######## block 1 ########
## config.mk

```make
export PLATFORM = sky130hd
export DESIGN_NAME = seg_mux_decoder
export DESIGN_NICKNAME = d
export VERILOG_FILES = /design/src/rtl/seg_mux_decoder.sv
export SDC_FILE = /design/constraint.sdc
export NUM_CORES = 1
export LEC_CHECK = 0
export CAP_MARGIN = 40
export CELL_PAD_IN_SITES_DETAIL_PLACEMENT = 0
export CELL_PAD_IN_SITES_GLOBAL_PLACEMENT = 1
export CORE_MARGIN = 8
export CORE_UTILIZATION = 30
export DETAILED_ROUTE_END_ITERATION = 6
export GPL_TIMING_DRIVEN = 0
export PLACE_DENSITY_LB_ADDON = 0.1
export SLEW_MARGIN = 10
export SYNTH_ARGS = -nofsm -noshare
export SYNTH_HDL_FRONTEND = slang
export SYNTH_SLANG_ARGS = --single-unit
```

## constraint.sdc

```tcl
create_clock -name clk -period 6.09 [get_ports clk]
set_input_delay 0.609 -clock clk [delete_from_list [all_inputs] [get_ports clk]]
set_output_delay 0.609 -clock clk [all_outputs]
set_load 0.05 [all_outputs]
```

## src/rtl/seg_mux_decoder.sv

```systemverilog
`timescale 1ns/1ps
// -----------------------------------------------------------------------------
// seg_mux_decoder
// Watches the multiplexed 7-segment bus (anodes + segments, both active-low)
// driven by the timer display scan, rebuilds the four displayed BCD digits
// (MM:SS) and publishes them as one coherent frame once all four positions
// have been seen in scan order.
//
// Ports
//   clk          in   1   system clock (clk_5MHz domain)
//   reset        in   1   asynchronous, active-high reset
//   an           in   8   anode enables, active-low; an[3:0] select digit 0..3
//   seg          in   8   segments, active-low {dp,g,f,e,d,c,b,a}; dp ignored
//   time_bcd     out  16  {digit0,digit1,digit2,digit3} = {M_TENS,M_ONES,S_TENS,S_ONES}
//   frame_valid  out  1   one-clock pulse: time_bcd refreshed with a full frame
//   seq_err      out  1   one-clock pulse: digit position captured out of order
//   dec_err      out  1   one-clock pulse: captured glyph is not a digit 0-9
//   stale        out  1   level: no capture for TIMEOUT_CYCLES clocks
//
// SETTLE_CYCLES must be at least 2.
// -----------------------------------------------------------------------------
module seg_mux_decoder #(
  parameter int SETTLE_CYCLES  = 4,
  parameter int TIMEOUT_CYCLES = 65535
) (
  input  logic        clk,
  input  logic        reset,
  input  logic [7:0]  an,
  input  logic [7:0]  seg,
  output logic [15:0] time_bcd,
  output logic        frame_valid,
  output logic        seq_err,
  output logic        dec_err,
  output logic        stale
);

  localparam int SW = (SETTLE_CYCLES > 2) ? $clog2(SETTLE_CYCLES) : 1;
  localparam logic [SW-1:0] SETTLE_MAX = SW'(SETTLE_CYCLES - 1);
  localparam logic [SW-1:0] CAPTURE_AT = SW'(SETTLE_CYCLES - 2);
  localparam logic [16:0]   TO_MAX     = 17'(TIMEOUT_CYCLES);

  typedef enum logic [1:0] {SYNC, COLLECT, PUBLISH} state_t;

  logic [7:0]    r_an;
  logic [6:0]    r_seg;
  logic [14:0]   r_prev_key;
  logic [SW-1:0] r_settle;
  logic [16:0]   r_to;
  logic          r_stale;
  state_t        r_state;
  logic [1:0]    r_expect;
  logic [3:0]    r_shadow [4];
  logic [15:0]   r_time;
  logic          r_frame_valid;
  logic          r_seq_err;
  logic          r_dec_err;

  logic [14:0]   w_key;
  logic          w_same;
  logic          w_valid;
  logic          w_capture;
  logic [1:0]    w_pos;
  logic [3:0]    w_digit;
  logic          w_bad;
  logic [16:0]   w_to_next;
  logic          w_stale_set;
  logic          w_unused;

  // The decimal point is dropped at the input stage so it can never reach
  // the settle comparison or the decoder.
  assign w_unused = seg[7];

  // NOTE: clocked state is written with <= so every register samples the
  // values from before the edge; = here would create order-dependent races.
  always_ff @(posedge clk or posedge reset) begin
    if (reset) begin
      r_an  <= 8'h00;
      r_seg <= 7'h00;
    end else begin
      r_an  <= an;
      r_seg <= seg[6:0];
    end
  end

  assign w_key   = {r_an, r_seg};
  assign w_same  = (w_key == r_prev_key);
  // Only the low nibble drives digits; the upper anodes must all be off.
  assign w_valid = (r_an[7:4] == 4'hF) && $onehot(~r_an[3:0]);
  // Fires on the one cycle the settle counter steps onto its saturation value,
  // so a held digit is captured exactly once.
  assign w_capture = w_valid && w_same && (r_settle == CAPTURE_AT);

  // NOTE: every output of a combinational block gets a default first so no
  // path leaves it unassigned, which would otherwise infer a latch.
  always_comb begin
    w_pos = 2'd0;
    case (r_an[3:0])
      4'b1110: w_pos = 2'd0;
      4'b1101: w_pos = 2'd1;
      4'b1011: w_pos = 2'd2;
      4'b0111: w_pos = 2'd3;
      default: w_pos = 2'd0;
    endcase
  end

  always_comb begin
    w_digit = 4'hF;
    w_bad   = 1'b0;
    case (r_seg)
      7'h40:   w_digit = 4'd0;
      7'h79:   w_digit = 4'd1;
      7'h24:   w_digit = 4'd2;
      7'h30:   w_digit = 4'd3;
      7'h19:   w_digit = 4'd4;
      7'h12:   w_digit = 4'd5;
      7'h02:   w_digit = 4'd6;
      7'h78:   w_digit = 4'd7;
      7'h00:   w_digit = 4'd8;
      7'h10:   w_digit = 4'd9;
      default: w_bad   = 1'b1;
    endcase
  end

  always_ff @(posedge clk or posedge reset) begin
    if (reset) begin
      r_prev_key <= '0;
      r_settle   <= '0;
    end else begin
      r_prev_key <= w_key;
      if (!w_valid || !w_same) begin
        r_settle <= '0;
      end else if (r_settle != SETTLE_MAX) begin
        r_settle <= r_settle + SW'(1);
      end
    end
  end

  // A capture in the same cycle the counter would saturate wins: the counter
  // clears and stale never rises.
  always_comb begin
    w_to_next = r_to;
    if (w_capture) begin
      w_to_next = 17'd0;
    end else if (r_to != TO_MAX) begin
      w_to_next = r_to + 17'd1;
    end
  end

  assign w_stale_set = !r_stale && (w_to_next == TO_MAX);

  always_ff @(posedge clk or posedge reset) begin
    if (reset) begin
      r_to    <= 17'd0;
      r_stale <= 1'b0;
    end else begin
      r_to    <= w_to_next;
      r_stale <= (w_to_next == TO_MAX);
    end
  end

  always_ff @(posedge clk or posedge reset) begin
    if (reset) begin
      r_state       <= SYNC;
      r_expect      <= 2'd0;
      r_time        <= 16'h0000;
      r_frame_valid <= 1'b0;
      r_seq_err     <= 1'b0;
      r_dec_err     <= 1'b0;
      // NOTE: the shadow digits are reset too, so a reset mid-frame can never
      // leak half a frame into a later publish.
      for (int i = 0; i < 4; i++) r_shadow[i] <= 4'h0;
    end else begin
      r_frame_valid <= 1'b0;
      r_seq_err     <= 1'b0;
      r_dec_err     <= w_capture && w_bad;

      case (r_state)
        SYNC: begin
          if (w_capture && (w_pos == 2'd0)) begin
            r_shadow[0] <= w_digit;
            r_expect    <= 2'd1;
            r_state     <= COLLECT;
          end
        end

        COLLECT: begin
          if (w_capture) begin
            if (w_pos == r_expect) begin
              r_shadow[w_pos] <= w_digit;
              if (w_pos == 2'd3) r_state <= PUBLISH;
              else               r_expect <= r_expect + 2'd1;
            end else if (w_pos == (r_expect - 2'd1)) begin
              // Same digit re-settled after a segment change: keep the newest.
              r_shadow[w_pos] <= w_digit;
            end else begin
              r_seq_err <= 1'b1;
              for (int i = 0; i < 4; i++) r_shadow[i] <= 4'h0;
              if (w_pos == 2'd0) begin
                r_shadow[0] <= w_digit;
                r_expect    <= 2'd1;
              end else begin
                r_state <= SYNC;
              end
            end
          end
        end

        PUBLISH: begin
          r_time        <= {r_shadow[0], r_shadow[1], r_shadow[2], r_shadow[3]};
          r_frame_valid <= 1'b1;
          r_state       <= SYNC;
        end

        default: r_state <= SYNC;
      endcase

      // A display that has gone quiet must resynchronise from digit 0.
      if (w_stale_set) r_state <= SYNC;
    end
  end

  assign time_bcd    = r_time;
  assign frame_valid = r_frame_valid;
  assign seq_err     = r_seq_err;
  assign dec_err     = r_dec_err;
  assign stale       = r_stale;

endmodule

```

######## block 2 ########
File: config.mk
export PLATFORM = sky130hd
export DESIGN_NAME = bp_resolve_queue
export DESIGN_NICKNAME = d
export VERILOG_FILES = /design/src/rtl/bp_resolve_queue.sv
export SDC_FILE = /design/constraint.sdc
export NUM_CORES = 1
export LEC_CHECK = 0
export CAP_MARGIN = 20
export CORE_MARGIN = 4
export CORE_UTILIZATION = 43
export CTS_CLUSTER_DIAMETER = 120
export DETAILED_ROUTE_END_ITERATION = 7
export DONT_BUFFER_PORTS = 1
export GPL_ROUTABILITY_DRIVEN = 0
export PLACE_DENSITY = 0.69
export SLEW_MARGIN = 0
export SYNTH_ARGS = -nofsm -noshare
export SYNTH_HDL_FRONTEND = slang
export SYNTH_SLANG_ARGS = --single-unit
File: constraint.sdc
create_clock -name clk -period 3 [get_ports clk]
set_input_delay 0.6 -clock clk [delete_from_list [all_inputs] [get_ports clk]]
set_output_delay 0.6 -clock clk [all_outputs]
set_load 0.005 [all_outputs]
File: src/rtl/bp_resolve_queue.sv
// Branch resolve queue: 8-entry in-order tracker of fetched branches that trains the predictor when a resolved head retires.
// Enqueue, resolve and retire each take one edge; a mispredicting retire flushes the whole queue on that same edge.
module bp_resolve_queue (
  input  logic       clk,
  input  logic       rst,
  input  logic       rdy,
  input  logic       in_fetch_valid,
  input  logic [7:0] in_fetch_tag,
  input  logic       in_fetch_pred,
  output logic [2:0] out_fetch_idx,
  output logic       out_full,
  input  logic       in_ex_valid,
  input  logic [2:0] in_ex_idx,
  input  logic       in_ex_taken,
  input  logic       in_commit,
  output logic       out_bp_valid,
  output logic [7:0] out_bp_tag,
  output logic       out_bp_taken,
  output logic       out_mispredict
);

  logic [7:0]      valid_q, valid_d, pred_q, pred_d;
  logic [7:0]      res_q, res_d, taken_q, taken_d;
  logic [7:0][7:0] tag_q, tag_d;
  logic [2:0]      head_q, head_d, tail_q, tail_d;
  logic [3:0]      count_q, count_d;
  logic            bp_valid_q, bp_valid_d, bp_taken_q, bp_taken_d;
  logic            mispredict_q, mispredict_d;
  logic [7:0]      bp_tag_q, bp_tag_d;
  logic            enq, retire, flush;

  assign out_full       = (count_q == 4'd8);
  assign out_fetch_idx  = tail_q;
  assign out_bp_valid   = bp_valid_q;
  assign out_bp_tag     = bp_tag_q;
  assign out_bp_taken   = bp_taken_q;
  assign out_mispredict = mispredict_q;

  always_comb begin
    valid_d      = valid_q;
    pred_d       = pred_q;
    res_d        = res_q;
    taken_d      = taken_q;
    tag_d        = tag_q;
    head_d       = head_q;
    tail_d       = tail_q;
    count_d      = count_q;
    bp_valid_d   = 1'b0;
    mispredict_d = 1'b0;
    bp_tag_d     = bp_tag_q;
    bp_taken_d   = bp_taken_q;
    enq          = 1'b0;
    retire       = 1'b0;
    flush        = 1'b0;
    if (rdy) begin
      enq    = in_fetch_valid && !out_full;
      // Retire looks only at pre-edge state, so a same-cycle resolve cannot enable it.
      retire = in_commit && valid_q[head_q] && res_q[head_q];
      flush  = retire && (pred_q[head_q] != taken_q[head_q]);
      if (retire) begin
        bp_valid_d   = 1'b1;
        bp_tag_d     = tag_q[head_q];
        bp_taken_d   = taken_q[head_q];
        mispredict_d = flush;
      end
      if (flush) begin
        valid_d = '0;
        head_d  = 3'd0;
        tail_d  = 3'd0;
        count_d = 4'd0;
      end else begin
        if (in_ex_valid && valid_q[in_ex_idx]) begin
          res_d[in_ex_idx]   = 1'b1;
          taken_d[in_ex_idx] = in_ex_taken;
        end
        if (enq) begin
          valid_d[tail_q] = 1'b1;
          tag_d[tail_q]   = in_fetch_tag;
          pred_d[tail_q]  = in_fetch_pred;
          res_d[tail_q]   = 1'b0;
          tail_d          = tail_q + 3'd1;
        end
        if (retire) begin
          valid_d[head_q] = 1'b0;
          head_d          = head_q + 3'd1;
        end
        count_d = count_q + {3'b000, enq} - {3'b000, retire};
      end
    end
  end

  always_ff @(posedge clk) begin
    if (rst) begin
      valid_q      <= '0;
      pred_q       <= '0;
      res_q        <= '0;
      taken_q      <= '0;
      tag_q        <= '0;
      head_q       <= 3'd0;
      tail_q       <= 3'd0;
      count_q      <= 4'd0;
      bp_valid_q   <= 1'b0;
      bp_tag_q     <= 8'd0;
      bp_taken_q   <= 1'b0;
      mispredict_q <= 1'b0;
    end else begin
      valid_q      <= valid_d;
      pred_q       <= pred_d;
      res_q        <= res_d;
      taken_q      <= taken_d;
      tag_q        <= tag_d;
      head_q       <= head_d;
      tail_q       <= tail_d;
      count_q      <= count_d;
      bp_valid_q   <= bp_valid_d;
      bp_tag_q     <= bp_tag_d;
      bp_taken_q   <= bp_taken_d;
      mispredict_q <= mispredict_d;
    end
  end

endmodule

######## block 3 ########
--- config.mk ---
export PLATFORM = sky130hd
export DESIGN_NAME = cfa_blend_mix_flat
export DESIGN_NICKNAME = d
export VERILOG_FILES = /design/src/rtl/cfa_blend_mix_pkg.sv /design/src/rtl/cfa_blend_mix_if.sv /design/src/rtl/cfa_blend_mix_div255_round.sv /design/src/rtl/cfa_blend_mix.sv /design/src/flat_wrapper.sv
export SDC_FILE = /design/constraint.sdc
export NUM_CORES = 1
export LEC_CHECK = 0
export CAP_MARGIN = 20
export CORE_MARGIN = 4
export CORE_UTILIZATION = 61
export CTS_BUF_LIST = sky130_fd_sc_hd__clkbuf_4
export DETAILED_ROUTE_END_ITERATION = 12
export PLACE_DENSITY = 0.82
export SYNTH_ARGS = -nofsm -noshare
export SYNTH_HDL_FRONTEND = slang
export SYNTH_SLANG_ARGS = --single-unit
--- constraint.sdc ---
create_clock -name clk -period 8.88 [get_ports clk]
set_clock_uncertainty 0.2 [all_clocks]
set_input_delay 1.332 -clock clk [delete_from_list [all_inputs] [get_ports clk]]
set_output_delay 1.332 -clock clk [all_outputs]
set_load 0.02 [all_outputs]
--- src/rtl/cfa_blend_mix_pkg.sv ---
// Shared constants for the CFA blend/mix stage.
// Weight is 8 bits with full scale 255; sums carry DW+9 bits.
package cfa_blend_mix_pkg;

  localparam int WW   = 8;
  localparam int WMAX = 255;
  localparam int RND  = 255;
  localparam int DIV  = 510;

  function automatic int sum_w(input int dw);
    return dw + 9;
  endfunction

endpackage

--- src/rtl/cfa_blend_mix_if.sv ---
// Sample stream bundle for the blend/mix stage.
// Input side and output side each use a valid/ready pair.
interface cfa_blend_mix_if
  import cfa_blend_mix_pkg::*;
#(
  parameter int DW = 8
);

  logic [WW-1:0] w_grad_f;
  logic [DW-1:0] pix_a;
  logic [DW-1:0] pix_b;
  logic          in_last;
  logic          in_valid;
  logic          in_ready;
  logic [DW-1:0] pix_out;
  logic          out_last;
  logic          out_valid;
  logic          out_ready;

  modport master (
    output w_grad_f, pix_a, pix_b,
    output in_last, in_valid, out_ready,
    input  in_ready, pix_out,
    input  out_last, out_valid
  );

  modport slave (
    input  w_grad_f, pix_a, pix_b,
    input  in_last, in_valid, out_ready,
    output in_ready, pix_out,
    output out_last, out_valid
  );

endinterface

--- src/rtl/cfa_blend_mix_div255_round.sv ---
// Rounded divide by 255: q = floor((2*sum+255)/510).
// Uses floor((sum+127)/255) with a shift/fold reduction.
module cfa_blend_mix_div255_round
  import cfa_blend_mix_pkg::*;
#(
  parameter int DW = 8,
  parameter int SW = sum_w(DW)
) (
  input  logic [SW-1:0] sum,
  output logic [DW-1:0] q
);

  localparam int NIT = (SW + 7) / 8;

  logic [SW-1:0] z;
  logic [DW-1:0] acc;

  // Each fold keeps acc + floor(z/255) invariant: 256k+l = 255k + (k+l)
  always_comb begin
    z   = sum + SW'(RND / 2);
    acc = '0;
    for (int i = 0; i < NIT; i++) begin
      acc = acc + DW'(z >> 8);
      z   = (z >> 8) + {{(SW-8){1'b0}}, z[7:0]};
    end
    if (z >= SW'(WMAX))
      acc = acc + DW'(1);
    q = acc;
  end

endmodule

--- src/rtl/cfa_blend_mix.sv ---
// Three-stage weighted blend of two CFA candidates.
// Whole pipeline advances together when the output slot frees.
module cfa_blend_mix
  import cfa_blend_mix_pkg::*;
#(
  parameter int DW    = 8,
  parameter int CNT_W = 16
) (
  input  logic             clk,
  input  logic             rst,
  cfa_blend_mix_if.slave   bus,
  output logic [CNT_W-1:0] sample_cnt
);

  localparam int PW = DW + WW;
  localparam int SW = sum_w(DW);

  logic          adv;
  logic [WW-1:0] wc;

  logic          v1, l1;
  logic [PW-1:0] pa, pb;

  logic          v2, l2;
  logic [SW-1:0] sum;

  logic          ov, ol;
  logic [DW-1:0] po;
  logic [DW-1:0] q;

  assign adv          = !ov || bus.out_ready;
  assign bus.in_ready = adv;
  assign bus.out_valid = ov;
  assign bus.out_last  = ol;
  assign bus.pix_out   = po;
  assign wc = WW'(WMAX) - bus.w_grad_f;

  always_ff @(posedge clk or negedge rst) begin
    if (!rst) begin
      v1 <= 1'b0;
      l1 <= 1'b0;
      pa <= '0;
      pb <= '0;
    end else if (adv) begin
      v1 <= bus.in_valid;
      if (bus.in_valid) begin
        pa <= PW'(bus.w_grad_f) * PW'(bus.pix_a);
        pb <= PW'(wc) * PW'(bus.pix_b);
        l1 <= bus.in_last;
      end
    end
  end

  always_ff @(posedge clk or negedge rst) begin
    if (!rst) begin
      v2  <= 1'b0;
      l2  <= 1'b0;
      sum <= '0;
    end else if (adv) begin
      v2 <= v1;
      if (v1) begin
        sum <= SW'(pa) + SW'(pb);
        l2  <= l1;
      end
    end
  end

  cfa_blend_mix_div255_round #(
    .DW (DW),
    .SW (SW)
  ) u_div (
    .sum (sum),
    .q   (q)
  );

  always_ff @(posedge clk or negedge rst) begin
    if (!rst) begin
      ov <= 1'b0;
      ol <= 1'b0;
      po <= '0;
    end else if (adv) begin
      ov <= v2;
      if (v2) begin
        po <= q;
        ol <= l2;
      end
    end
  end

  always_ff @(posedge clk or negedge rst) begin
    if (!rst)
      sample_cnt <= '0;
    else if (ov && bus.out_ready)
      sample_cnt <= sample_cnt + CNT_W'(1);
  end

endmodule

--- src/flat_wrapper.sv ---
// flat-port wrapper written by rule: the top's interface ports become plain ports
module cfa_blend_mix_flat import cfa_blend_mix_pkg::*;
#(
  parameter int DW    = 8,
  parameter int CNT_W = 16
)
  (clk, rst, sample_cnt, bus_w_grad_f, bus_pix_a, bus_pix_b, bus_in_last, bus_in_valid, bus_out_ready, bus_in_ready, bus_pix_out, bus_out_last, bus_out_valid);
  cfa_blend_mix_if #(.DW(DW)) bus_i ();
  input  logic clk;
  input  logic rst;
  output logic [CNT_W-1:0] sample_cnt;
  input wire logic [$bits(bus_i.w_grad_f)-1:0] bus_w_grad_f;
  input wire logic [$bits(bus_i.pix_a)-1:0] bus_pix_a;
  input wire logic [$bits(bus_i.pix_b)-1:0] bus_pix_b;
  input wire logic [$bits(bus_i.in_last)-1:0] bus_in_last;
  input wire logic [$bits(bus_i.in_valid)-1:0] bus_in_valid;
  input wire logic [$bits(bus_i.out_ready)-1:0] bus_out_ready;
  output wire logic [$bits(bus_i.in_ready)-1:0] bus_in_ready;
  output wire logic [$bits(bus_i.pix_out)-1:0] bus_pix_out;
  output wire logic [$bits(bus_i.out_last)-1:0] bus_out_last;
  output wire logic [$bits(bus_i.out_valid)-1:0] bus_out_valid;
  assign bus_i.w_grad_f = bus_w_grad_f;
  assign bus_i.pix_a = bus_pix_a;
  assign bus_i.pix_b = bus_pix_b;
  assign bus_i.in_last = bus_in_last;
  assign bus_i.in_valid = bus_in_valid;
  assign bus_i.out_ready = bus_out_ready;
  assign bus_in_ready = bus_i.in_ready;
  assign bus_pix_out = bus_i.pix_out;
  assign bus_out_last = bus_i.out_last;
  assign bus_out_valid = bus_i.out_valid;
  cfa_blend_mix #(.DW(DW), .CNT_W(CNT_W)) u_core (.clk(clk), .rst(rst), .bus(bus_i), .sample_cnt(sample_cnt));
endmodule
######## block 4 ########
$ cat config.mk
export PLATFORM = sky130hd
export DESIGN_NAME = fsm_seq_ctrl_flat
export DESIGN_NICKNAME = d
export VERILOG_FILES = /design/src/rtl/fsm_seq_ctrl_if.sv /design/src/rtl/fsm_seq_ctrl.sv /design/src/flat_wrapper.sv
export SDC_FILE = /design/constraint.sdc
export NUM_CORES = 1
export LEC_CHECK = 0
export CORE_MARGIN = 3
export CORE_UTILIZATION = 52
export DETAILED_ROUTE_END_ITERATION = 10
export HOLD_SLACK_MARGIN = 0.15
export PLACE_DENSITY = 0.83
export REMOVE_ABC_BUFFERS = 1
export SYNTH_ARGS = -nofsm -noshare
export SYNTH_HDL_FRONTEND = slang
export SYNTH_SLANG_ARGS = --single-unit
export TNS_END_PERCENT = 5
$ cat constraint.sdc
create_clock -name clk -period 2.98 [get_ports clk]
set_input_delay 0.447 -clock clk [delete_from_list [all_inputs] [get_ports clk]]
set_output_delay 0.447 -clock clk [all_outputs]
set_load 0.03 [all_outputs]
$ cat src/rtl/fsm_seq_ctrl_if.sv
// Word request / result response bundle for the "101" sequencing controller.
// The slave modport is the controller side; master is the producer/consumer side.
interface fsm_seq_ctrl_if #(
    parameter int NBITS = 8,
    parameter int CNT_W = 4
);
    logic             in_val;
    logic             in_rdy;
    logic [NBITS-1:0] in_msg;
    logic             in_restart;
    logic             out_val;
    logic             out_rdy;
    logic [CNT_W-1:0] out_count;
    logic [3:0]       out_state;
    logic             out_last;
    logic             busy;

    modport master (
        output in_val, in_msg, in_restart, out_rdy,
        input  in_rdy, out_val, out_count, out_state, out_last, busy
    );

    modport slave (
        input  in_val, in_msg, in_restart, out_rdy,
        output in_rdy, out_val, out_count, out_state, out_last, busy
    );
endinterface

$ cat src/rtl/fsm_seq_ctrl.sv
// Feeds NBITS-wide words MSB-first into a one-hot "101" overlap detector, counting D entries.
// Result valid NBITS edges after accept; result held in DONE until out_rdy, in_rdy low meanwhile.
module fsm_seq_ctrl #(
    parameter int NBITS = 8,
    parameter int CNT_W = 4
) (
    input  logic          clk,
    input  logic          reset_n,
    fsm_seq_ctrl_if.slave bus
);
    localparam int IDX_W = (NBITS > 1) ? $clog2(NBITS) : 1;
    localparam logic [IDX_W-1:0] IDX_INIT = IDX_W'(NBITS - 1);

    localparam logic [3:0] ST_A = 4'b0001;
    localparam logic [3:0] ST_B = 4'b0010;
    localparam logic [3:0] ST_C = 4'b0100;
    localparam logic [3:0] ST_D = 4'b1000;

    typedef enum logic [1:0] {
        IDLE  = 2'd0,
        SHIFT = 2'd1,
        DONE  = 2'd2
    } ctrl_t;

    ctrl_t            ctrl;
    logic [NBITS-1:0] msg;
    logic [IDX_W-1:0] idx;
    logic [3:0]       fsm;
    logic [CNT_W-1:0] count;
    logic             last;
    logic [3:0]       fsm_nxt;

    // Illegal (non-one-hot) encodings fall into the A row so the detector self-recovers.
    function automatic logic [3:0] fsm_next(input logic [3:0] s, input logic b);
        logic [3:0] n;
        case (s)
            ST_B:    n = b ? ST_B : ST_C;
            ST_C:    n = b ? ST_D : ST_A;
            ST_D:    n = b ? ST_B : ST_C;
            default: n = b ? ST_B : ST_A;
        endcase
        return n;
    endfunction

    assign fsm_nxt = fsm_next(fsm, msg[idx]);

    always_ff @(posedge clk or negedge reset_n) begin
        if (!reset_n) begin
            ctrl  <= IDLE;
            msg   <= '0;
            idx   <= '0;
            fsm   <= ST_A;
            count <= '0;
            last  <= 1'b0;
        end else begin
            case (ctrl)
                IDLE: begin
                    if (bus.in_val) begin
                        msg   <= bus.in_msg;
                        count <= '0;
                        idx   <= IDX_INIT;
                        ctrl  <= SHIFT;
                        if (bus.in_restart) begin
                            fsm  <= ST_A;
                            last <= 1'b0;
                        end
                    end
                end
                SHIFT: begin
                    fsm  <= fsm_nxt;
                    last <= (fsm_nxt == ST_D);
                    if (fsm_nxt == ST_D) begin
                        count <= count + CNT_W'(1);
                    end
                    if (idx == '0) begin
                        ctrl <= DONE;
                    end else begin
                        idx <= idx - IDX_W'(1);
                    end
                end
                DONE: begin
                    if (bus.out_rdy) begin
                        ctrl <= IDLE;
                    end
                end
                default: ctrl <= IDLE;
            endcase
        end
    end

    assign bus.in_rdy    = (ctrl == IDLE);
    assign bus.out_val   = (ctrl == DONE);
    assign bus.busy      = (ctrl != IDLE);
    assign bus.out_count = count;
    assign bus.out_state = fsm;
    assign bus.out_last  = last;
endmodule

$ cat src/flat_wrapper.sv
// flat-port wrapper written by rule: the top's interface ports become plain ports
module fsm_seq_ctrl_flat 
#(
    parameter int NBITS = 8,
    parameter int CNT_W = 4
)
  (clk, reset_n, bus_in_val, bus_in_msg, bus_in_restart, bus_out_rdy, bus_in_rdy, bus_out_val, bus_out_count, bus_out_state, bus_out_last, bus_busy);
  fsm_seq_ctrl_if #(.NBITS(NBITS), .CNT_W(CNT_W)) bus_i ();
  input  logic clk;
  input  logic reset_n;
  input wire logic [$bits(bus_i.in_val)-1:0] bus_in_val;
  input wire logic [$bits(bus_i.in_msg)-1:0] bus_in_msg;
  input wire logic [$bits(bus_i.in_restart)-1:0] bus_in_restart;
  input wire logic [$bits(bus_i.out_rdy)-1:0] bus_out_rdy;
  output wire logic [$bits(bus_i.in_rdy)-1:0] bus_in_rdy;
  output wire logic [$bits(bus_i.out_val)-1:0] bus_out_val;
  output wire logic [$bits(bus_i.out_count)-1:0] bus_out_count;
  output wire logic [$bits(bus_i.out_state)-1:0] bus_out_state;
  output wire logic [$bits(bus_i.out_last)-1:0] bus_out_last;
  output wire logic [$bits(bus_i.busy)-1:0] bus_busy;
  assign bus_i.in_val = bus_in_val;
  assign bus_i.in_msg = bus_in_msg;
  assign bus_i.in_restart = bus_in_restart;
  assign bus_i.out_rdy = bus_out_rdy;
  assign bus_in_rdy = bus_i.in_rdy;
  assign bus_out_val = bus_i.out_val;
  assign bus_out_count = bus_i.out_count;
  assign bus_out_state = bus_i.out_state;
  assign bus_out_last = bus_i.out_last;
  assign bus_busy = bus_i.busy;
  fsm_seq_ctrl #(.NBITS(NBITS), .CNT_W(CNT_W)) u_core (.clk(clk), .reset_n(reset_n), .bus(bus_i));
endmodule

==> layout pictures side by side <==
Nets reached from selected ports.
panel A
Scale: 2 px per um.
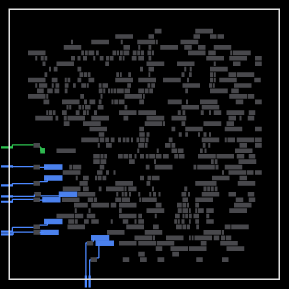
panel B
Scale: 2 px per um.
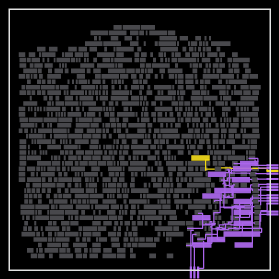
panel C
Scale: 2 px per um.
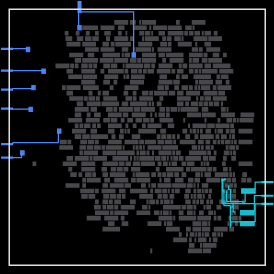
panel D
Scale: 6 px per um.
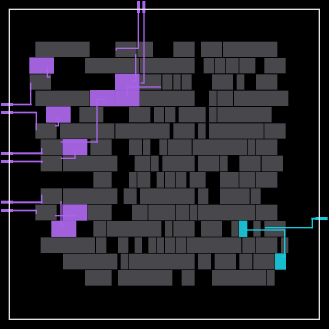
panel D -> block 4
panel C -> block 2
panel A -> block 1
panel B -> block 3
- most cells: panel B
- fewest cells: panel D

Key to panel D:
purple -> bus_in_msg  # direction input, end cells 8, wire 98.7 um
cyan -> bus_in_val  # direction input, end cells 2, wire 21.7 um

Block 1, clock network drawn from the DEF:
Scale: 3 px per um.
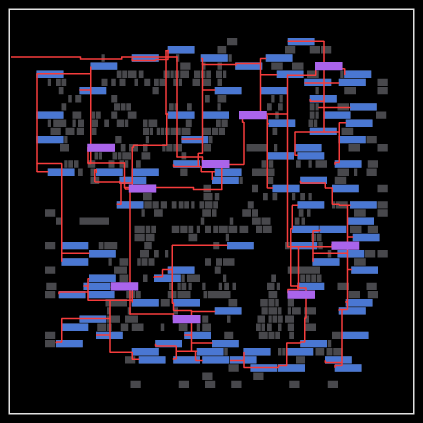
purple -> clock drivers  # count 9
red -> clock wires  # length 1,310 um
blue -> flip-flops  # count 89
flops lie = spread over the die
routed clock nets = 10

==> ci_impl_report.md, block 1 <==
### Flow metrics

| Metric | Value |
|---|---|
| Status | `complete, no violations` |
| Worst r2r dst | `r_expect[0]$_DFFE_PP0P_` |
| R2R Setup Slk | `between 2000 and 3000 ps` |
| Hold_buf cts | `0` |
| AND-OR/OR-AND Cells, Area Fraction | `0.114` |
| GRT Max-Usage Layer | `met2` |
| Comb power frac | `0.051` |
| Cell Rows | `43` |
| Cell mode on critical path | `ha_1` |
| DP Worst Slack | `2630 ps` |
| Gate Count Post-Synth | `between 300 and 400` |
| Reg clk slew, reported paths | `60 ps` |
| Post-Syn Area | `approximately 4200 sq um` |
| Crit-path leading delay family | `simple AND/OR/NAND/NOR gates` |
| Yosys Instances | `395` |
| Net Sw Frac | `0.223` |
| Max layer used | `met4` |
| Router iterations before antenna repair | `4` |
| Die area | `between 15,000 and 20,000 sq um` |
| Cell area after layout | `5100 sq um` |
| Worst R2R Start | `r_an[0]$_DFF_PP0_` |
| Top cells by area | `dfrtp_1 (53%), mux2_2 (4.6%), xnor2_1 (4.0%)` |
| Syn Area/Cell | `between 10 and 15 sq um` |
| Post-Syn Nets | `~420` |
| Top power group | `sequential cells` |
| Met3 WL | `423 um` |
| Util after Layout | `0.370` |
block 1: how the worst min path moves through the flow:
stage                                          to  slack [ps]  depth (start not counted)
after floorplan           r_prev_key[9]$_DFF_PP0_         350                          0
after global placement    r_prev_key[9]$_DFF_PP0_         360                          0
after detailed placement  r_prev_key[9]$_DFF_PP0_         360                          0
after CTS                 r_prev_key[6]$_DFF_PP0_         370                          0
after global routing      r_prev_key[6]$_DFF_PP0_         380                          0
final                     r_prev_key[6]$_DFF_PP0_         370                          0
block 1: cell usage after synthesis, types with 10 or more instances:
cell	number
dfrtp_1	89
nor2_1	28
nand2_1	27
o21ai_0	27
nand3_1	22
xnor2_1	19
mux2_2	17
inv_1	14
a21oi_1	12
clkbuf_1	11
nor3_1	11
nand4_1	10
block 1: final cells by class:
class	instances	area, sq um	area share
timing repair buffer	37	388	0.0761
clock inverter	5	56.3	0.0110
clock buffer	10	229	0.0449
sequential	89	2230	0.437
buffer	22	120	0.0236
multi-input combinational	270	1800	0.353
tap	180	225	0.0442
inverter	14	55.1	0.0108
Block 4, metal 3:
Scale: 10 px per um. Cells faint in the background.
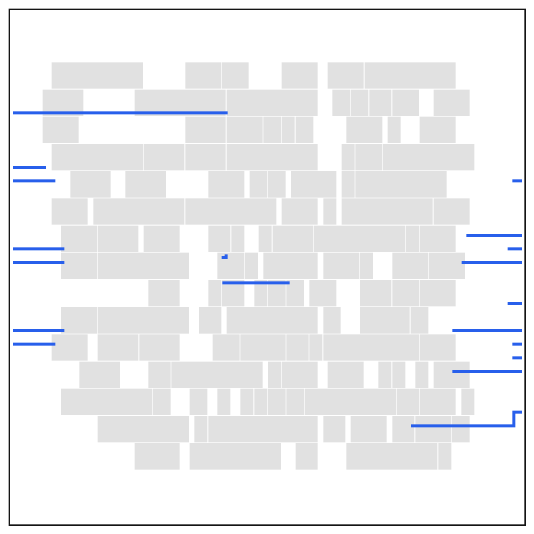
share of all routed wire = 4.7%
wire length on this layer = 94.2 um
total number of vias: 800
routed wire length: 2020 um

==> ci_impl_report.md, block 4 <==
### Flow metrics

| Metric | Value |
|---|---|
| Status | `complete, no violations` |
| Tcrit/Tclk final | `0.703` |
| N_taps | `25` |
| R2R Setup Slk | `between 800 and 900 ps` |
| Worst-margin pin slew | `967 ps` |
| Post-synth seq share | `0.514` |
| Hold_buf cts | `0` |
| Async SR Flop Fraction | `1.00` |
| Area post-placement | `1340 sq um` |
| Nets@finish | `142` |
| Main flop type | `dfrtp_1` |
| Adder Area Share | `0.0350` |
| CTS root buf | `clkbuf_4` |
| Gate Count Post-Synth | `99` |
| XOR Share, Synth | `0.00816` |
| Top cells by area | `dfrtp_1 (49%), mux2_2 (10%), a21oi_1 (3.7%)` |
| GRT Max-Usage Layer | `met2` |
| Total power | `between 1 and 1.5 mW` |
| Placed Cells | `~150` |
| CP max stage cell | `or4b_4` |
| Seq cells | `22` |
| Number of global-route vias before repair | `861` |
| DP Worst Slack | `908 ps` |
| AND-OR/OR-AND Cells, Area Fraction | `0.129` |
| Area of the core | `1840 sq um` |
| Met1 GRT Util | `0.235` |
| H-tree depth | `1` |
| Crit path required time | `3230 ps` |
| Post-Syn Area | `1070 sq um` |
| Cell Rows | `15` |
| Clock Sink Count | `22` |
| Worst path cell trace | `or4b_4 -> a311oi_2 -> nand3b_2 -> or4b_1 -> nand2_1` |
| Synth cell count leaders | `dfrtp_1 (21), mux2_2 (10), a21oi_1 (8), nand2_1 (8), nor2_1 (8)` |
| Synth Area in Simple Gates | `0.156` |
| Overall Global Routing Usage | `0.188` |
| GR Util met2 | `0.320` |
| Global route total overflow | `0` |
| Multi-input gates | `68` |
| Synth mux share | `0.124` |
| Max stage delay on crit path | `560 ps` |
| IO Port Bufs | `24` |
| Fillers | `133` |
| Gpl congestion | `approximately 0.78` |
| Dominant cell area share | `0.490` |
| Reg clk slew, reported paths | `between 100 and 150 ps` |
## block 4: worst max-delay path by stage
stage                                   startpoint                                   to  depth (start not counted)
4_1_cts        u_core.bus.out_state[1]$_DFFE_PN0P_  u_core.bus.out_count[2]$_DFFE_PN0P_                          5
5_1_grt        u_core.bus.out_state[1]$_DFFE_PN0P_  u_core.bus.out_count[2]$_DFFE_PN0P_                          5
3_5_place_dp   u_core.bus.out_state[1]$_DFFE_PN0P_  u_core.bus.out_count[2]$_DFFE_PN0P_                          5
2_1_floorplan  u_core.bus.out_state[1]$_DFFE_PN0P_  u_core.bus.out_count[2]$_DFFE_PN0P_                          5
3_3_place_gp   u_core.bus.out_state[1]$_DFFE_PN0P_  u_core.bus.out_count[2]$_DFFE_PN0P_                          5
6_report       u_core.bus.out_state[1]$_DFFE_PN0P_  u_core.bus.out_count[2]$_DFFE_PN0P_                          5
## block 4: layout by cell type (no fill, tap or decap), types with 4 or more instances in the layout
cell type         n
dfrtp_1          21
nand2b_1          4
mux2_2           10
inv_1             7
nor2_1            8
clkdlybuf4s50_1  24
o21ai_0           4
a21oi_1           8
nand2_1           8
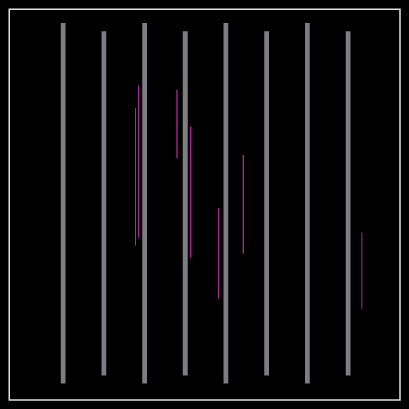
Block 3: signal wires on met4
Scale: 3 px per um. Supply wires on this layer in gray.
share of all routed wire = 1.4%
nets with wire on the layer = 6
longest straight run = 50.3 um

Block 3, placement density heat map:
Scale: 3 px per um. 13 x 13 tiles, from dark blue (low) to red (high), 0 to 100% covered.
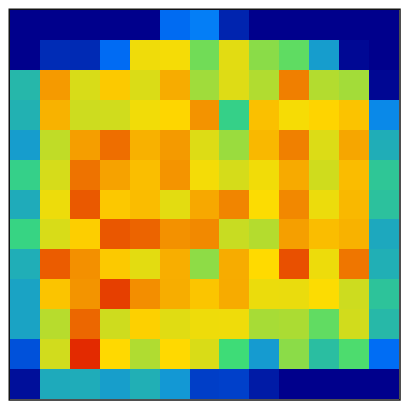
nearly empty tiles = 11%
fullest tile = 95%
mean over tiles = 57%
tiles over 75% full = 34%

==> ci_impl_report.md, block 3 <==
### Flow metrics

| Metric | Value |
|---|---|
| Status | `complete, no violations` |
| Peak Freq | `155 MHz` |
| Cell Rows | `44` |
| Post-route insts no fill | `approximately 1,200` |
| Psw | `around 1.7 mW` |
| Worst path bufs/invs | `3` |
| Reg2reg path depth | `29` |
| Net Sw Frac | `0.493` |
| CP Depth | `29` |
| Largest net degree at the start of global routing | `~80` |
| Max stage delay on crit path | `490 ps` |
| Reg power frac | `0.186` |
| Pre-Place Util | `0.622` |
| Gate Count Post-Synth | `985` |
| Worst-margin pin slew | `about 960 ps` |
| Clock buffer depth | `2` |
| Post-synth seq share | `0.219` |
| Crit start category | `flop` |
| Yosys Instances | `985` |
| Cell area after layout | `9850 sq um` |
| Total power | `3.36 mW` |
| Clk latency of the worst-skew pair | `430 ps` |
| Critical path capture point type | `flop` |
| Clock share of power | `0.057` |
| Cell Int Power | `1.70 mW` |
| Util after Layout | `0.678` |
| Synth Area in Simple Gates | `0.198` |
| Final Hold Viols | `0` |
| Via density | `approximately 5.5` |
| Routed len/inst | `14.3 um` |
| Crit Path Max Fanout | `10` |
| Top power group | `combinational cells` |
| Die height | `130 um` |
| R2R Setup Slk | `2420 ps` |
| CP max stage cell | `fa_1` |
| Power Clock | `0.192 mW` |
| Clock Sink Count | `79` |
| Yosys top cell by area | `dfrtp_1` |
| CTS root buf | `clkbuf_4` |
| Total number of vias | `between 6,000 and 7,000` |
| Routed wire length | `17,400 um` |
| Hold slack | `approximately 290 ps` |
| Overall Global Routing Usage | `0.222` |
| IO Port Bufs | `55` |
[block 3: synth_stat cells, drive strengths merged (5+ instances only)]
cell and instances:
a21o 11, a21oi 27, and2 35, and3 8, clkbuf 18, dfrtp 79
fa 77, ha 104, inv 128, mux2 13, nand2 115, nand2b 39
nand3 17, nand4 6, nor2 30, nor2b 39, nor3 16, nor4 5
o21ai 63, o31ai 8, or3 7, xnor2 49, xor2 28
[block 3: cell type report]
cell class | count | area [sq um]
timing repair buffer | 55 | 548
fill | 1191 | 4680
clock inverter | 6 | 43.8
sequential | 79 | 1980
tap | 184 | 230
clock buffer | 10 | 75.1
inverter | 128 | 480
multi-input combinational | 757 | 6500
[block 3: sequential cells by signal (all words and copies together) (netlist names)]
name                  flops
u_core.pa                16
u_core.bus.out_last       1
u_core.l2                 1
u_core.v2                 1
u_core.bus.out_valid      1
u_core.sample_cnt        16
u_core.pb                16
u_core.l1                 1
u_core.v1                 1
u_core.bus.pix_out        8
u_core.sum               17
[block 3: layer usage]
layer,global-route usage,vias to the layer above,share of wire
li1,-,3354,-
met1,0.293,3229,0.46
met2,0.396,104,0.50
met3,0.0258,15,0.033
met4,0.0501,0,0.014
met5,0,-,0
Block 2, track usage over the die:
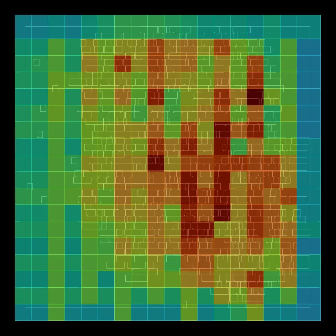
GRT Max-Usage Layer: met2
GR Util met2: 0.311
met3 Use GR: 0.0556
Util after Layout: 0.489

Block 2, clock network drawn from the DEF:
Scale: 3 px per um.
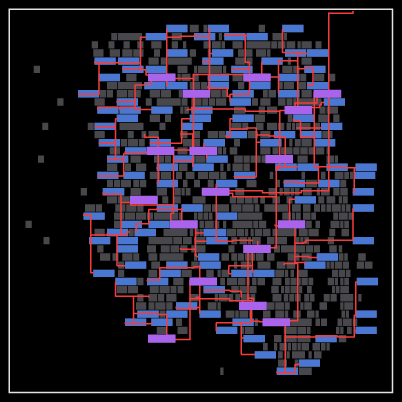
blue -> flip-flops  # count 117
purple -> clock drivers  # count 17
red -> clock wires  # length 1,600 um
routed clock nets = 18
clk latency of the worst-skew pair: 420 ps
clock share of power: 0.498
Clock Skew: 9.42 ps
Power Clock: 1.86 mW

==> ci_impl_report.md, block 2 <==
### Flow metrics

| Metric | Value |
|---|---|
| Share of cells above drive strength 1 | `0.132` |
| Synth flops | `roughly 120` |
| Data buffer area share | `0.0232` |
| DP Worst Slack | `~130 ps` |
| Comb power | `0.244 mW` |
| Yosys cell types | `49` |
| Routed wire length | `15,800 um` |
| Worst setup path endpoint | `count_q[3]$_SDFFE_PP0P_` |
| Worst R2R Start | `head_q[1]$_SDFFE_PP0P_` |
| Post-CTS setup buffer count | `0` |
| Gate Count Post-Synth | `639` |
| Reg power frac | `0.437` |
| Fillers | `around 1,300` |
| Hold endpoint | `head_q[1]$_SDFFE_PP0P_` |
| XOR Share, Synth | `0.0143` |
| Yosys Instances | `639` |
| Setup Crit Path Kind | `flop to flop` |
| Cell area after layout | `approximately 6800 sq um` |
| Nonclk buf count | `21` |
| Metal2 WL | `7220 um` |
| Max cap viols | `0` |
| IO Port Bufs | `0` |
| Global-route wire length before repair | `between 20,000 and 30,000 um` |
| Status | `complete, no violations` |
| Hpwl dp | `~10,000 um` |
| Cell Int Power | `between 2 and 3 mW` |
| Reg2reg path depth | `13` |
| Top cells by area | `dfxtp_1 (38%), mux2i_1 (14%), nand2b_1 (9.8%)` |
| Synth mux share | `0.215` |
| Cell Rows | `around 43` |
| Crit path DAT | `3210 ps` |
| R2R Setup Slk | `130 ps` |
| Comb area share | `0.506` |
| Die area | `~16,000 sq um` |
| Max IR drop VDD | `0.391 mV` |
| Clock Sink Count | `~120` |
| Met1 GRT Util | `0.262` |
| Post-synth EDFFs | `0` |
| Initial DRC count | `672` |
| Final setup violating endpoints | `0` |
| Biggest register | `tag_q` |
| Peak Freq | `348 MHz` |
| Overall Global Routing Usage | `0.198` |
| Max FFs per register | `64` |
-- block 2: Yosys cell counts (3+ instances only) --
cell type / instances
a211oi_1: 8
a21o_1: 3
a21oi_1: 15
a221o_1: 3
a221oi_1: 7
a22o_1: 6
a22oi_1: 3
a311oi_1: 6
buf_1: 13
buf_2: 8
buf_4: 8
clkbuf_1: 27
dfxtp_1: 117
ha_1: 7
inv_1: 20
mux2_2: 6
mux2i_1: 87
mux4_2: 15
nand2_1: 41
nand2b_1: 96
nand3_1: 14
nand3b_1: 4
nor2_1: 26
nor2b_1: 13
nor3_1: 15
nor4_1: 7
o2111ai_1: 9
o211ai_1: 14
o21ai_0: 4
o21ai_1: 5
o221ai_1: 6
xnor2_1: 9
-- block 2: per-stage QoR --
step	std cells	power, mW
after floorplan	639	1.86
after global placement	783	1.89
after detailed placement	783	1.90
after CTS	815	3.74
after global routing	815	3.84
final	815	3.73
-- block 2: worst max-delay path, cell delays in order, from the launching register on --
cell and delay (ps):
dfxtp_2 350, buf_4 180, nor2b_1 160, a221o_1 370, or3_4 400, inv_2 70, ha_1 130, inv_1 60
ha_1 270, a21o_1 160, a21oi_1 180, xnor2_1 140, o211ai_1 120, a21oi_1 200

######## block 5 ########
==> src/rtl/hpu_lsu_lsq_if.sv <==
// Bundle of the LSQ's enqueue, D-cache, wake-up, write-back and exception signals.
// Signal suffixes are from the LSQ's point of view. The LSQ uses the slave modport
// and the surrounding pipeline uses the master modport.
interface hpu_lsu_lsq_if #(
  parameter int PHY_IDX_W = 6
);

  logic                 flush_en_i;
  logic                 lsq_en_i;
  logic                 lsq_store_i;
  logic [1:0]           lsq_size_i;
  logic                 lsq_unsigned_i;
  logic [31:0]          lsq_addr_i;
  logic [31:0]          lsq_wdata_i;
  logic [PHY_IDX_W-1:0] lsq_rdst_index_i;
  logic                 lsq_stall_o;

  logic                 dc_req_o;
  logic                 dc_we_o;
  logic [31:0]          dc_addr_o;
  logic [31:0]          dc_wdata_o;
  logic [3:0]           dc_be_o;
  logic                 dc_ack_i;
  logic                 dc_rvld_i;
  logic [31:0]          dc_rdata_i;

  logic                 laq_awake_en_o;
  logic [PHY_IDX_W-1:0] laq_awake_rdst_index_o;
  logic                 wb_en_o;
  logic [PHY_IDX_W-1:0] wb_rdst_index_o;
  logic [31:0]          wb_data_o;
  logic                 misalign_o;
  logic [31:0]          misalign_addr_o;

  modport slave (
    input  flush_en_i, lsq_en_i, lsq_store_i, lsq_size_i, lsq_unsigned_i,
           lsq_addr_i, lsq_wdata_i, lsq_rdst_index_i,
           dc_ack_i, dc_rvld_i, dc_rdata_i,
    output lsq_stall_o, dc_req_o, dc_we_o, dc_addr_o, dc_wdata_o, dc_be_o,
           laq_awake_en_o, laq_awake_rdst_index_o,
           wb_en_o, wb_rdst_index_o, wb_data_o,
           misalign_o, misalign_addr_o
  );

  modport master (
    output flush_en_i, lsq_en_i, lsq_store_i, lsq_size_i, lsq_unsigned_i,
           lsq_addr_i, lsq_wdata_i, lsq_rdst_index_i,
           dc_ack_i, dc_rvld_i, dc_rdata_i,
    input  lsq_stall_o, dc_req_o, dc_we_o, dc_addr_o, dc_wdata_o, dc_be_o,
           laq_awake_en_o, laq_awake_rdst_index_o,
           wb_en_o, wb_rdst_index_o, wb_data_o,
           misalign_o, misalign_addr_o
  );

endinterface

==> src/rtl/hpu_lsu_lsq.sv <==
// In-order load/store queue. Issued memory ops are buffered in a circular queue.
// Ops go to the D-cache one at a time from the head. Load data is aligned and
// extended. The LSQ also raises the load wake-up and reports misaligned accesses.
module hpu_lsu_lsq #(
  parameter int LSQ_LEN   = 8,
  parameter int LSQ_INDEX = 3,
  parameter int PHY_IDX_W = 6
) (
  input logic           clk_i,
  input logic           rst_i,
  hpu_lsu_lsq_if.slave  bus
);

  typedef enum logic [1:0] {IDLE, REQ, WAIT} state_e;

  localparam int PTR_W = LSQ_INDEX + 1;

  state_e               state_q;
  logic [PTR_W-1:0]     wr_ptr_q, wr_ptr_d;
  logic [PTR_W-1:0]     rd_ptr_q, rd_ptr_d;
  logic                 drop_q;
  logic                 misalign_q;
  logic [31:0]          misalign_addr_q;
  logic                 wb_en_q;
  logic [PHY_IDX_W-1:0] wb_rdst_q;
  logic [31:0]          wb_data_q;

  logic                 ent_store_q [LSQ_LEN];
  logic [1:0]           ent_size_q  [LSQ_LEN];
  logic                 ent_uns_q   [LSQ_LEN];
  logic [31:0]          ent_addr_q  [LSQ_LEN];
  logic [31:0]          ent_wdata_q [LSQ_LEN];
  logic [PHY_IDX_W-1:0] ent_rdst_q  [LSQ_LEN];

  logic                 empty, full, enq, pop;
  logic [LSQ_INDEX-1:0] head_idx;
  logic                 head_store, head_uns, head_misalign;
  logic [1:0]           head_size;
  logic [31:0]          head_addr, head_wdata;
  logic [PHY_IDX_W-1:0] head_rdst;
  logic                 in_req, awake;
  logic [4:0]           shamt;
  logic [31:0]          shifted, load_data, req_wdata;
  logic [3:0]           req_be;

  // Queue status, head entry decode and the enqueue/pop decisions.
  always_comb begin
    empty    = (wr_ptr_q == rd_ptr_q);
    full     = (wr_ptr_q[LSQ_INDEX-1:0] == rd_ptr_q[LSQ_INDEX-1:0]) &&
               (wr_ptr_q[LSQ_INDEX] != rd_ptr_q[LSQ_INDEX]);
    enq      = bus.lsq_en_i && !full && !bus.flush_en_i;
    head_idx   = rd_ptr_q[LSQ_INDEX-1:0];
    head_store = ent_store_q[head_idx];
    head_size  = ent_size_q[head_idx];
    head_uns   = ent_uns_q[head_idx];
    head_addr  = ent_addr_q[head_idx];
    head_wdata = ent_wdata_q[head_idx];
    head_rdst  = ent_rdst_q[head_idx];
    head_misalign = ((head_size == 2'd1) && head_addr[0]) ||
                    (head_size[1] && (head_addr[1:0] != 2'b00));
    pop = 1'b0;
    if (!bus.flush_en_i) begin
      case (state_q)
        IDLE:    pop = !drop_q && !empty && head_misalign;
        REQ:     pop = bus.dc_ack_i && head_store;
        WAIT:    pop = bus.dc_rvld_i;
        default: pop = 1'b0;
      endcase
    end
    wr_ptr_d = bus.flush_en_i ? '0 : (enq ? wr_ptr_q + PTR_W'(1) : wr_ptr_q);
    rd_ptr_d = bus.flush_en_i ? '0 : (pop ? rd_ptr_q + PTR_W'(1) : rd_ptr_q);
    in_req   = (state_q == REQ);
    awake    = (state_q == WAIT) && bus.dc_rvld_i && !bus.flush_en_i;
  end

  // Byte enables and lane replication for the request, plus load data alignment and extension.
  always_comb begin
    req_be    = 4'hF;
    req_wdata = head_wdata;
    case (head_size)
      2'd0: begin
        req_be    = 4'b0001 << head_addr[1:0];
        req_wdata = {4{head_wdata[7:0]}};
      end
      2'd1: begin
        req_be    = 4'b0011 << {head_addr[1], 1'b0};
        req_wdata = {2{head_wdata[15:0]}};
      end
      default: begin
        req_be    = 4'hF;
        req_wdata = head_wdata;
      end
    endcase
    shamt     = {head_addr[1:0], 3'b000};
    shifted   = bus.dc_rdata_i >> shamt;
    load_data = shifted;
    case (head_size)
      2'd0:    load_data = head_uns ? {24'b0, shifted[7:0]} : {{24{shifted[7]}}, shifted[7:0]};
      2'd1:    load_data = head_uns ? {16'b0, shifted[15:0]} : {{16{shifted[15]}}, shifted[15:0]};
      default: load_data = shifted;
    endcase
  end

  // Queue pointers: {wrap flag, index}, cleared by flush.
  always_ff @(posedge clk_i or posedge rst_i) begin
    if (rst_i) begin
      wr_ptr_q <= '0;
      rd_ptr_q <= '0;
    end else begin
      wr_ptr_q <= wr_ptr_d;
      rd_ptr_q <= rd_ptr_d;
    end
  end

  // Entry storage is written only on enqueue. It needs no reset because it is only read when valid.
  always_ff @(posedge clk_i) begin
    if (enq) begin
      ent_store_q[wr_ptr_q[LSQ_INDEX-1:0]] <= bus.lsq_store_i;
      ent_size_q[wr_ptr_q[LSQ_INDEX-1:0]]  <= bus.lsq_size_i;
      ent_uns_q[wr_ptr_q[LSQ_INDEX-1:0]]   <= bus.lsq_unsigned_i;
      ent_addr_q[wr_ptr_q[LSQ_INDEX-1:0]]  <= bus.lsq_addr_i;
      ent_wdata_q[wr_ptr_q[LSQ_INDEX-1:0]] <= bus.lsq_wdata_i;
      ent_rdst_q[wr_ptr_q[LSQ_INDEX-1:0]]  <= bus.lsq_rdst_index_i;
    end
  end

  // Head sequencer: IDLE -> REQ -> (WAIT) -> IDLE. It also drops the response of a load flushed in flight and registers the wb/misalign outputs.
  always_ff @(posedge clk_i or posedge rst_i) begin
    if (rst_i) begin
      state_q         <= IDLE;
      drop_q          <= 1'b0;
      misalign_q      <= 1'b0;
      misalign_addr_q <= '0;
      wb_en_q         <= 1'b0;
      wb_rdst_q       <= '0;
      wb_data_q       <= '0;
    end else begin
      misalign_q <= 1'b0;
      wb_en_q    <= awake;
      if (awake) begin
        wb_rdst_q <= head_rdst;
        wb_data_q <= load_data;
      end
      if (bus.flush_en_i) begin
        state_q <= IDLE;
        drop_q  <= (drop_q && !bus.dc_rvld_i) ||
                   ((state_q == WAIT) && !bus.dc_rvld_i) ||
                   ((state_q == REQ) && bus.dc_ack_i && !head_store);
      end else begin
        if (drop_q && bus.dc_rvld_i) begin
          drop_q <= 1'b0;
        end
        case (state_q)
          IDLE: begin
            if (!drop_q && !empty) begin
              if (head_misalign) begin
                misalign_q      <= 1'b1;
                misalign_addr_q <= head_addr;
              end else begin
                state_q <= REQ;
              end
            end
          end
          REQ: begin
            if (bus.dc_ack_i) begin
              state_q <= head_store ? IDLE : WAIT;
            end
          end
          WAIT: begin
            if (bus.dc_rvld_i) begin
              state_q <= IDLE;
            end
          end
          default: state_q <= IDLE;
        endcase
      end
    end
  end

  assign bus.lsq_stall_o            = full;
  assign bus.dc_req_o               = in_req && !bus.flush_en_i;
  assign bus.dc_we_o                = in_req && head_store;
  assign bus.dc_addr_o              = in_req ? {head_addr[31:2], 2'b00} : 32'h0;
  assign bus.dc_wdata_o             = in_req ? req_wdata : 32'h0;
  assign bus.dc_be_o                = in_req ? req_be : 4'h0;
  assign bus.laq_awake_en_o         = awake;
  assign bus.laq_awake_rdst_index_o = awake ? head_rdst : '0;
  assign bus.wb_en_o                = wb_en_q;
  assign bus.wb_rdst_index_o        = wb_rdst_q;
  assign bus.wb_data_o              = wb_data_q;
  assign bus.misalign_o             = misalign_q;
  assign bus.misalign_addr_o        = misalign_addr_q;

endmodule

==> src/flat_wrapper.sv <==
// flat-port wrapper written by rule: the top's interface ports become plain ports
module hpu_lsu_lsq_flat 
#(
  parameter int LSQ_LEN   = 8,
  parameter int LSQ_INDEX = 3,
  parameter int PHY_IDX_W = 6
)
  (clk_i, rst_i, bus_flush_en_i, bus_lsq_en_i, bus_lsq_store_i, bus_lsq_size_i, bus_lsq_unsigned_i, bus_lsq_addr_i, bus_lsq_wdata_i, bus_lsq_rdst_index_i, bus_dc_ack_i, bus_dc_rvld_i, bus_dc_rdata_i, bus_lsq_stall_o, bus_dc_req_o, bus_dc_we_o, bus_dc_addr_o, bus_dc_wdata_o, bus_dc_be_o, bus_laq_awake_en_o, bus_laq_awake_rdst_index_o, bus_wb_en_o, bus_wb_rdst_index_o, bus_wb_data_o, bus_misalign_o, bus_misalign_addr_o);
  hpu_lsu_lsq_if #(.PHY_IDX_W(PHY_IDX_W)) bus_i ();
  input logic clk_i;
  input logic rst_i;
  input wire logic [$bits(bus_i.flush_en_i)-1:0] bus_flush_en_i;
  input wire logic [$bits(bus_i.lsq_en_i)-1:0] bus_lsq_en_i;
  input wire logic [$bits(bus_i.lsq_store_i)-1:0] bus_lsq_store_i;
  input wire logic [$bits(bus_i.lsq_size_i)-1:0] bus_lsq_size_i;
  input wire logic [$bits(bus_i.lsq_unsigned_i)-1:0] bus_lsq_unsigned_i;
  input wire logic [$bits(bus_i.lsq_addr_i)-1:0] bus_lsq_addr_i;
  input wire logic [$bits(bus_i.lsq_wdata_i)-1:0] bus_lsq_wdata_i;
  input wire logic [$bits(bus_i.lsq_rdst_index_i)-1:0] bus_lsq_rdst_index_i;
  input wire logic [$bits(bus_i.dc_ack_i)-1:0] bus_dc_ack_i;
  input wire logic [$bits(bus_i.dc_rvld_i)-1:0] bus_dc_rvld_i;
  input wire logic [$bits(bus_i.dc_rdata_i)-1:0] bus_dc_rdata_i;
  output wire logic [$bits(bus_i.lsq_stall_o)-1:0] bus_lsq_stall_o;
  output wire logic [$bits(bus_i.dc_req_o)-1:0] bus_dc_req_o;
  output wire logic [$bits(bus_i.dc_we_o)-1:0] bus_dc_we_o;
  output wire logic [$bits(bus_i.dc_addr_o)-1:0] bus_dc_addr_o;
  output wire logic [$bits(bus_i.dc_wdata_o)-1:0] bus_dc_wdata_o;
  output wire logic [$bits(bus_i.dc_be_o)-1:0] bus_dc_be_o;
  output wire logic [$bits(bus_i.laq_awake_en_o)-1:0] bus_laq_awake_en_o;
  output wire logic [$bits(bus_i.laq_awake_rdst_index_o)-1:0] bus_laq_awake_rdst_index_o;
  output wire logic [$bits(bus_i.wb_en_o)-1:0] bus_wb_en_o;
  output wire logic [$bits(bus_i.wb_rdst_index_o)-1:0] bus_wb_rdst_index_o;
  output wire logic [$bits(bus_i.wb_data_o)-1:0] bus_wb_data_o;
  output wire logic [$bits(bus_i.misalign_o)-1:0] bus_misalign_o;
  output wire logic [$bits(bus_i.misalign_addr_o)-1:0] bus_misalign_addr_o;
  assign bus_i.flush_en_i = bus_flush_en_i;
  assign bus_i.lsq_en_i = bus_lsq_en_i;
  assign bus_i.lsq_store_i = bus_lsq_store_i;
  assign bus_i.lsq_size_i = bus_lsq_size_i;
  assign bus_i.lsq_unsigned_i = bus_lsq_unsigned_i;
  assign bus_i.lsq_addr_i = bus_lsq_addr_i;
  assign bus_i.lsq_wdata_i = bus_lsq_wdata_i;
  assign bus_i.lsq_rdst_index_i = bus_lsq_rdst_index_i;
  assign bus_i.dc_ack_i = bus_dc_ack_i;
  assign bus_i.dc_rvld_i = bus_dc_rvld_i;
  assign bus_i.dc_rdata_i = bus_dc_rdata_i;
  assign bus_lsq_stall_o = bus_i.lsq_stall_o;
  assign bus_dc_req_o = bus_i.dc_req_o;
  assign bus_dc_we_o = bus_i.dc_we_o;
  assign bus_dc_addr_o = bus_i.dc_addr_o;
  assign bus_dc_wdata_o = bus_i.dc_wdata_o;
  assign bus_dc_be_o = bus_i.dc_be_o;
  assign bus_laq_awake_en_o = bus_i.laq_awake_en_o;
  assign bus_laq_awake_rdst_index_o = bus_i.laq_awake_rdst_index_o;
  assign bus_wb_en_o = bus_i.wb_en_o;
  assign bus_wb_rdst_index_o = bus_i.wb_rdst_index_o;
  assign bus_wb_data_o = bus_i.wb_data_o;
  assign bus_misalign_o = bus_i.misalign_o;
  assign bus_misalign_addr_o = bus_i.misalign_addr_o;
  hpu_lsu_lsq #(.LSQ_LEN(LSQ_LEN), .LSQ_INDEX(LSQ_INDEX), .PHY_IDX_W(PHY_IDX_W)) u_core (.clk_i(clk_i), .rst_i(rst_i), .bus(bus_i));
endmodule
==> config.mk <==
export PLATFORM = sky130hd
export DESIGN_NAME = hpu_lsu_lsq_flat
export DESIGN_NICKNAME = d
export VERILOG_FILES = /design/src/rtl/hpu_lsu_lsq_if.sv /design/src/rtl/hpu_lsu_lsq.sv /design/src/flat_wrapper.sv
export SDC_FILE = /design/constraint.sdc
export NUM_CORES = 1
export LEC_CHECK = 0
export CORE_MARGIN = 4
export CORE_UTILIZATION = 40
export CTS_CLUSTER_DIAMETER = 200
export DETAILED_ROUTE_END_ITERATION = 10
export MAX_ROUTING_LAYER = met4
export SLEW_MARGIN = 40
export SYNTH_ARGS = -nofsm -noshare
export SYNTH_HDL_FRONTEND = slang
export SYNTH_SLANG_ARGS = --single-unit
==> constraint.sdc <==
create_clock -name clk_i -period 9.5 [get_ports clk_i]
set_clock_uncertainty 0.05 [all_clocks]
set_input_delay 1.9 -clock clk_i [delete_from_list [all_inputs] [get_ports clk_i]]
set_output_delay 1.9 -clock clk_i [all_outputs]
set_load 0.05 [all_outputs]
######## block 6 ########
==> src/rtl/flex_counter_array_if.sv <==
// rtl/flex_counter_array_if.sv - control and status bundle for the flex counter bank
interface flex_counter_array_if #(
    parameter int NUM_CNT_BITS = 4,
    parameter int NUM_CH       = 2
);
    logic [NUM_CH-1:0]              clear;
    logic [NUM_CH-1:0]              count_enable;
    logic [NUM_CH-1:0]              count_down;
    logic [NUM_CH-1:0]              one_shot;
    logic [NUM_CH*NUM_CNT_BITS-1:0] rollover_val;
    logic [NUM_CH*NUM_CNT_BITS-1:0] count_out;
    logic [NUM_CH-1:0]              rollover_flag;
    logic [NUM_CH-1:0]              rollover_pulse;
    logic [NUM_CH-1:0]              done;
    logic                           any_rollover;

    modport master (
        output clear, count_enable, count_down, one_shot, rollover_val,
        input  count_out, rollover_flag, rollover_pulse, done, any_rollover
    );

    modport slave (
        input  clear, count_enable, count_down, one_shot, rollover_val,
        output count_out, rollover_flag, rollover_pulse, done, any_rollover
    );
endinterface

==> src/rtl/flex_counter_array.sv <==
// rtl/flex_counter_array.sv - bank of independent up/down, periodic/one-shot counters
module flex_counter_array #(
    parameter int NUM_CNT_BITS = 4,
    parameter int NUM_CH       = 2
) (
    input  logic                 clk,
    input  logic                 rst,
    flex_counter_array_if.slave  bus
);
    localparam logic [NUM_CNT_BITS-1:0] ONE = NUM_CNT_BITS'(1);

    logic [NUM_CH-1:0] pulse_vec;

    assign bus.any_rollover = |pulse_vec;

    for (genvar i = 0; i < NUM_CH; i++) begin : g_ch
        logic [NUM_CNT_BITS-1:0] r;
        logic [NUM_CNT_BITS-1:0] term;
        logic [NUM_CNT_BITS-1:0] c_q;
        logic [NUM_CNT_BITS-1:0] c_nxt;
        logic                    flag_q;
        logic                    flag_nxt;
        logic                    pulse_q;
        logic                    pulse_nxt;
        logic                    done_q;
        logic                    done_nxt;
        logic                    step;

        assign r = bus.rollover_val[i*NUM_CNT_BITS +: NUM_CNT_BITS];

        always_comb begin
            step      = 1'b0;
            c_nxt     = c_q;
            flag_nxt  = 1'b0;
            pulse_nxt = 1'b0;
            done_nxt  = done_q;
            term      = bus.count_down[i] ? ONE : r;
            if (bus.clear[i]) begin
                c_nxt    = '0;
                done_nxt = 1'b0;
            end else begin
                // A halted one-shot or a disabled (R == 0) channel never steps.
                step = bus.count_enable[i] && !done_q && (r != '0);
                if (step) begin
                    if (bus.count_down[i]) begin
                        c_nxt = ((c_q <= ONE) || (c_q > r)) ? r : c_q - ONE;
                    end else begin
                        c_nxt = (c_q >= r) ? ONE : c_q + ONE;
                    end
                end
                // Flag is re-evaluated on hold cycles too, so R/direction edits show next cycle.
                flag_nxt  = (r != '0) && (c_nxt == term);
                pulse_nxt = step && (c_nxt == term);
                if (pulse_nxt && bus.one_shot[i]) begin
                    done_nxt = 1'b1;
                end
            end
        end

        always_ff @(posedge clk or posedge rst) begin
            if (rst) begin
                c_q     <= '0;
                flag_q  <= 1'b0;
                pulse_q <= 1'b0;
                done_q  <= 1'b0;
            end else begin
                c_q     <= c_nxt;
                flag_q  <= flag_nxt;
                pulse_q <= pulse_nxt;
                done_q  <= done_nxt;
            end
        end

        assign bus.count_out[i*NUM_CNT_BITS +: NUM_CNT_BITS] = c_q;
        assign bus.rollover_flag[i]  = flag_q;
        assign bus.rollover_pulse[i] = pulse_q;
        assign bus.done[i]           = done_q;
        assign pulse_vec[i]          = pulse_q;
    end
endmodule

==> src/flat_wrapper.sv <==
// flat-port wrapper written by rule: the top's interface ports become plain ports
module flex_counter_array_flat 
#(
    parameter int NUM_CNT_BITS = 4,
    parameter int NUM_CH       = 2
)
  (clk, rst, bus_clear, bus_count_enable, bus_count_down, bus_one_shot, bus_rollover_val, bus_count_out, bus_rollover_flag, bus_rollover_pulse, bus_done, bus_any_rollover);
  flex_counter_array_if #(.NUM_CNT_BITS(NUM_CNT_BITS), .NUM_CH(NUM_CH)) bus_i ();
  input  logic clk;
  input  logic rst;
  input wire logic [$bits(bus_i.clear)-1:0] bus_clear;
  input wire logic [$bits(bus_i.count_enable)-1:0] bus_count_enable;
  input wire logic [$bits(bus_i.count_down)-1:0] bus_count_down;
  input wire logic [$bits(bus_i.one_shot)-1:0] bus_one_shot;
  input wire logic [$bits(bus_i.rollover_val)-1:0] bus_rollover_val;
  output wire logic [$bits(bus_i.count_out)-1:0] bus_count_out;
  output wire logic [$bits(bus_i.rollover_flag)-1:0] bus_rollover_flag;
  output wire logic [$bits(bus_i.rollover_pulse)-1:0] bus_rollover_pulse;
  output wire logic [$bits(bus_i.done)-1:0] bus_done;
  output wire logic [$bits(bus_i.any_rollover)-1:0] bus_any_rollover;
  assign bus_i.clear = bus_clear;
  assign bus_i.count_enable = bus_count_enable;
  assign bus_i.count_down = bus_count_down;
  assign bus_i.one_shot = bus_one_shot;
  assign bus_i.rollover_val = bus_rollover_val;
  assign bus_count_out = bus_i.count_out;
  assign bus_rollover_flag = bus_i.rollover_flag;
  assign bus_rollover_pulse = bus_i.rollover_pulse;
  assign bus_done = bus_i.done;
  assign bus_any_rollover = bus_i.any_rollover;
  flex_counter_array #(.NUM_CNT_BITS(NUM_CNT_BITS), .NUM_CH(NUM_CH)) u_core (.clk(clk), .rst(rst), .bus(bus_i));
endmodule
==> config.mk <==
export PLATFORM = sky130hd
export DESIGN_NAME = flex_counter_array_flat
export DESIGN_NICKNAME = d
export VERILOG_FILES = /design/src/rtl/flex_counter_array_if.sv /design/src/rtl/flex_counter_array.sv /design/src/flat_wrapper.sv
export SDC_FILE = /design/constraint.sdc
export NUM_CORES = 1
export LEC_CHECK = 0
export CORE_ASPECT_RATIO = 0.9
export CORE_MARGIN = 4
export CORE_UTILIZATION = 46
export DETAILED_ROUTE_END_ITERATION = 8
export PLACE_DENSITY = 0.69
export SLEW_MARGIN = 10
export SYNTH_ARGS = -nofsm -noshare
export SYNTH_HDL_FRONTEND = slang
export SYNTH_SLANG_ARGS = --single-unit
==> constraint.sdc <==
create_clock -name clk -period 2.84 [get_ports clk]
set_input_delay 0.568 -clock clk [delete_from_list [all_inputs] [get_ports clk]]
set_output_delay 0.568 -clock clk [all_outputs]
set_load 0.01 [all_outputs]
######## block 7 ########
===== src/rtl/div_request_sequencer.sv =====
`default_nettype none
// ============================================================================
// Module   : div_request_sequencer
// Purpose  : In-order request front end for the iterative divider. Queues
//            tagged requests, issues them one at a time, bypasses x/0 locally
//            and returns results in order over valid/ready.
// Revision : 1.0 - initial release
// ============================================================================
module div_request_sequencer #(
    parameter int WIDTH = 4,
    parameter int DEPTH = 4,
    parameter int TAG_W = 2
) (
    input  logic             clk,
    input  logic             reset,
    input  logic             in_valid,
    output logic             in_ready,
    input  logic [WIDTH-1:0] in_left,
    input  logic [WIDTH-1:0] in_right,
    input  logic [TAG_W-1:0] in_tag,
    output logic             div_go,
    output logic [WIDTH-1:0] div_left,
    output logic [WIDTH-1:0] div_right,
    input  logic             div_done,
    input  logic [WIDTH-1:0] div_quotient,
    input  logic [WIDTH-1:0] div_remainder,
    output logic             out_valid,
    input  logic             out_ready,
    output logic [WIDTH-1:0] out_quotient,
    output logic [WIDTH-1:0] out_remainder,
    output logic [TAG_W-1:0] out_tag,
    output logic             out_div_by_zero,
    output logic             busy
);

    localparam int                c_PTR_W    = $clog2(DEPTH);
    localparam logic [c_PTR_W:0]  c_FULL_CNT = (c_PTR_W + 1)'(DEPTH);
    localparam logic [c_PTR_W:0]  c_CNT_ONE  = (c_PTR_W + 1)'(1);
    localparam logic [c_PTR_W-1:0] c_PTR_ONE = c_PTR_W'(1);

    typedef enum logic [1:0] {
        ST_IDLE  = 2'd0,
        ST_ISSUE = 2'd1,
        ST_WAIT  = 2'd2
    } state_t;

    state_t r_state;
    state_t w_state_next;

    logic [WIDTH-1:0]   r_fifo_left  [DEPTH];
    logic [WIDTH-1:0]   r_fifo_right [DEPTH];
    logic [TAG_W-1:0]   r_fifo_tag   [DEPTH];
    logic [c_PTR_W-1:0] r_wr_ptr;
    logic [c_PTR_W-1:0] r_rd_ptr;
    logic [c_PTR_W:0]   r_count;

    logic               r_div_go;
    logic [WIDTH-1:0]   r_div_left;
    logic [WIDTH-1:0]   r_div_right;
    logic [TAG_W-1:0]   r_tag_hold;

    logic               r_out_valid;
    logic [WIDTH-1:0]   r_out_quotient;
    logic [WIDTH-1:0]   r_out_remainder;
    logic [TAG_W-1:0]   r_out_tag;
    logic               r_out_div_by_zero;

    logic               w_full;
    logic               w_empty;
    logic               w_push;
    logic               w_launch;
    logic               w_bypass;
    logic [WIDTH-1:0]   w_head_left;
    logic [WIDTH-1:0]   w_head_right;
    logic [TAG_W-1:0]   w_head_tag;

    assign w_full       = (r_count == c_FULL_CNT);
    assign w_empty      = (r_count == '0);
    // Gate with reset so the source sees ready low while reset is asserted.
    assign in_ready     = reset && !w_full;
    assign w_push       = in_valid && in_ready;
    assign w_head_left  = r_fifo_left[r_rd_ptr];
    assign w_head_right = r_fifo_right[r_rd_ptr];
    assign w_head_tag   = r_fifo_tag[r_rd_ptr];
    assign w_bypass     = (w_head_right == '0);
    // Waiting for out_valid to drop keeps a single result outstanding.
    assign w_launch     = (r_state == ST_IDLE) && !w_empty && !r_out_valid;

    always_ff @(posedge clk) begin
        if (w_push) begin
            r_fifo_left[r_wr_ptr]  <= in_left;
            r_fifo_right[r_wr_ptr] <= in_right;
            r_fifo_tag[r_wr_ptr]   <= in_tag;
        end
    end

    always_ff @(posedge clk or negedge reset) begin
        if (!reset) begin
            r_wr_ptr <= '0;
            r_rd_ptr <= '0;
            r_count  <= '0;
        end else begin
            if (w_push) begin
                r_wr_ptr <= r_wr_ptr + c_PTR_ONE;
            end
            if (w_launch) begin
                r_rd_ptr <= r_rd_ptr + c_PTR_ONE;
            end
            if (w_push && !w_launch) begin
                r_count <= r_count + c_CNT_ONE;
            end else if (!w_push && w_launch) begin
                r_count <= r_count - c_CNT_ONE;
            end
        end
    end

    always_ff @(posedge clk or negedge reset) begin
        if (!reset) begin
            r_state <= ST_IDLE;
        end else begin
            r_state <= w_state_next;
        end
    end

    always_comb begin
        w_state_next = r_state;
        unique case (r_state)
            ST_IDLE:  if (w_launch && !w_bypass) w_state_next = ST_ISSUE;
            ST_ISSUE: w_state_next = ST_WAIT;
            ST_WAIT:  if (div_done) w_state_next = ST_IDLE;
            default:  w_state_next = ST_IDLE;
        endcase
    end

    always_ff @(posedge clk or negedge reset) begin
        if (!reset) begin
            r_div_go    <= 1'b0;
            r_div_left  <= '0;
            r_div_right <= '0;
            r_tag_hold  <= '0;
        end else begin
            r_div_go <= w_launch && !w_bypass;
            if (w_launch && !w_bypass) begin
                r_div_left  <= w_head_left;
                r_div_right <= w_head_right;
                r_tag_hold  <= w_head_tag;
            end
        end
    end

    // Loads never coincide with a handshake: both load paths require out_valid=0.
    always_ff @(posedge clk or negedge reset) begin
        if (!reset) begin
            r_out_valid       <= 1'b0;
            r_out_quotient    <= '0;
            r_out_remainder   <= '0;
            r_out_tag         <= '0;
            r_out_div_by_zero <= 1'b0;
        end else if (w_launch && w_bypass) begin
            r_out_valid       <= 1'b1;
            r_out_quotient    <= '1;
            r_out_remainder   <= w_head_left;
            r_out_tag         <= w_head_tag;
            r_out_div_by_zero <= 1'b1;
        end else if ((r_state == ST_WAIT) && div_done) begin
            r_out_valid       <= 1'b1;
            r_out_quotient    <= div_quotient;
            r_out_remainder   <= div_remainder;
            r_out_tag         <= r_tag_hold;
            r_out_div_by_zero <= 1'b0;
        end else if (r_out_valid && out_ready) begin
            r_out_valid       <= 1'b0;
        end
    end

    assign div_go          = r_div_go;
    assign div_left        = r_div_left;
    assign div_right       = r_div_right;
    assign out_valid       = r_out_valid;
    assign out_quotient    = r_out_quotient;
    assign out_remainder   = r_out_remainder;
    assign out_tag         = r_out_tag;
    assign out_div_by_zero = r_out_div_by_zero;
    assign busy            = (r_state != ST_IDLE) || !w_empty;

endmodule
`default_nettype wire


===== config.mk =====
export PLATFORM = sky130hd
export DESIGN_NAME = div_request_sequencer
export DESIGN_NICKNAME = d
export VERILOG_FILES = /design/src/rtl/div_request_sequencer.sv
export SDC_FILE = /design/constraint.sdc
export NUM_CORES = 1
export LEC_CHECK = 0
export ABC_AREA = 1
export CAP_MARGIN = 0
export CORE_MARGIN = 4
export CORE_UTILIZATION = 35
export CTS_CLUSTER_SIZE = 24
export DETAILED_ROUTE_END_ITERATION = 8
export PLACE_DENSITY_LB_ADDON = 0.05
export SLEW_MARGIN = 10
export SYNTH_ARGS = -nofsm -noshare
export SYNTH_HDL_FRONTEND = slang
export SYNTH_SLANG_ARGS = --single-unit

===== constraint.sdc =====
create_clock -name clk -period 2.4 [get_ports clk]
set_input_delay 0.48 -clock clk [delete_from_list [all_inputs] [get_ports clk]]
set_output_delay 0.48 -clock clk [all_outputs]
set_load 0.05 [all_outputs]

Block 6, clock network drawn from the DEF:
Scale: 4 px per um.
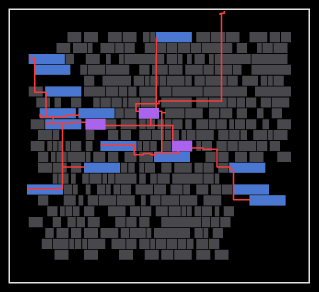
red -> clock wires  # length 242 um
blue -> flip-flops  # count 14
purple -> clock drivers  # count 3
routed clock nets = 4
Power Clock: 0.200 mW
Clock Skew: 5.23 ps

==> ci_impl_report.md, block 6 <==
### Flow metrics

| Metric | Value |
|---|---|
| Worst r2r dst | `u_core.g_ch[0].done_q$_DFFE_PP0P_` |
| Via density | `approximately 6.0` |
| Final Hold Viols | `0` |
| Slew Viols, Final | `0` |
| Post-CTS sizing | `5` |
| Overall Global Routing Usage | `0.212` |
| Hold slack | `about 580 ps` |
| Routed wire length | `5910 um` |
| Reg clk slew, reported paths | `around 60 ps` |
| Reg2reg path depth | `12` |
| Clock buffer depth | `2` |
| Min-Delay Path Class | `flop to flop` |
| Final setup violating endpoints | `2` |
| Failing checks | `negative setup slack` |
| Min setup slack post-route | `-38.8 ps` |
| Status | `finished with violations` |
| Slew margin rel. | `0.599` |
| Comb power | `~0.76 mW` |
| Number of synthesis warnings | `0` |
| CTS tree | `yes` |
| Synth flops | `14` |
| Yosys cell types | `61` |
| Area post-placement | `2500 sq um` |
| Initial antenna violation count | `0` |
| Global route total overflow | `0` |
| Hold_buf cts | `0` |
| Clock Sink Count | `14` |
| Placed Cells | `336` |
| IO Pins | `33` |
| Async SR Flop Fraction | `1.00` |
| Yosys top cell by area | `dfrtp_1` |
block 6: kinds of logic (layout without fill, tap and decap cells):
| kind of cell | after synthesis | after routing | synth area share |
|---|---|---|---|
| AND/OR/NAND/NOR | 80 | 80 | 0.250 |
| multiplexers | 3 | 3 | 0.0190 |
| flip-flops | 14 | 14 | 0.190 |
| adder cells (fa/ha/maj) | 14 | 14 | 0.0952 |
| XOR/XNOR | 8 | 8 | 0.0381 |
| AND-OR/OR-AND | 72 | 72 | 0.314 |
| buffers and inverters | 33 | 112 | 0.0932 |
block 6: registers in the layout (all words and copies together) (netlist names):
register / cells
u_core.g_ch.c_q: 8
u_core.g_ch.flag_q: 2
u_core.g_ch.pulse_q: 2
u_core.g_ch.done_q: 2
block 6: worst max-delay path, stage by stage:
cell and delay, ps:
clkdlybuf4s50_1 500, inv_1 80, ha_4 260, nor2b_1 190
o211ai_2 220, buf_4 200, a31oi_2 250, a41oi_1 170
nand3_1 130, o31ai_2 90, buf_4 160, o32ai_2 200
block 6: layout make-up:
cell class                 count  area (sq um)
tap                           46          57.6
inverter                      14          52.6
fill                         270           957
clock buffer                   4          55.1
timing repair buffer          94           795
multi-input combinational    177          1520
sequential                    14           350
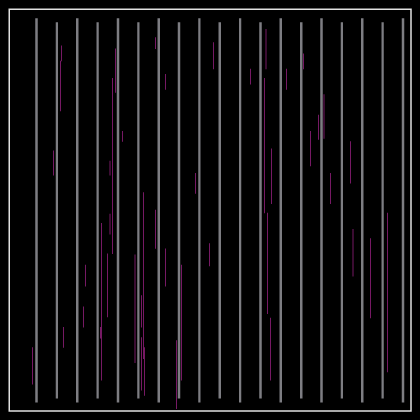
Block 5: signal wires on met4
Scale: 1.5 px per um. Supply wires on this layer in gray.
nets with wire on the layer = 23
main direction = vertical
wire length on this layer = 1,570 um
longest straight run = 117 um
share of all routed wire = 2.5%
routed wire length: 61,700 um
total number of vias: 13,881

==> ci_impl_report.md, block 5 <==
### Flow metrics

| Metric | Value |
|---|---|
| Min-Delay Path Class | `flop to flop` |
| Synth mux share | `0.162` |
| Post-Syn Area | `26,800 sq um` |
| Status | `complete, no violations` |
| Clock buffer depth | `3` |
| Crit path DAT | `4810 ps` |
| Worst R2R Start | `u_core.rd_ptr_q[1]$_DFFE_PP0P_` |
| HP Start | `u_core.bus.wb_rdst_index_o[4]$_DFFE_PP0P_` |
| Synth Area in Simple Gates | `0.0410` |
| Fillers | `between 5,000 and 6,000` |
| IO Port Bufs | `between 200 and 300` |
| GR Util met2 | `0.293` |
| Cell mode on critical path | `clkdlybuf4s50_1` |
| Placed Cells | `roughly 2,500` |
| Post-CTS sizing | `0` |
| Met1 GRT Util | `0.232` |
| CP Launch Point | `bus_flush_en_i` |
| Crit start category | `input pin` |
| Adder Area Share | `0.000934` |
| Nets@finish | `1,787` |
| Hold Path Stages | `1` |
| Yosys Instances | `1,401` |
| Max cap viols | `0` |
| Initial DRC count | `a little over 1,000` |
| Power Clock | `2.66 mW` |
| Routed len/inst | `approximately 24 um` |
| CP max stage cell | `clkdlybuf4s50_1` |
| IO Pins | `~260` |
| OpenROAD warning count | `26` |
| Number of global-route vias before repair | `around 14,000` |
| Logic inverters | `8` |
| DP Worst Slack | `roughly 2700 ps` |
| Met3 WL | `3080 um` |
| Via density | `5.35` |
==> block 5: worst max-delay path: cells and delay by family <==
| family | cells | cell delay (ps) |
|---|---|---|
| and+or+nand+nor | 2 | 970 |
| buffers and inverters | 3 | 1920 |
==> block 5: cell usage in the layout (no fill, tap or decap), types with 4 or more instances in the layout <==
cell type          n
a211oi_1          24
a21o_1             6
a21oi_1           56
a22oi_1            9
a2bb2oi_1          7
and3_1            16
buf_12             4
buf_4             19
buf_6              5
bufinv_16          5
clkbuf_1          22
clkbuf_16         72
clkdlybuf4s50_1  259
clkinv_1           8
clkinv_2          11
dfrtp_1           80
diode_2            5
edfxtp_1         592
inv_1              7
mux2_2            10
mux2i_1           90
mux4_2           144
nand2_1           29
nand3_1           13
nand3_2           10
nor2_1           116
nor2b_1           10
o21ai_0           25
o22ai_1            5
or3_1              4
xnor2_1            5
==> block 5: cells by family (layout without fill, tap and decap cells) <==
logic type	count (synthesis)	after routing
other	1	7
and+or+nand+nor	225	225
muxes	249	249
DFF	675	675
adders and majority gates	2	2
xor gates and xnor gates	7	7
AOI/OAI and AO/OA	144	144
buffers and inverters	98	423
Block 7, clock network drawn from the DEF:
Scale: 4 px per um.
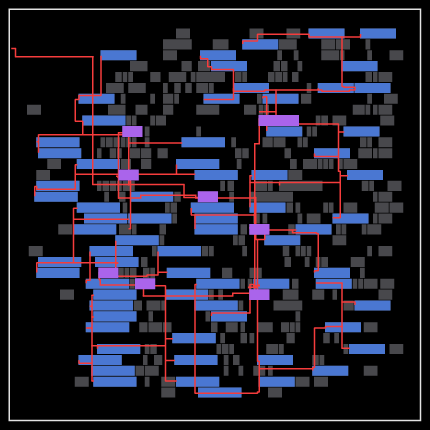
red -> clock wires  # length 1,000 um
purple -> clock drivers  # count 9
blue -> flip-flops  # count 72
routed clock nets = 10
flops lie = spread over the die

Block 7, nets reached from selected ports:
Scale: 3 px per um.
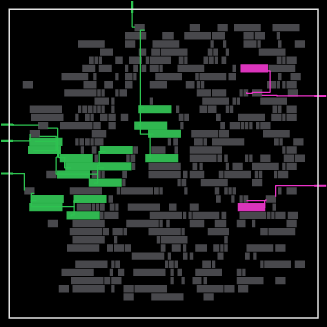
green -> in_left  # direction input, end cells 16, wire 198 um
magenta -> out_tag  # direction output, end cells 2, wire 60.3 um

==> ci_impl_report.md, block 7 <==
### Flow metrics

| Metric | Value |
|---|---|
| OpenROAD warning count | `29` |
| Gpl congestion | `between 0.6 and 0.7` |
| Yosys cell types | `28` |
| Number of global-route vias before repair | `~2,000` |
| Total power | `5.47 mW` |
| Hold endpoint | `r_tag_hold[0]$_DFFE_PN0P_` |
| Slew margin rel. | `0.575` |
| Hold slack | `roughly 480 ps` |
| Tcrit/Tclk final | `0.899` |
| Leakage | `1.72 nW` |
| Final setup violating endpoints | `0` |
| Peak Freq | `464 MHz` |
| IO Pins | `about 46` |
| Synth cell count leaders | `nand2_1 (80), edfxtp_1 (40), dfrtp_1 (32)` |
| Post-Syn Area | `3120 sq um` |
| Nets@finish | `370` |
| Max stage delay on crit path | `580 ps` |
| Area of the core | `8720 sq um` |
| DRC | `0` |
| Fillers | `835` |
| Min-Delay Path Class | `flop to flop` |
| Cts bufs inserted | `9` |
| Synth mux share | `0.00361` |
| PwrDens | `1380 nW/um^2` |
| Initial antenna violation count | `0` |
| XOR Share, Synth | `0.0140` |
| CP Depth | `11` |
| Clock share of power | `0.189` |
| Post-Syn Nets | `312` |
| Gate Count Post-Synth | `between 200 and 300` |
| Hold Path Stages | `2` |
| N_diodes | `0` |
| Chip Area, Yosys | `3120 sq um` |
| Status | `complete, no violations` |
| Logic area | `946 sq um` |
| Routed len/inst | `13.5 um` |
| Number of synthesis warnings | `0` |
## block 7: layout make-up
type	instances	share of cell area
multi-input cells	172	0.239
clock inverters	6	0.0215
flip-flops and latches	72	0.505
well taps	108	0.0341
repair buffers	59	0.143
inverters	27	0.0256
clock buffers	9	0.0313
## block 7: power groups by stage
stage,clock network [mW],registers (mW),logic (mW)
2_1_floorplan,0,2.43,1.38
3_3_place_gp,0,1.94,2.56
3_5_place_dp,0,1.94,2.58
4_1_cts,1.07,1.92,2.58
5_1_grt,1.13,1.96,2.81
6_report,1.04,1.91,2.53
## block 7: placed cells by master (no fill, tap or decap), types with 2 or more instances in the layout
cell type,instances
nand2_1,80
clkdlybuf4s50_1,43
edfxtp_1,40
dfrtp_1,32
nand3_1,24
inv_1,23
buf_4,14
o21ai_0,9
clkbuf_8,9
nor2_1,7
nand2_2,7
nand3_2,7
a21oi_1,7
o21ai_2,7
ha_1,5
o21ai_1,4
clkinv_1,3
nor3_1,3
inv_2,3
xor2_1,3
nand2_4,2
xnor2_1,2
bufinv_16,2
clkinv_4,2
## block 7: routing by layer
layer	global-route usage	share of wire
met4	0.0515	0.014
met5	0	0
met3	0.0321	0.056
met1	0.181	0.49
met2	0.192	0.44

==> layout pictures side by side <==
Track usage over the die.
image #1
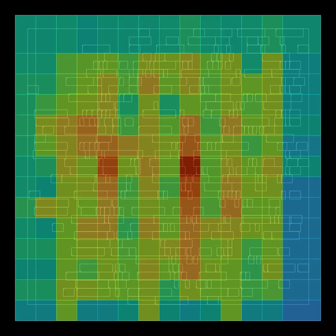
image #2
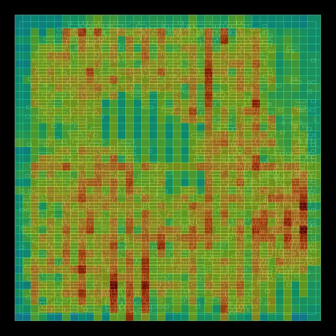
image #3
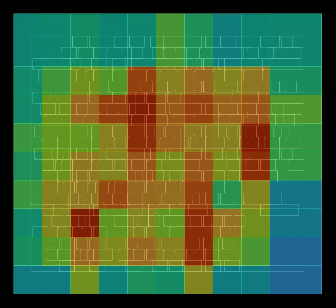
| picture | from |
|---|---|
| image #2 | block 5 |
| image #3 | block 6 |
| image #1 | block 7 |



==> layout pictures side by side <==
Track usage over the die.
(a)
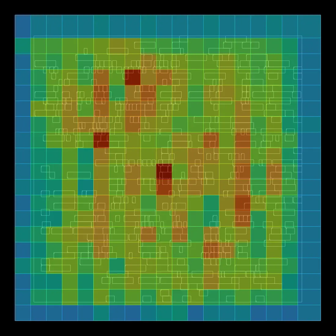
(b)
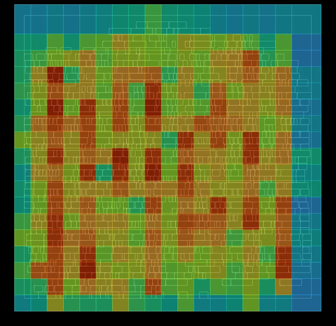
(c)
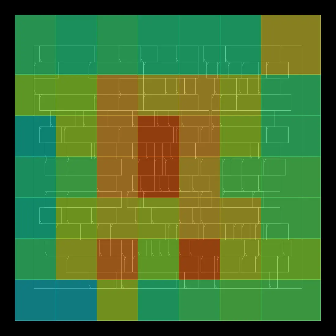
The one with the lowest track usage is (a).
The one with the lowest utilization is (a).
| from | picture |
|---|---|
| block 4 | (c) |
| block 3 | (b) |
| block 1 | (a) |


## Gallery

Placement density heat map.
Plate I
Scale: 3 px per um. 13 x 13 tiles, from dark blue (low) to red (high), 0 to 100% covered.
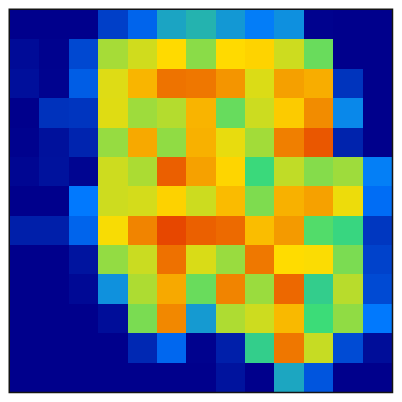
Plate II
Scale: 4 px per um. 10 x 10 tiles, from dark blue (low) to red (high), 0 to 100% covered.
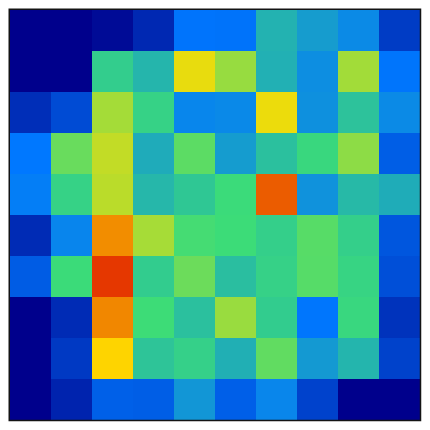
Plate III
Scale: 8 px per um. 10 x 10 tiles, from dark blue (low) to red (high), 0 to 100% covered.
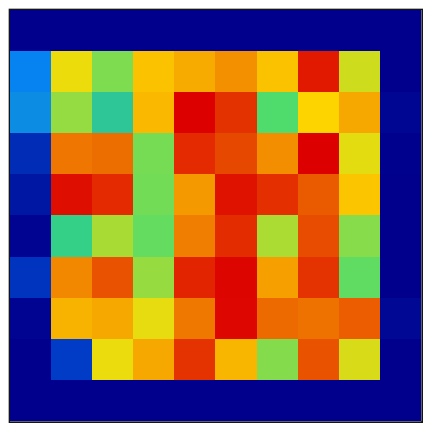
Plate IV
Scale: 3 px per um. 13 x 13 tiles, from dark blue (low) to red (high), 0 to 100% covered.
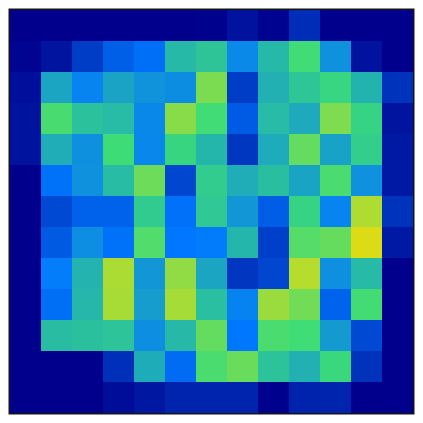
Plate V
Scale: 1.5 px per um. 27 x 27 tiles, from dark blue (low) to red (high), 0 to 100% covered.
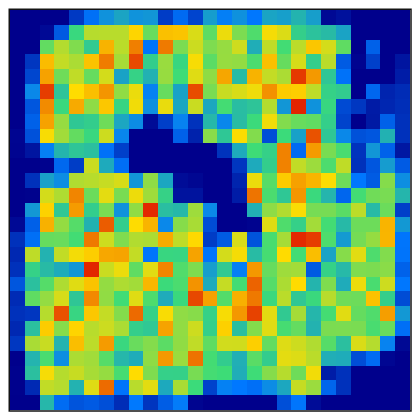
Plate VI
Scale: 4 px per um. 7 x 7 tiles, from dark blue (low) to red (high), 0 to 100% covered.
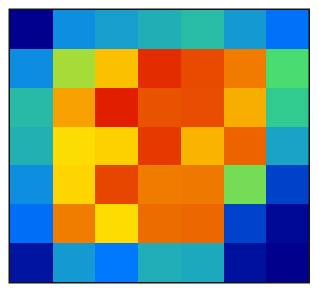
- lowest utilization: Plate IV
- smallest die: Plate III
For block 1, see Plate IV.
For block 2, see Plate I.
For block 4, see Plate III.
For block 5, see Plate V.
For block 7, see Plate II.
For block 6, see Plate VI.

Power figures rest on the tool's default switching activity, not on a simulated workload.
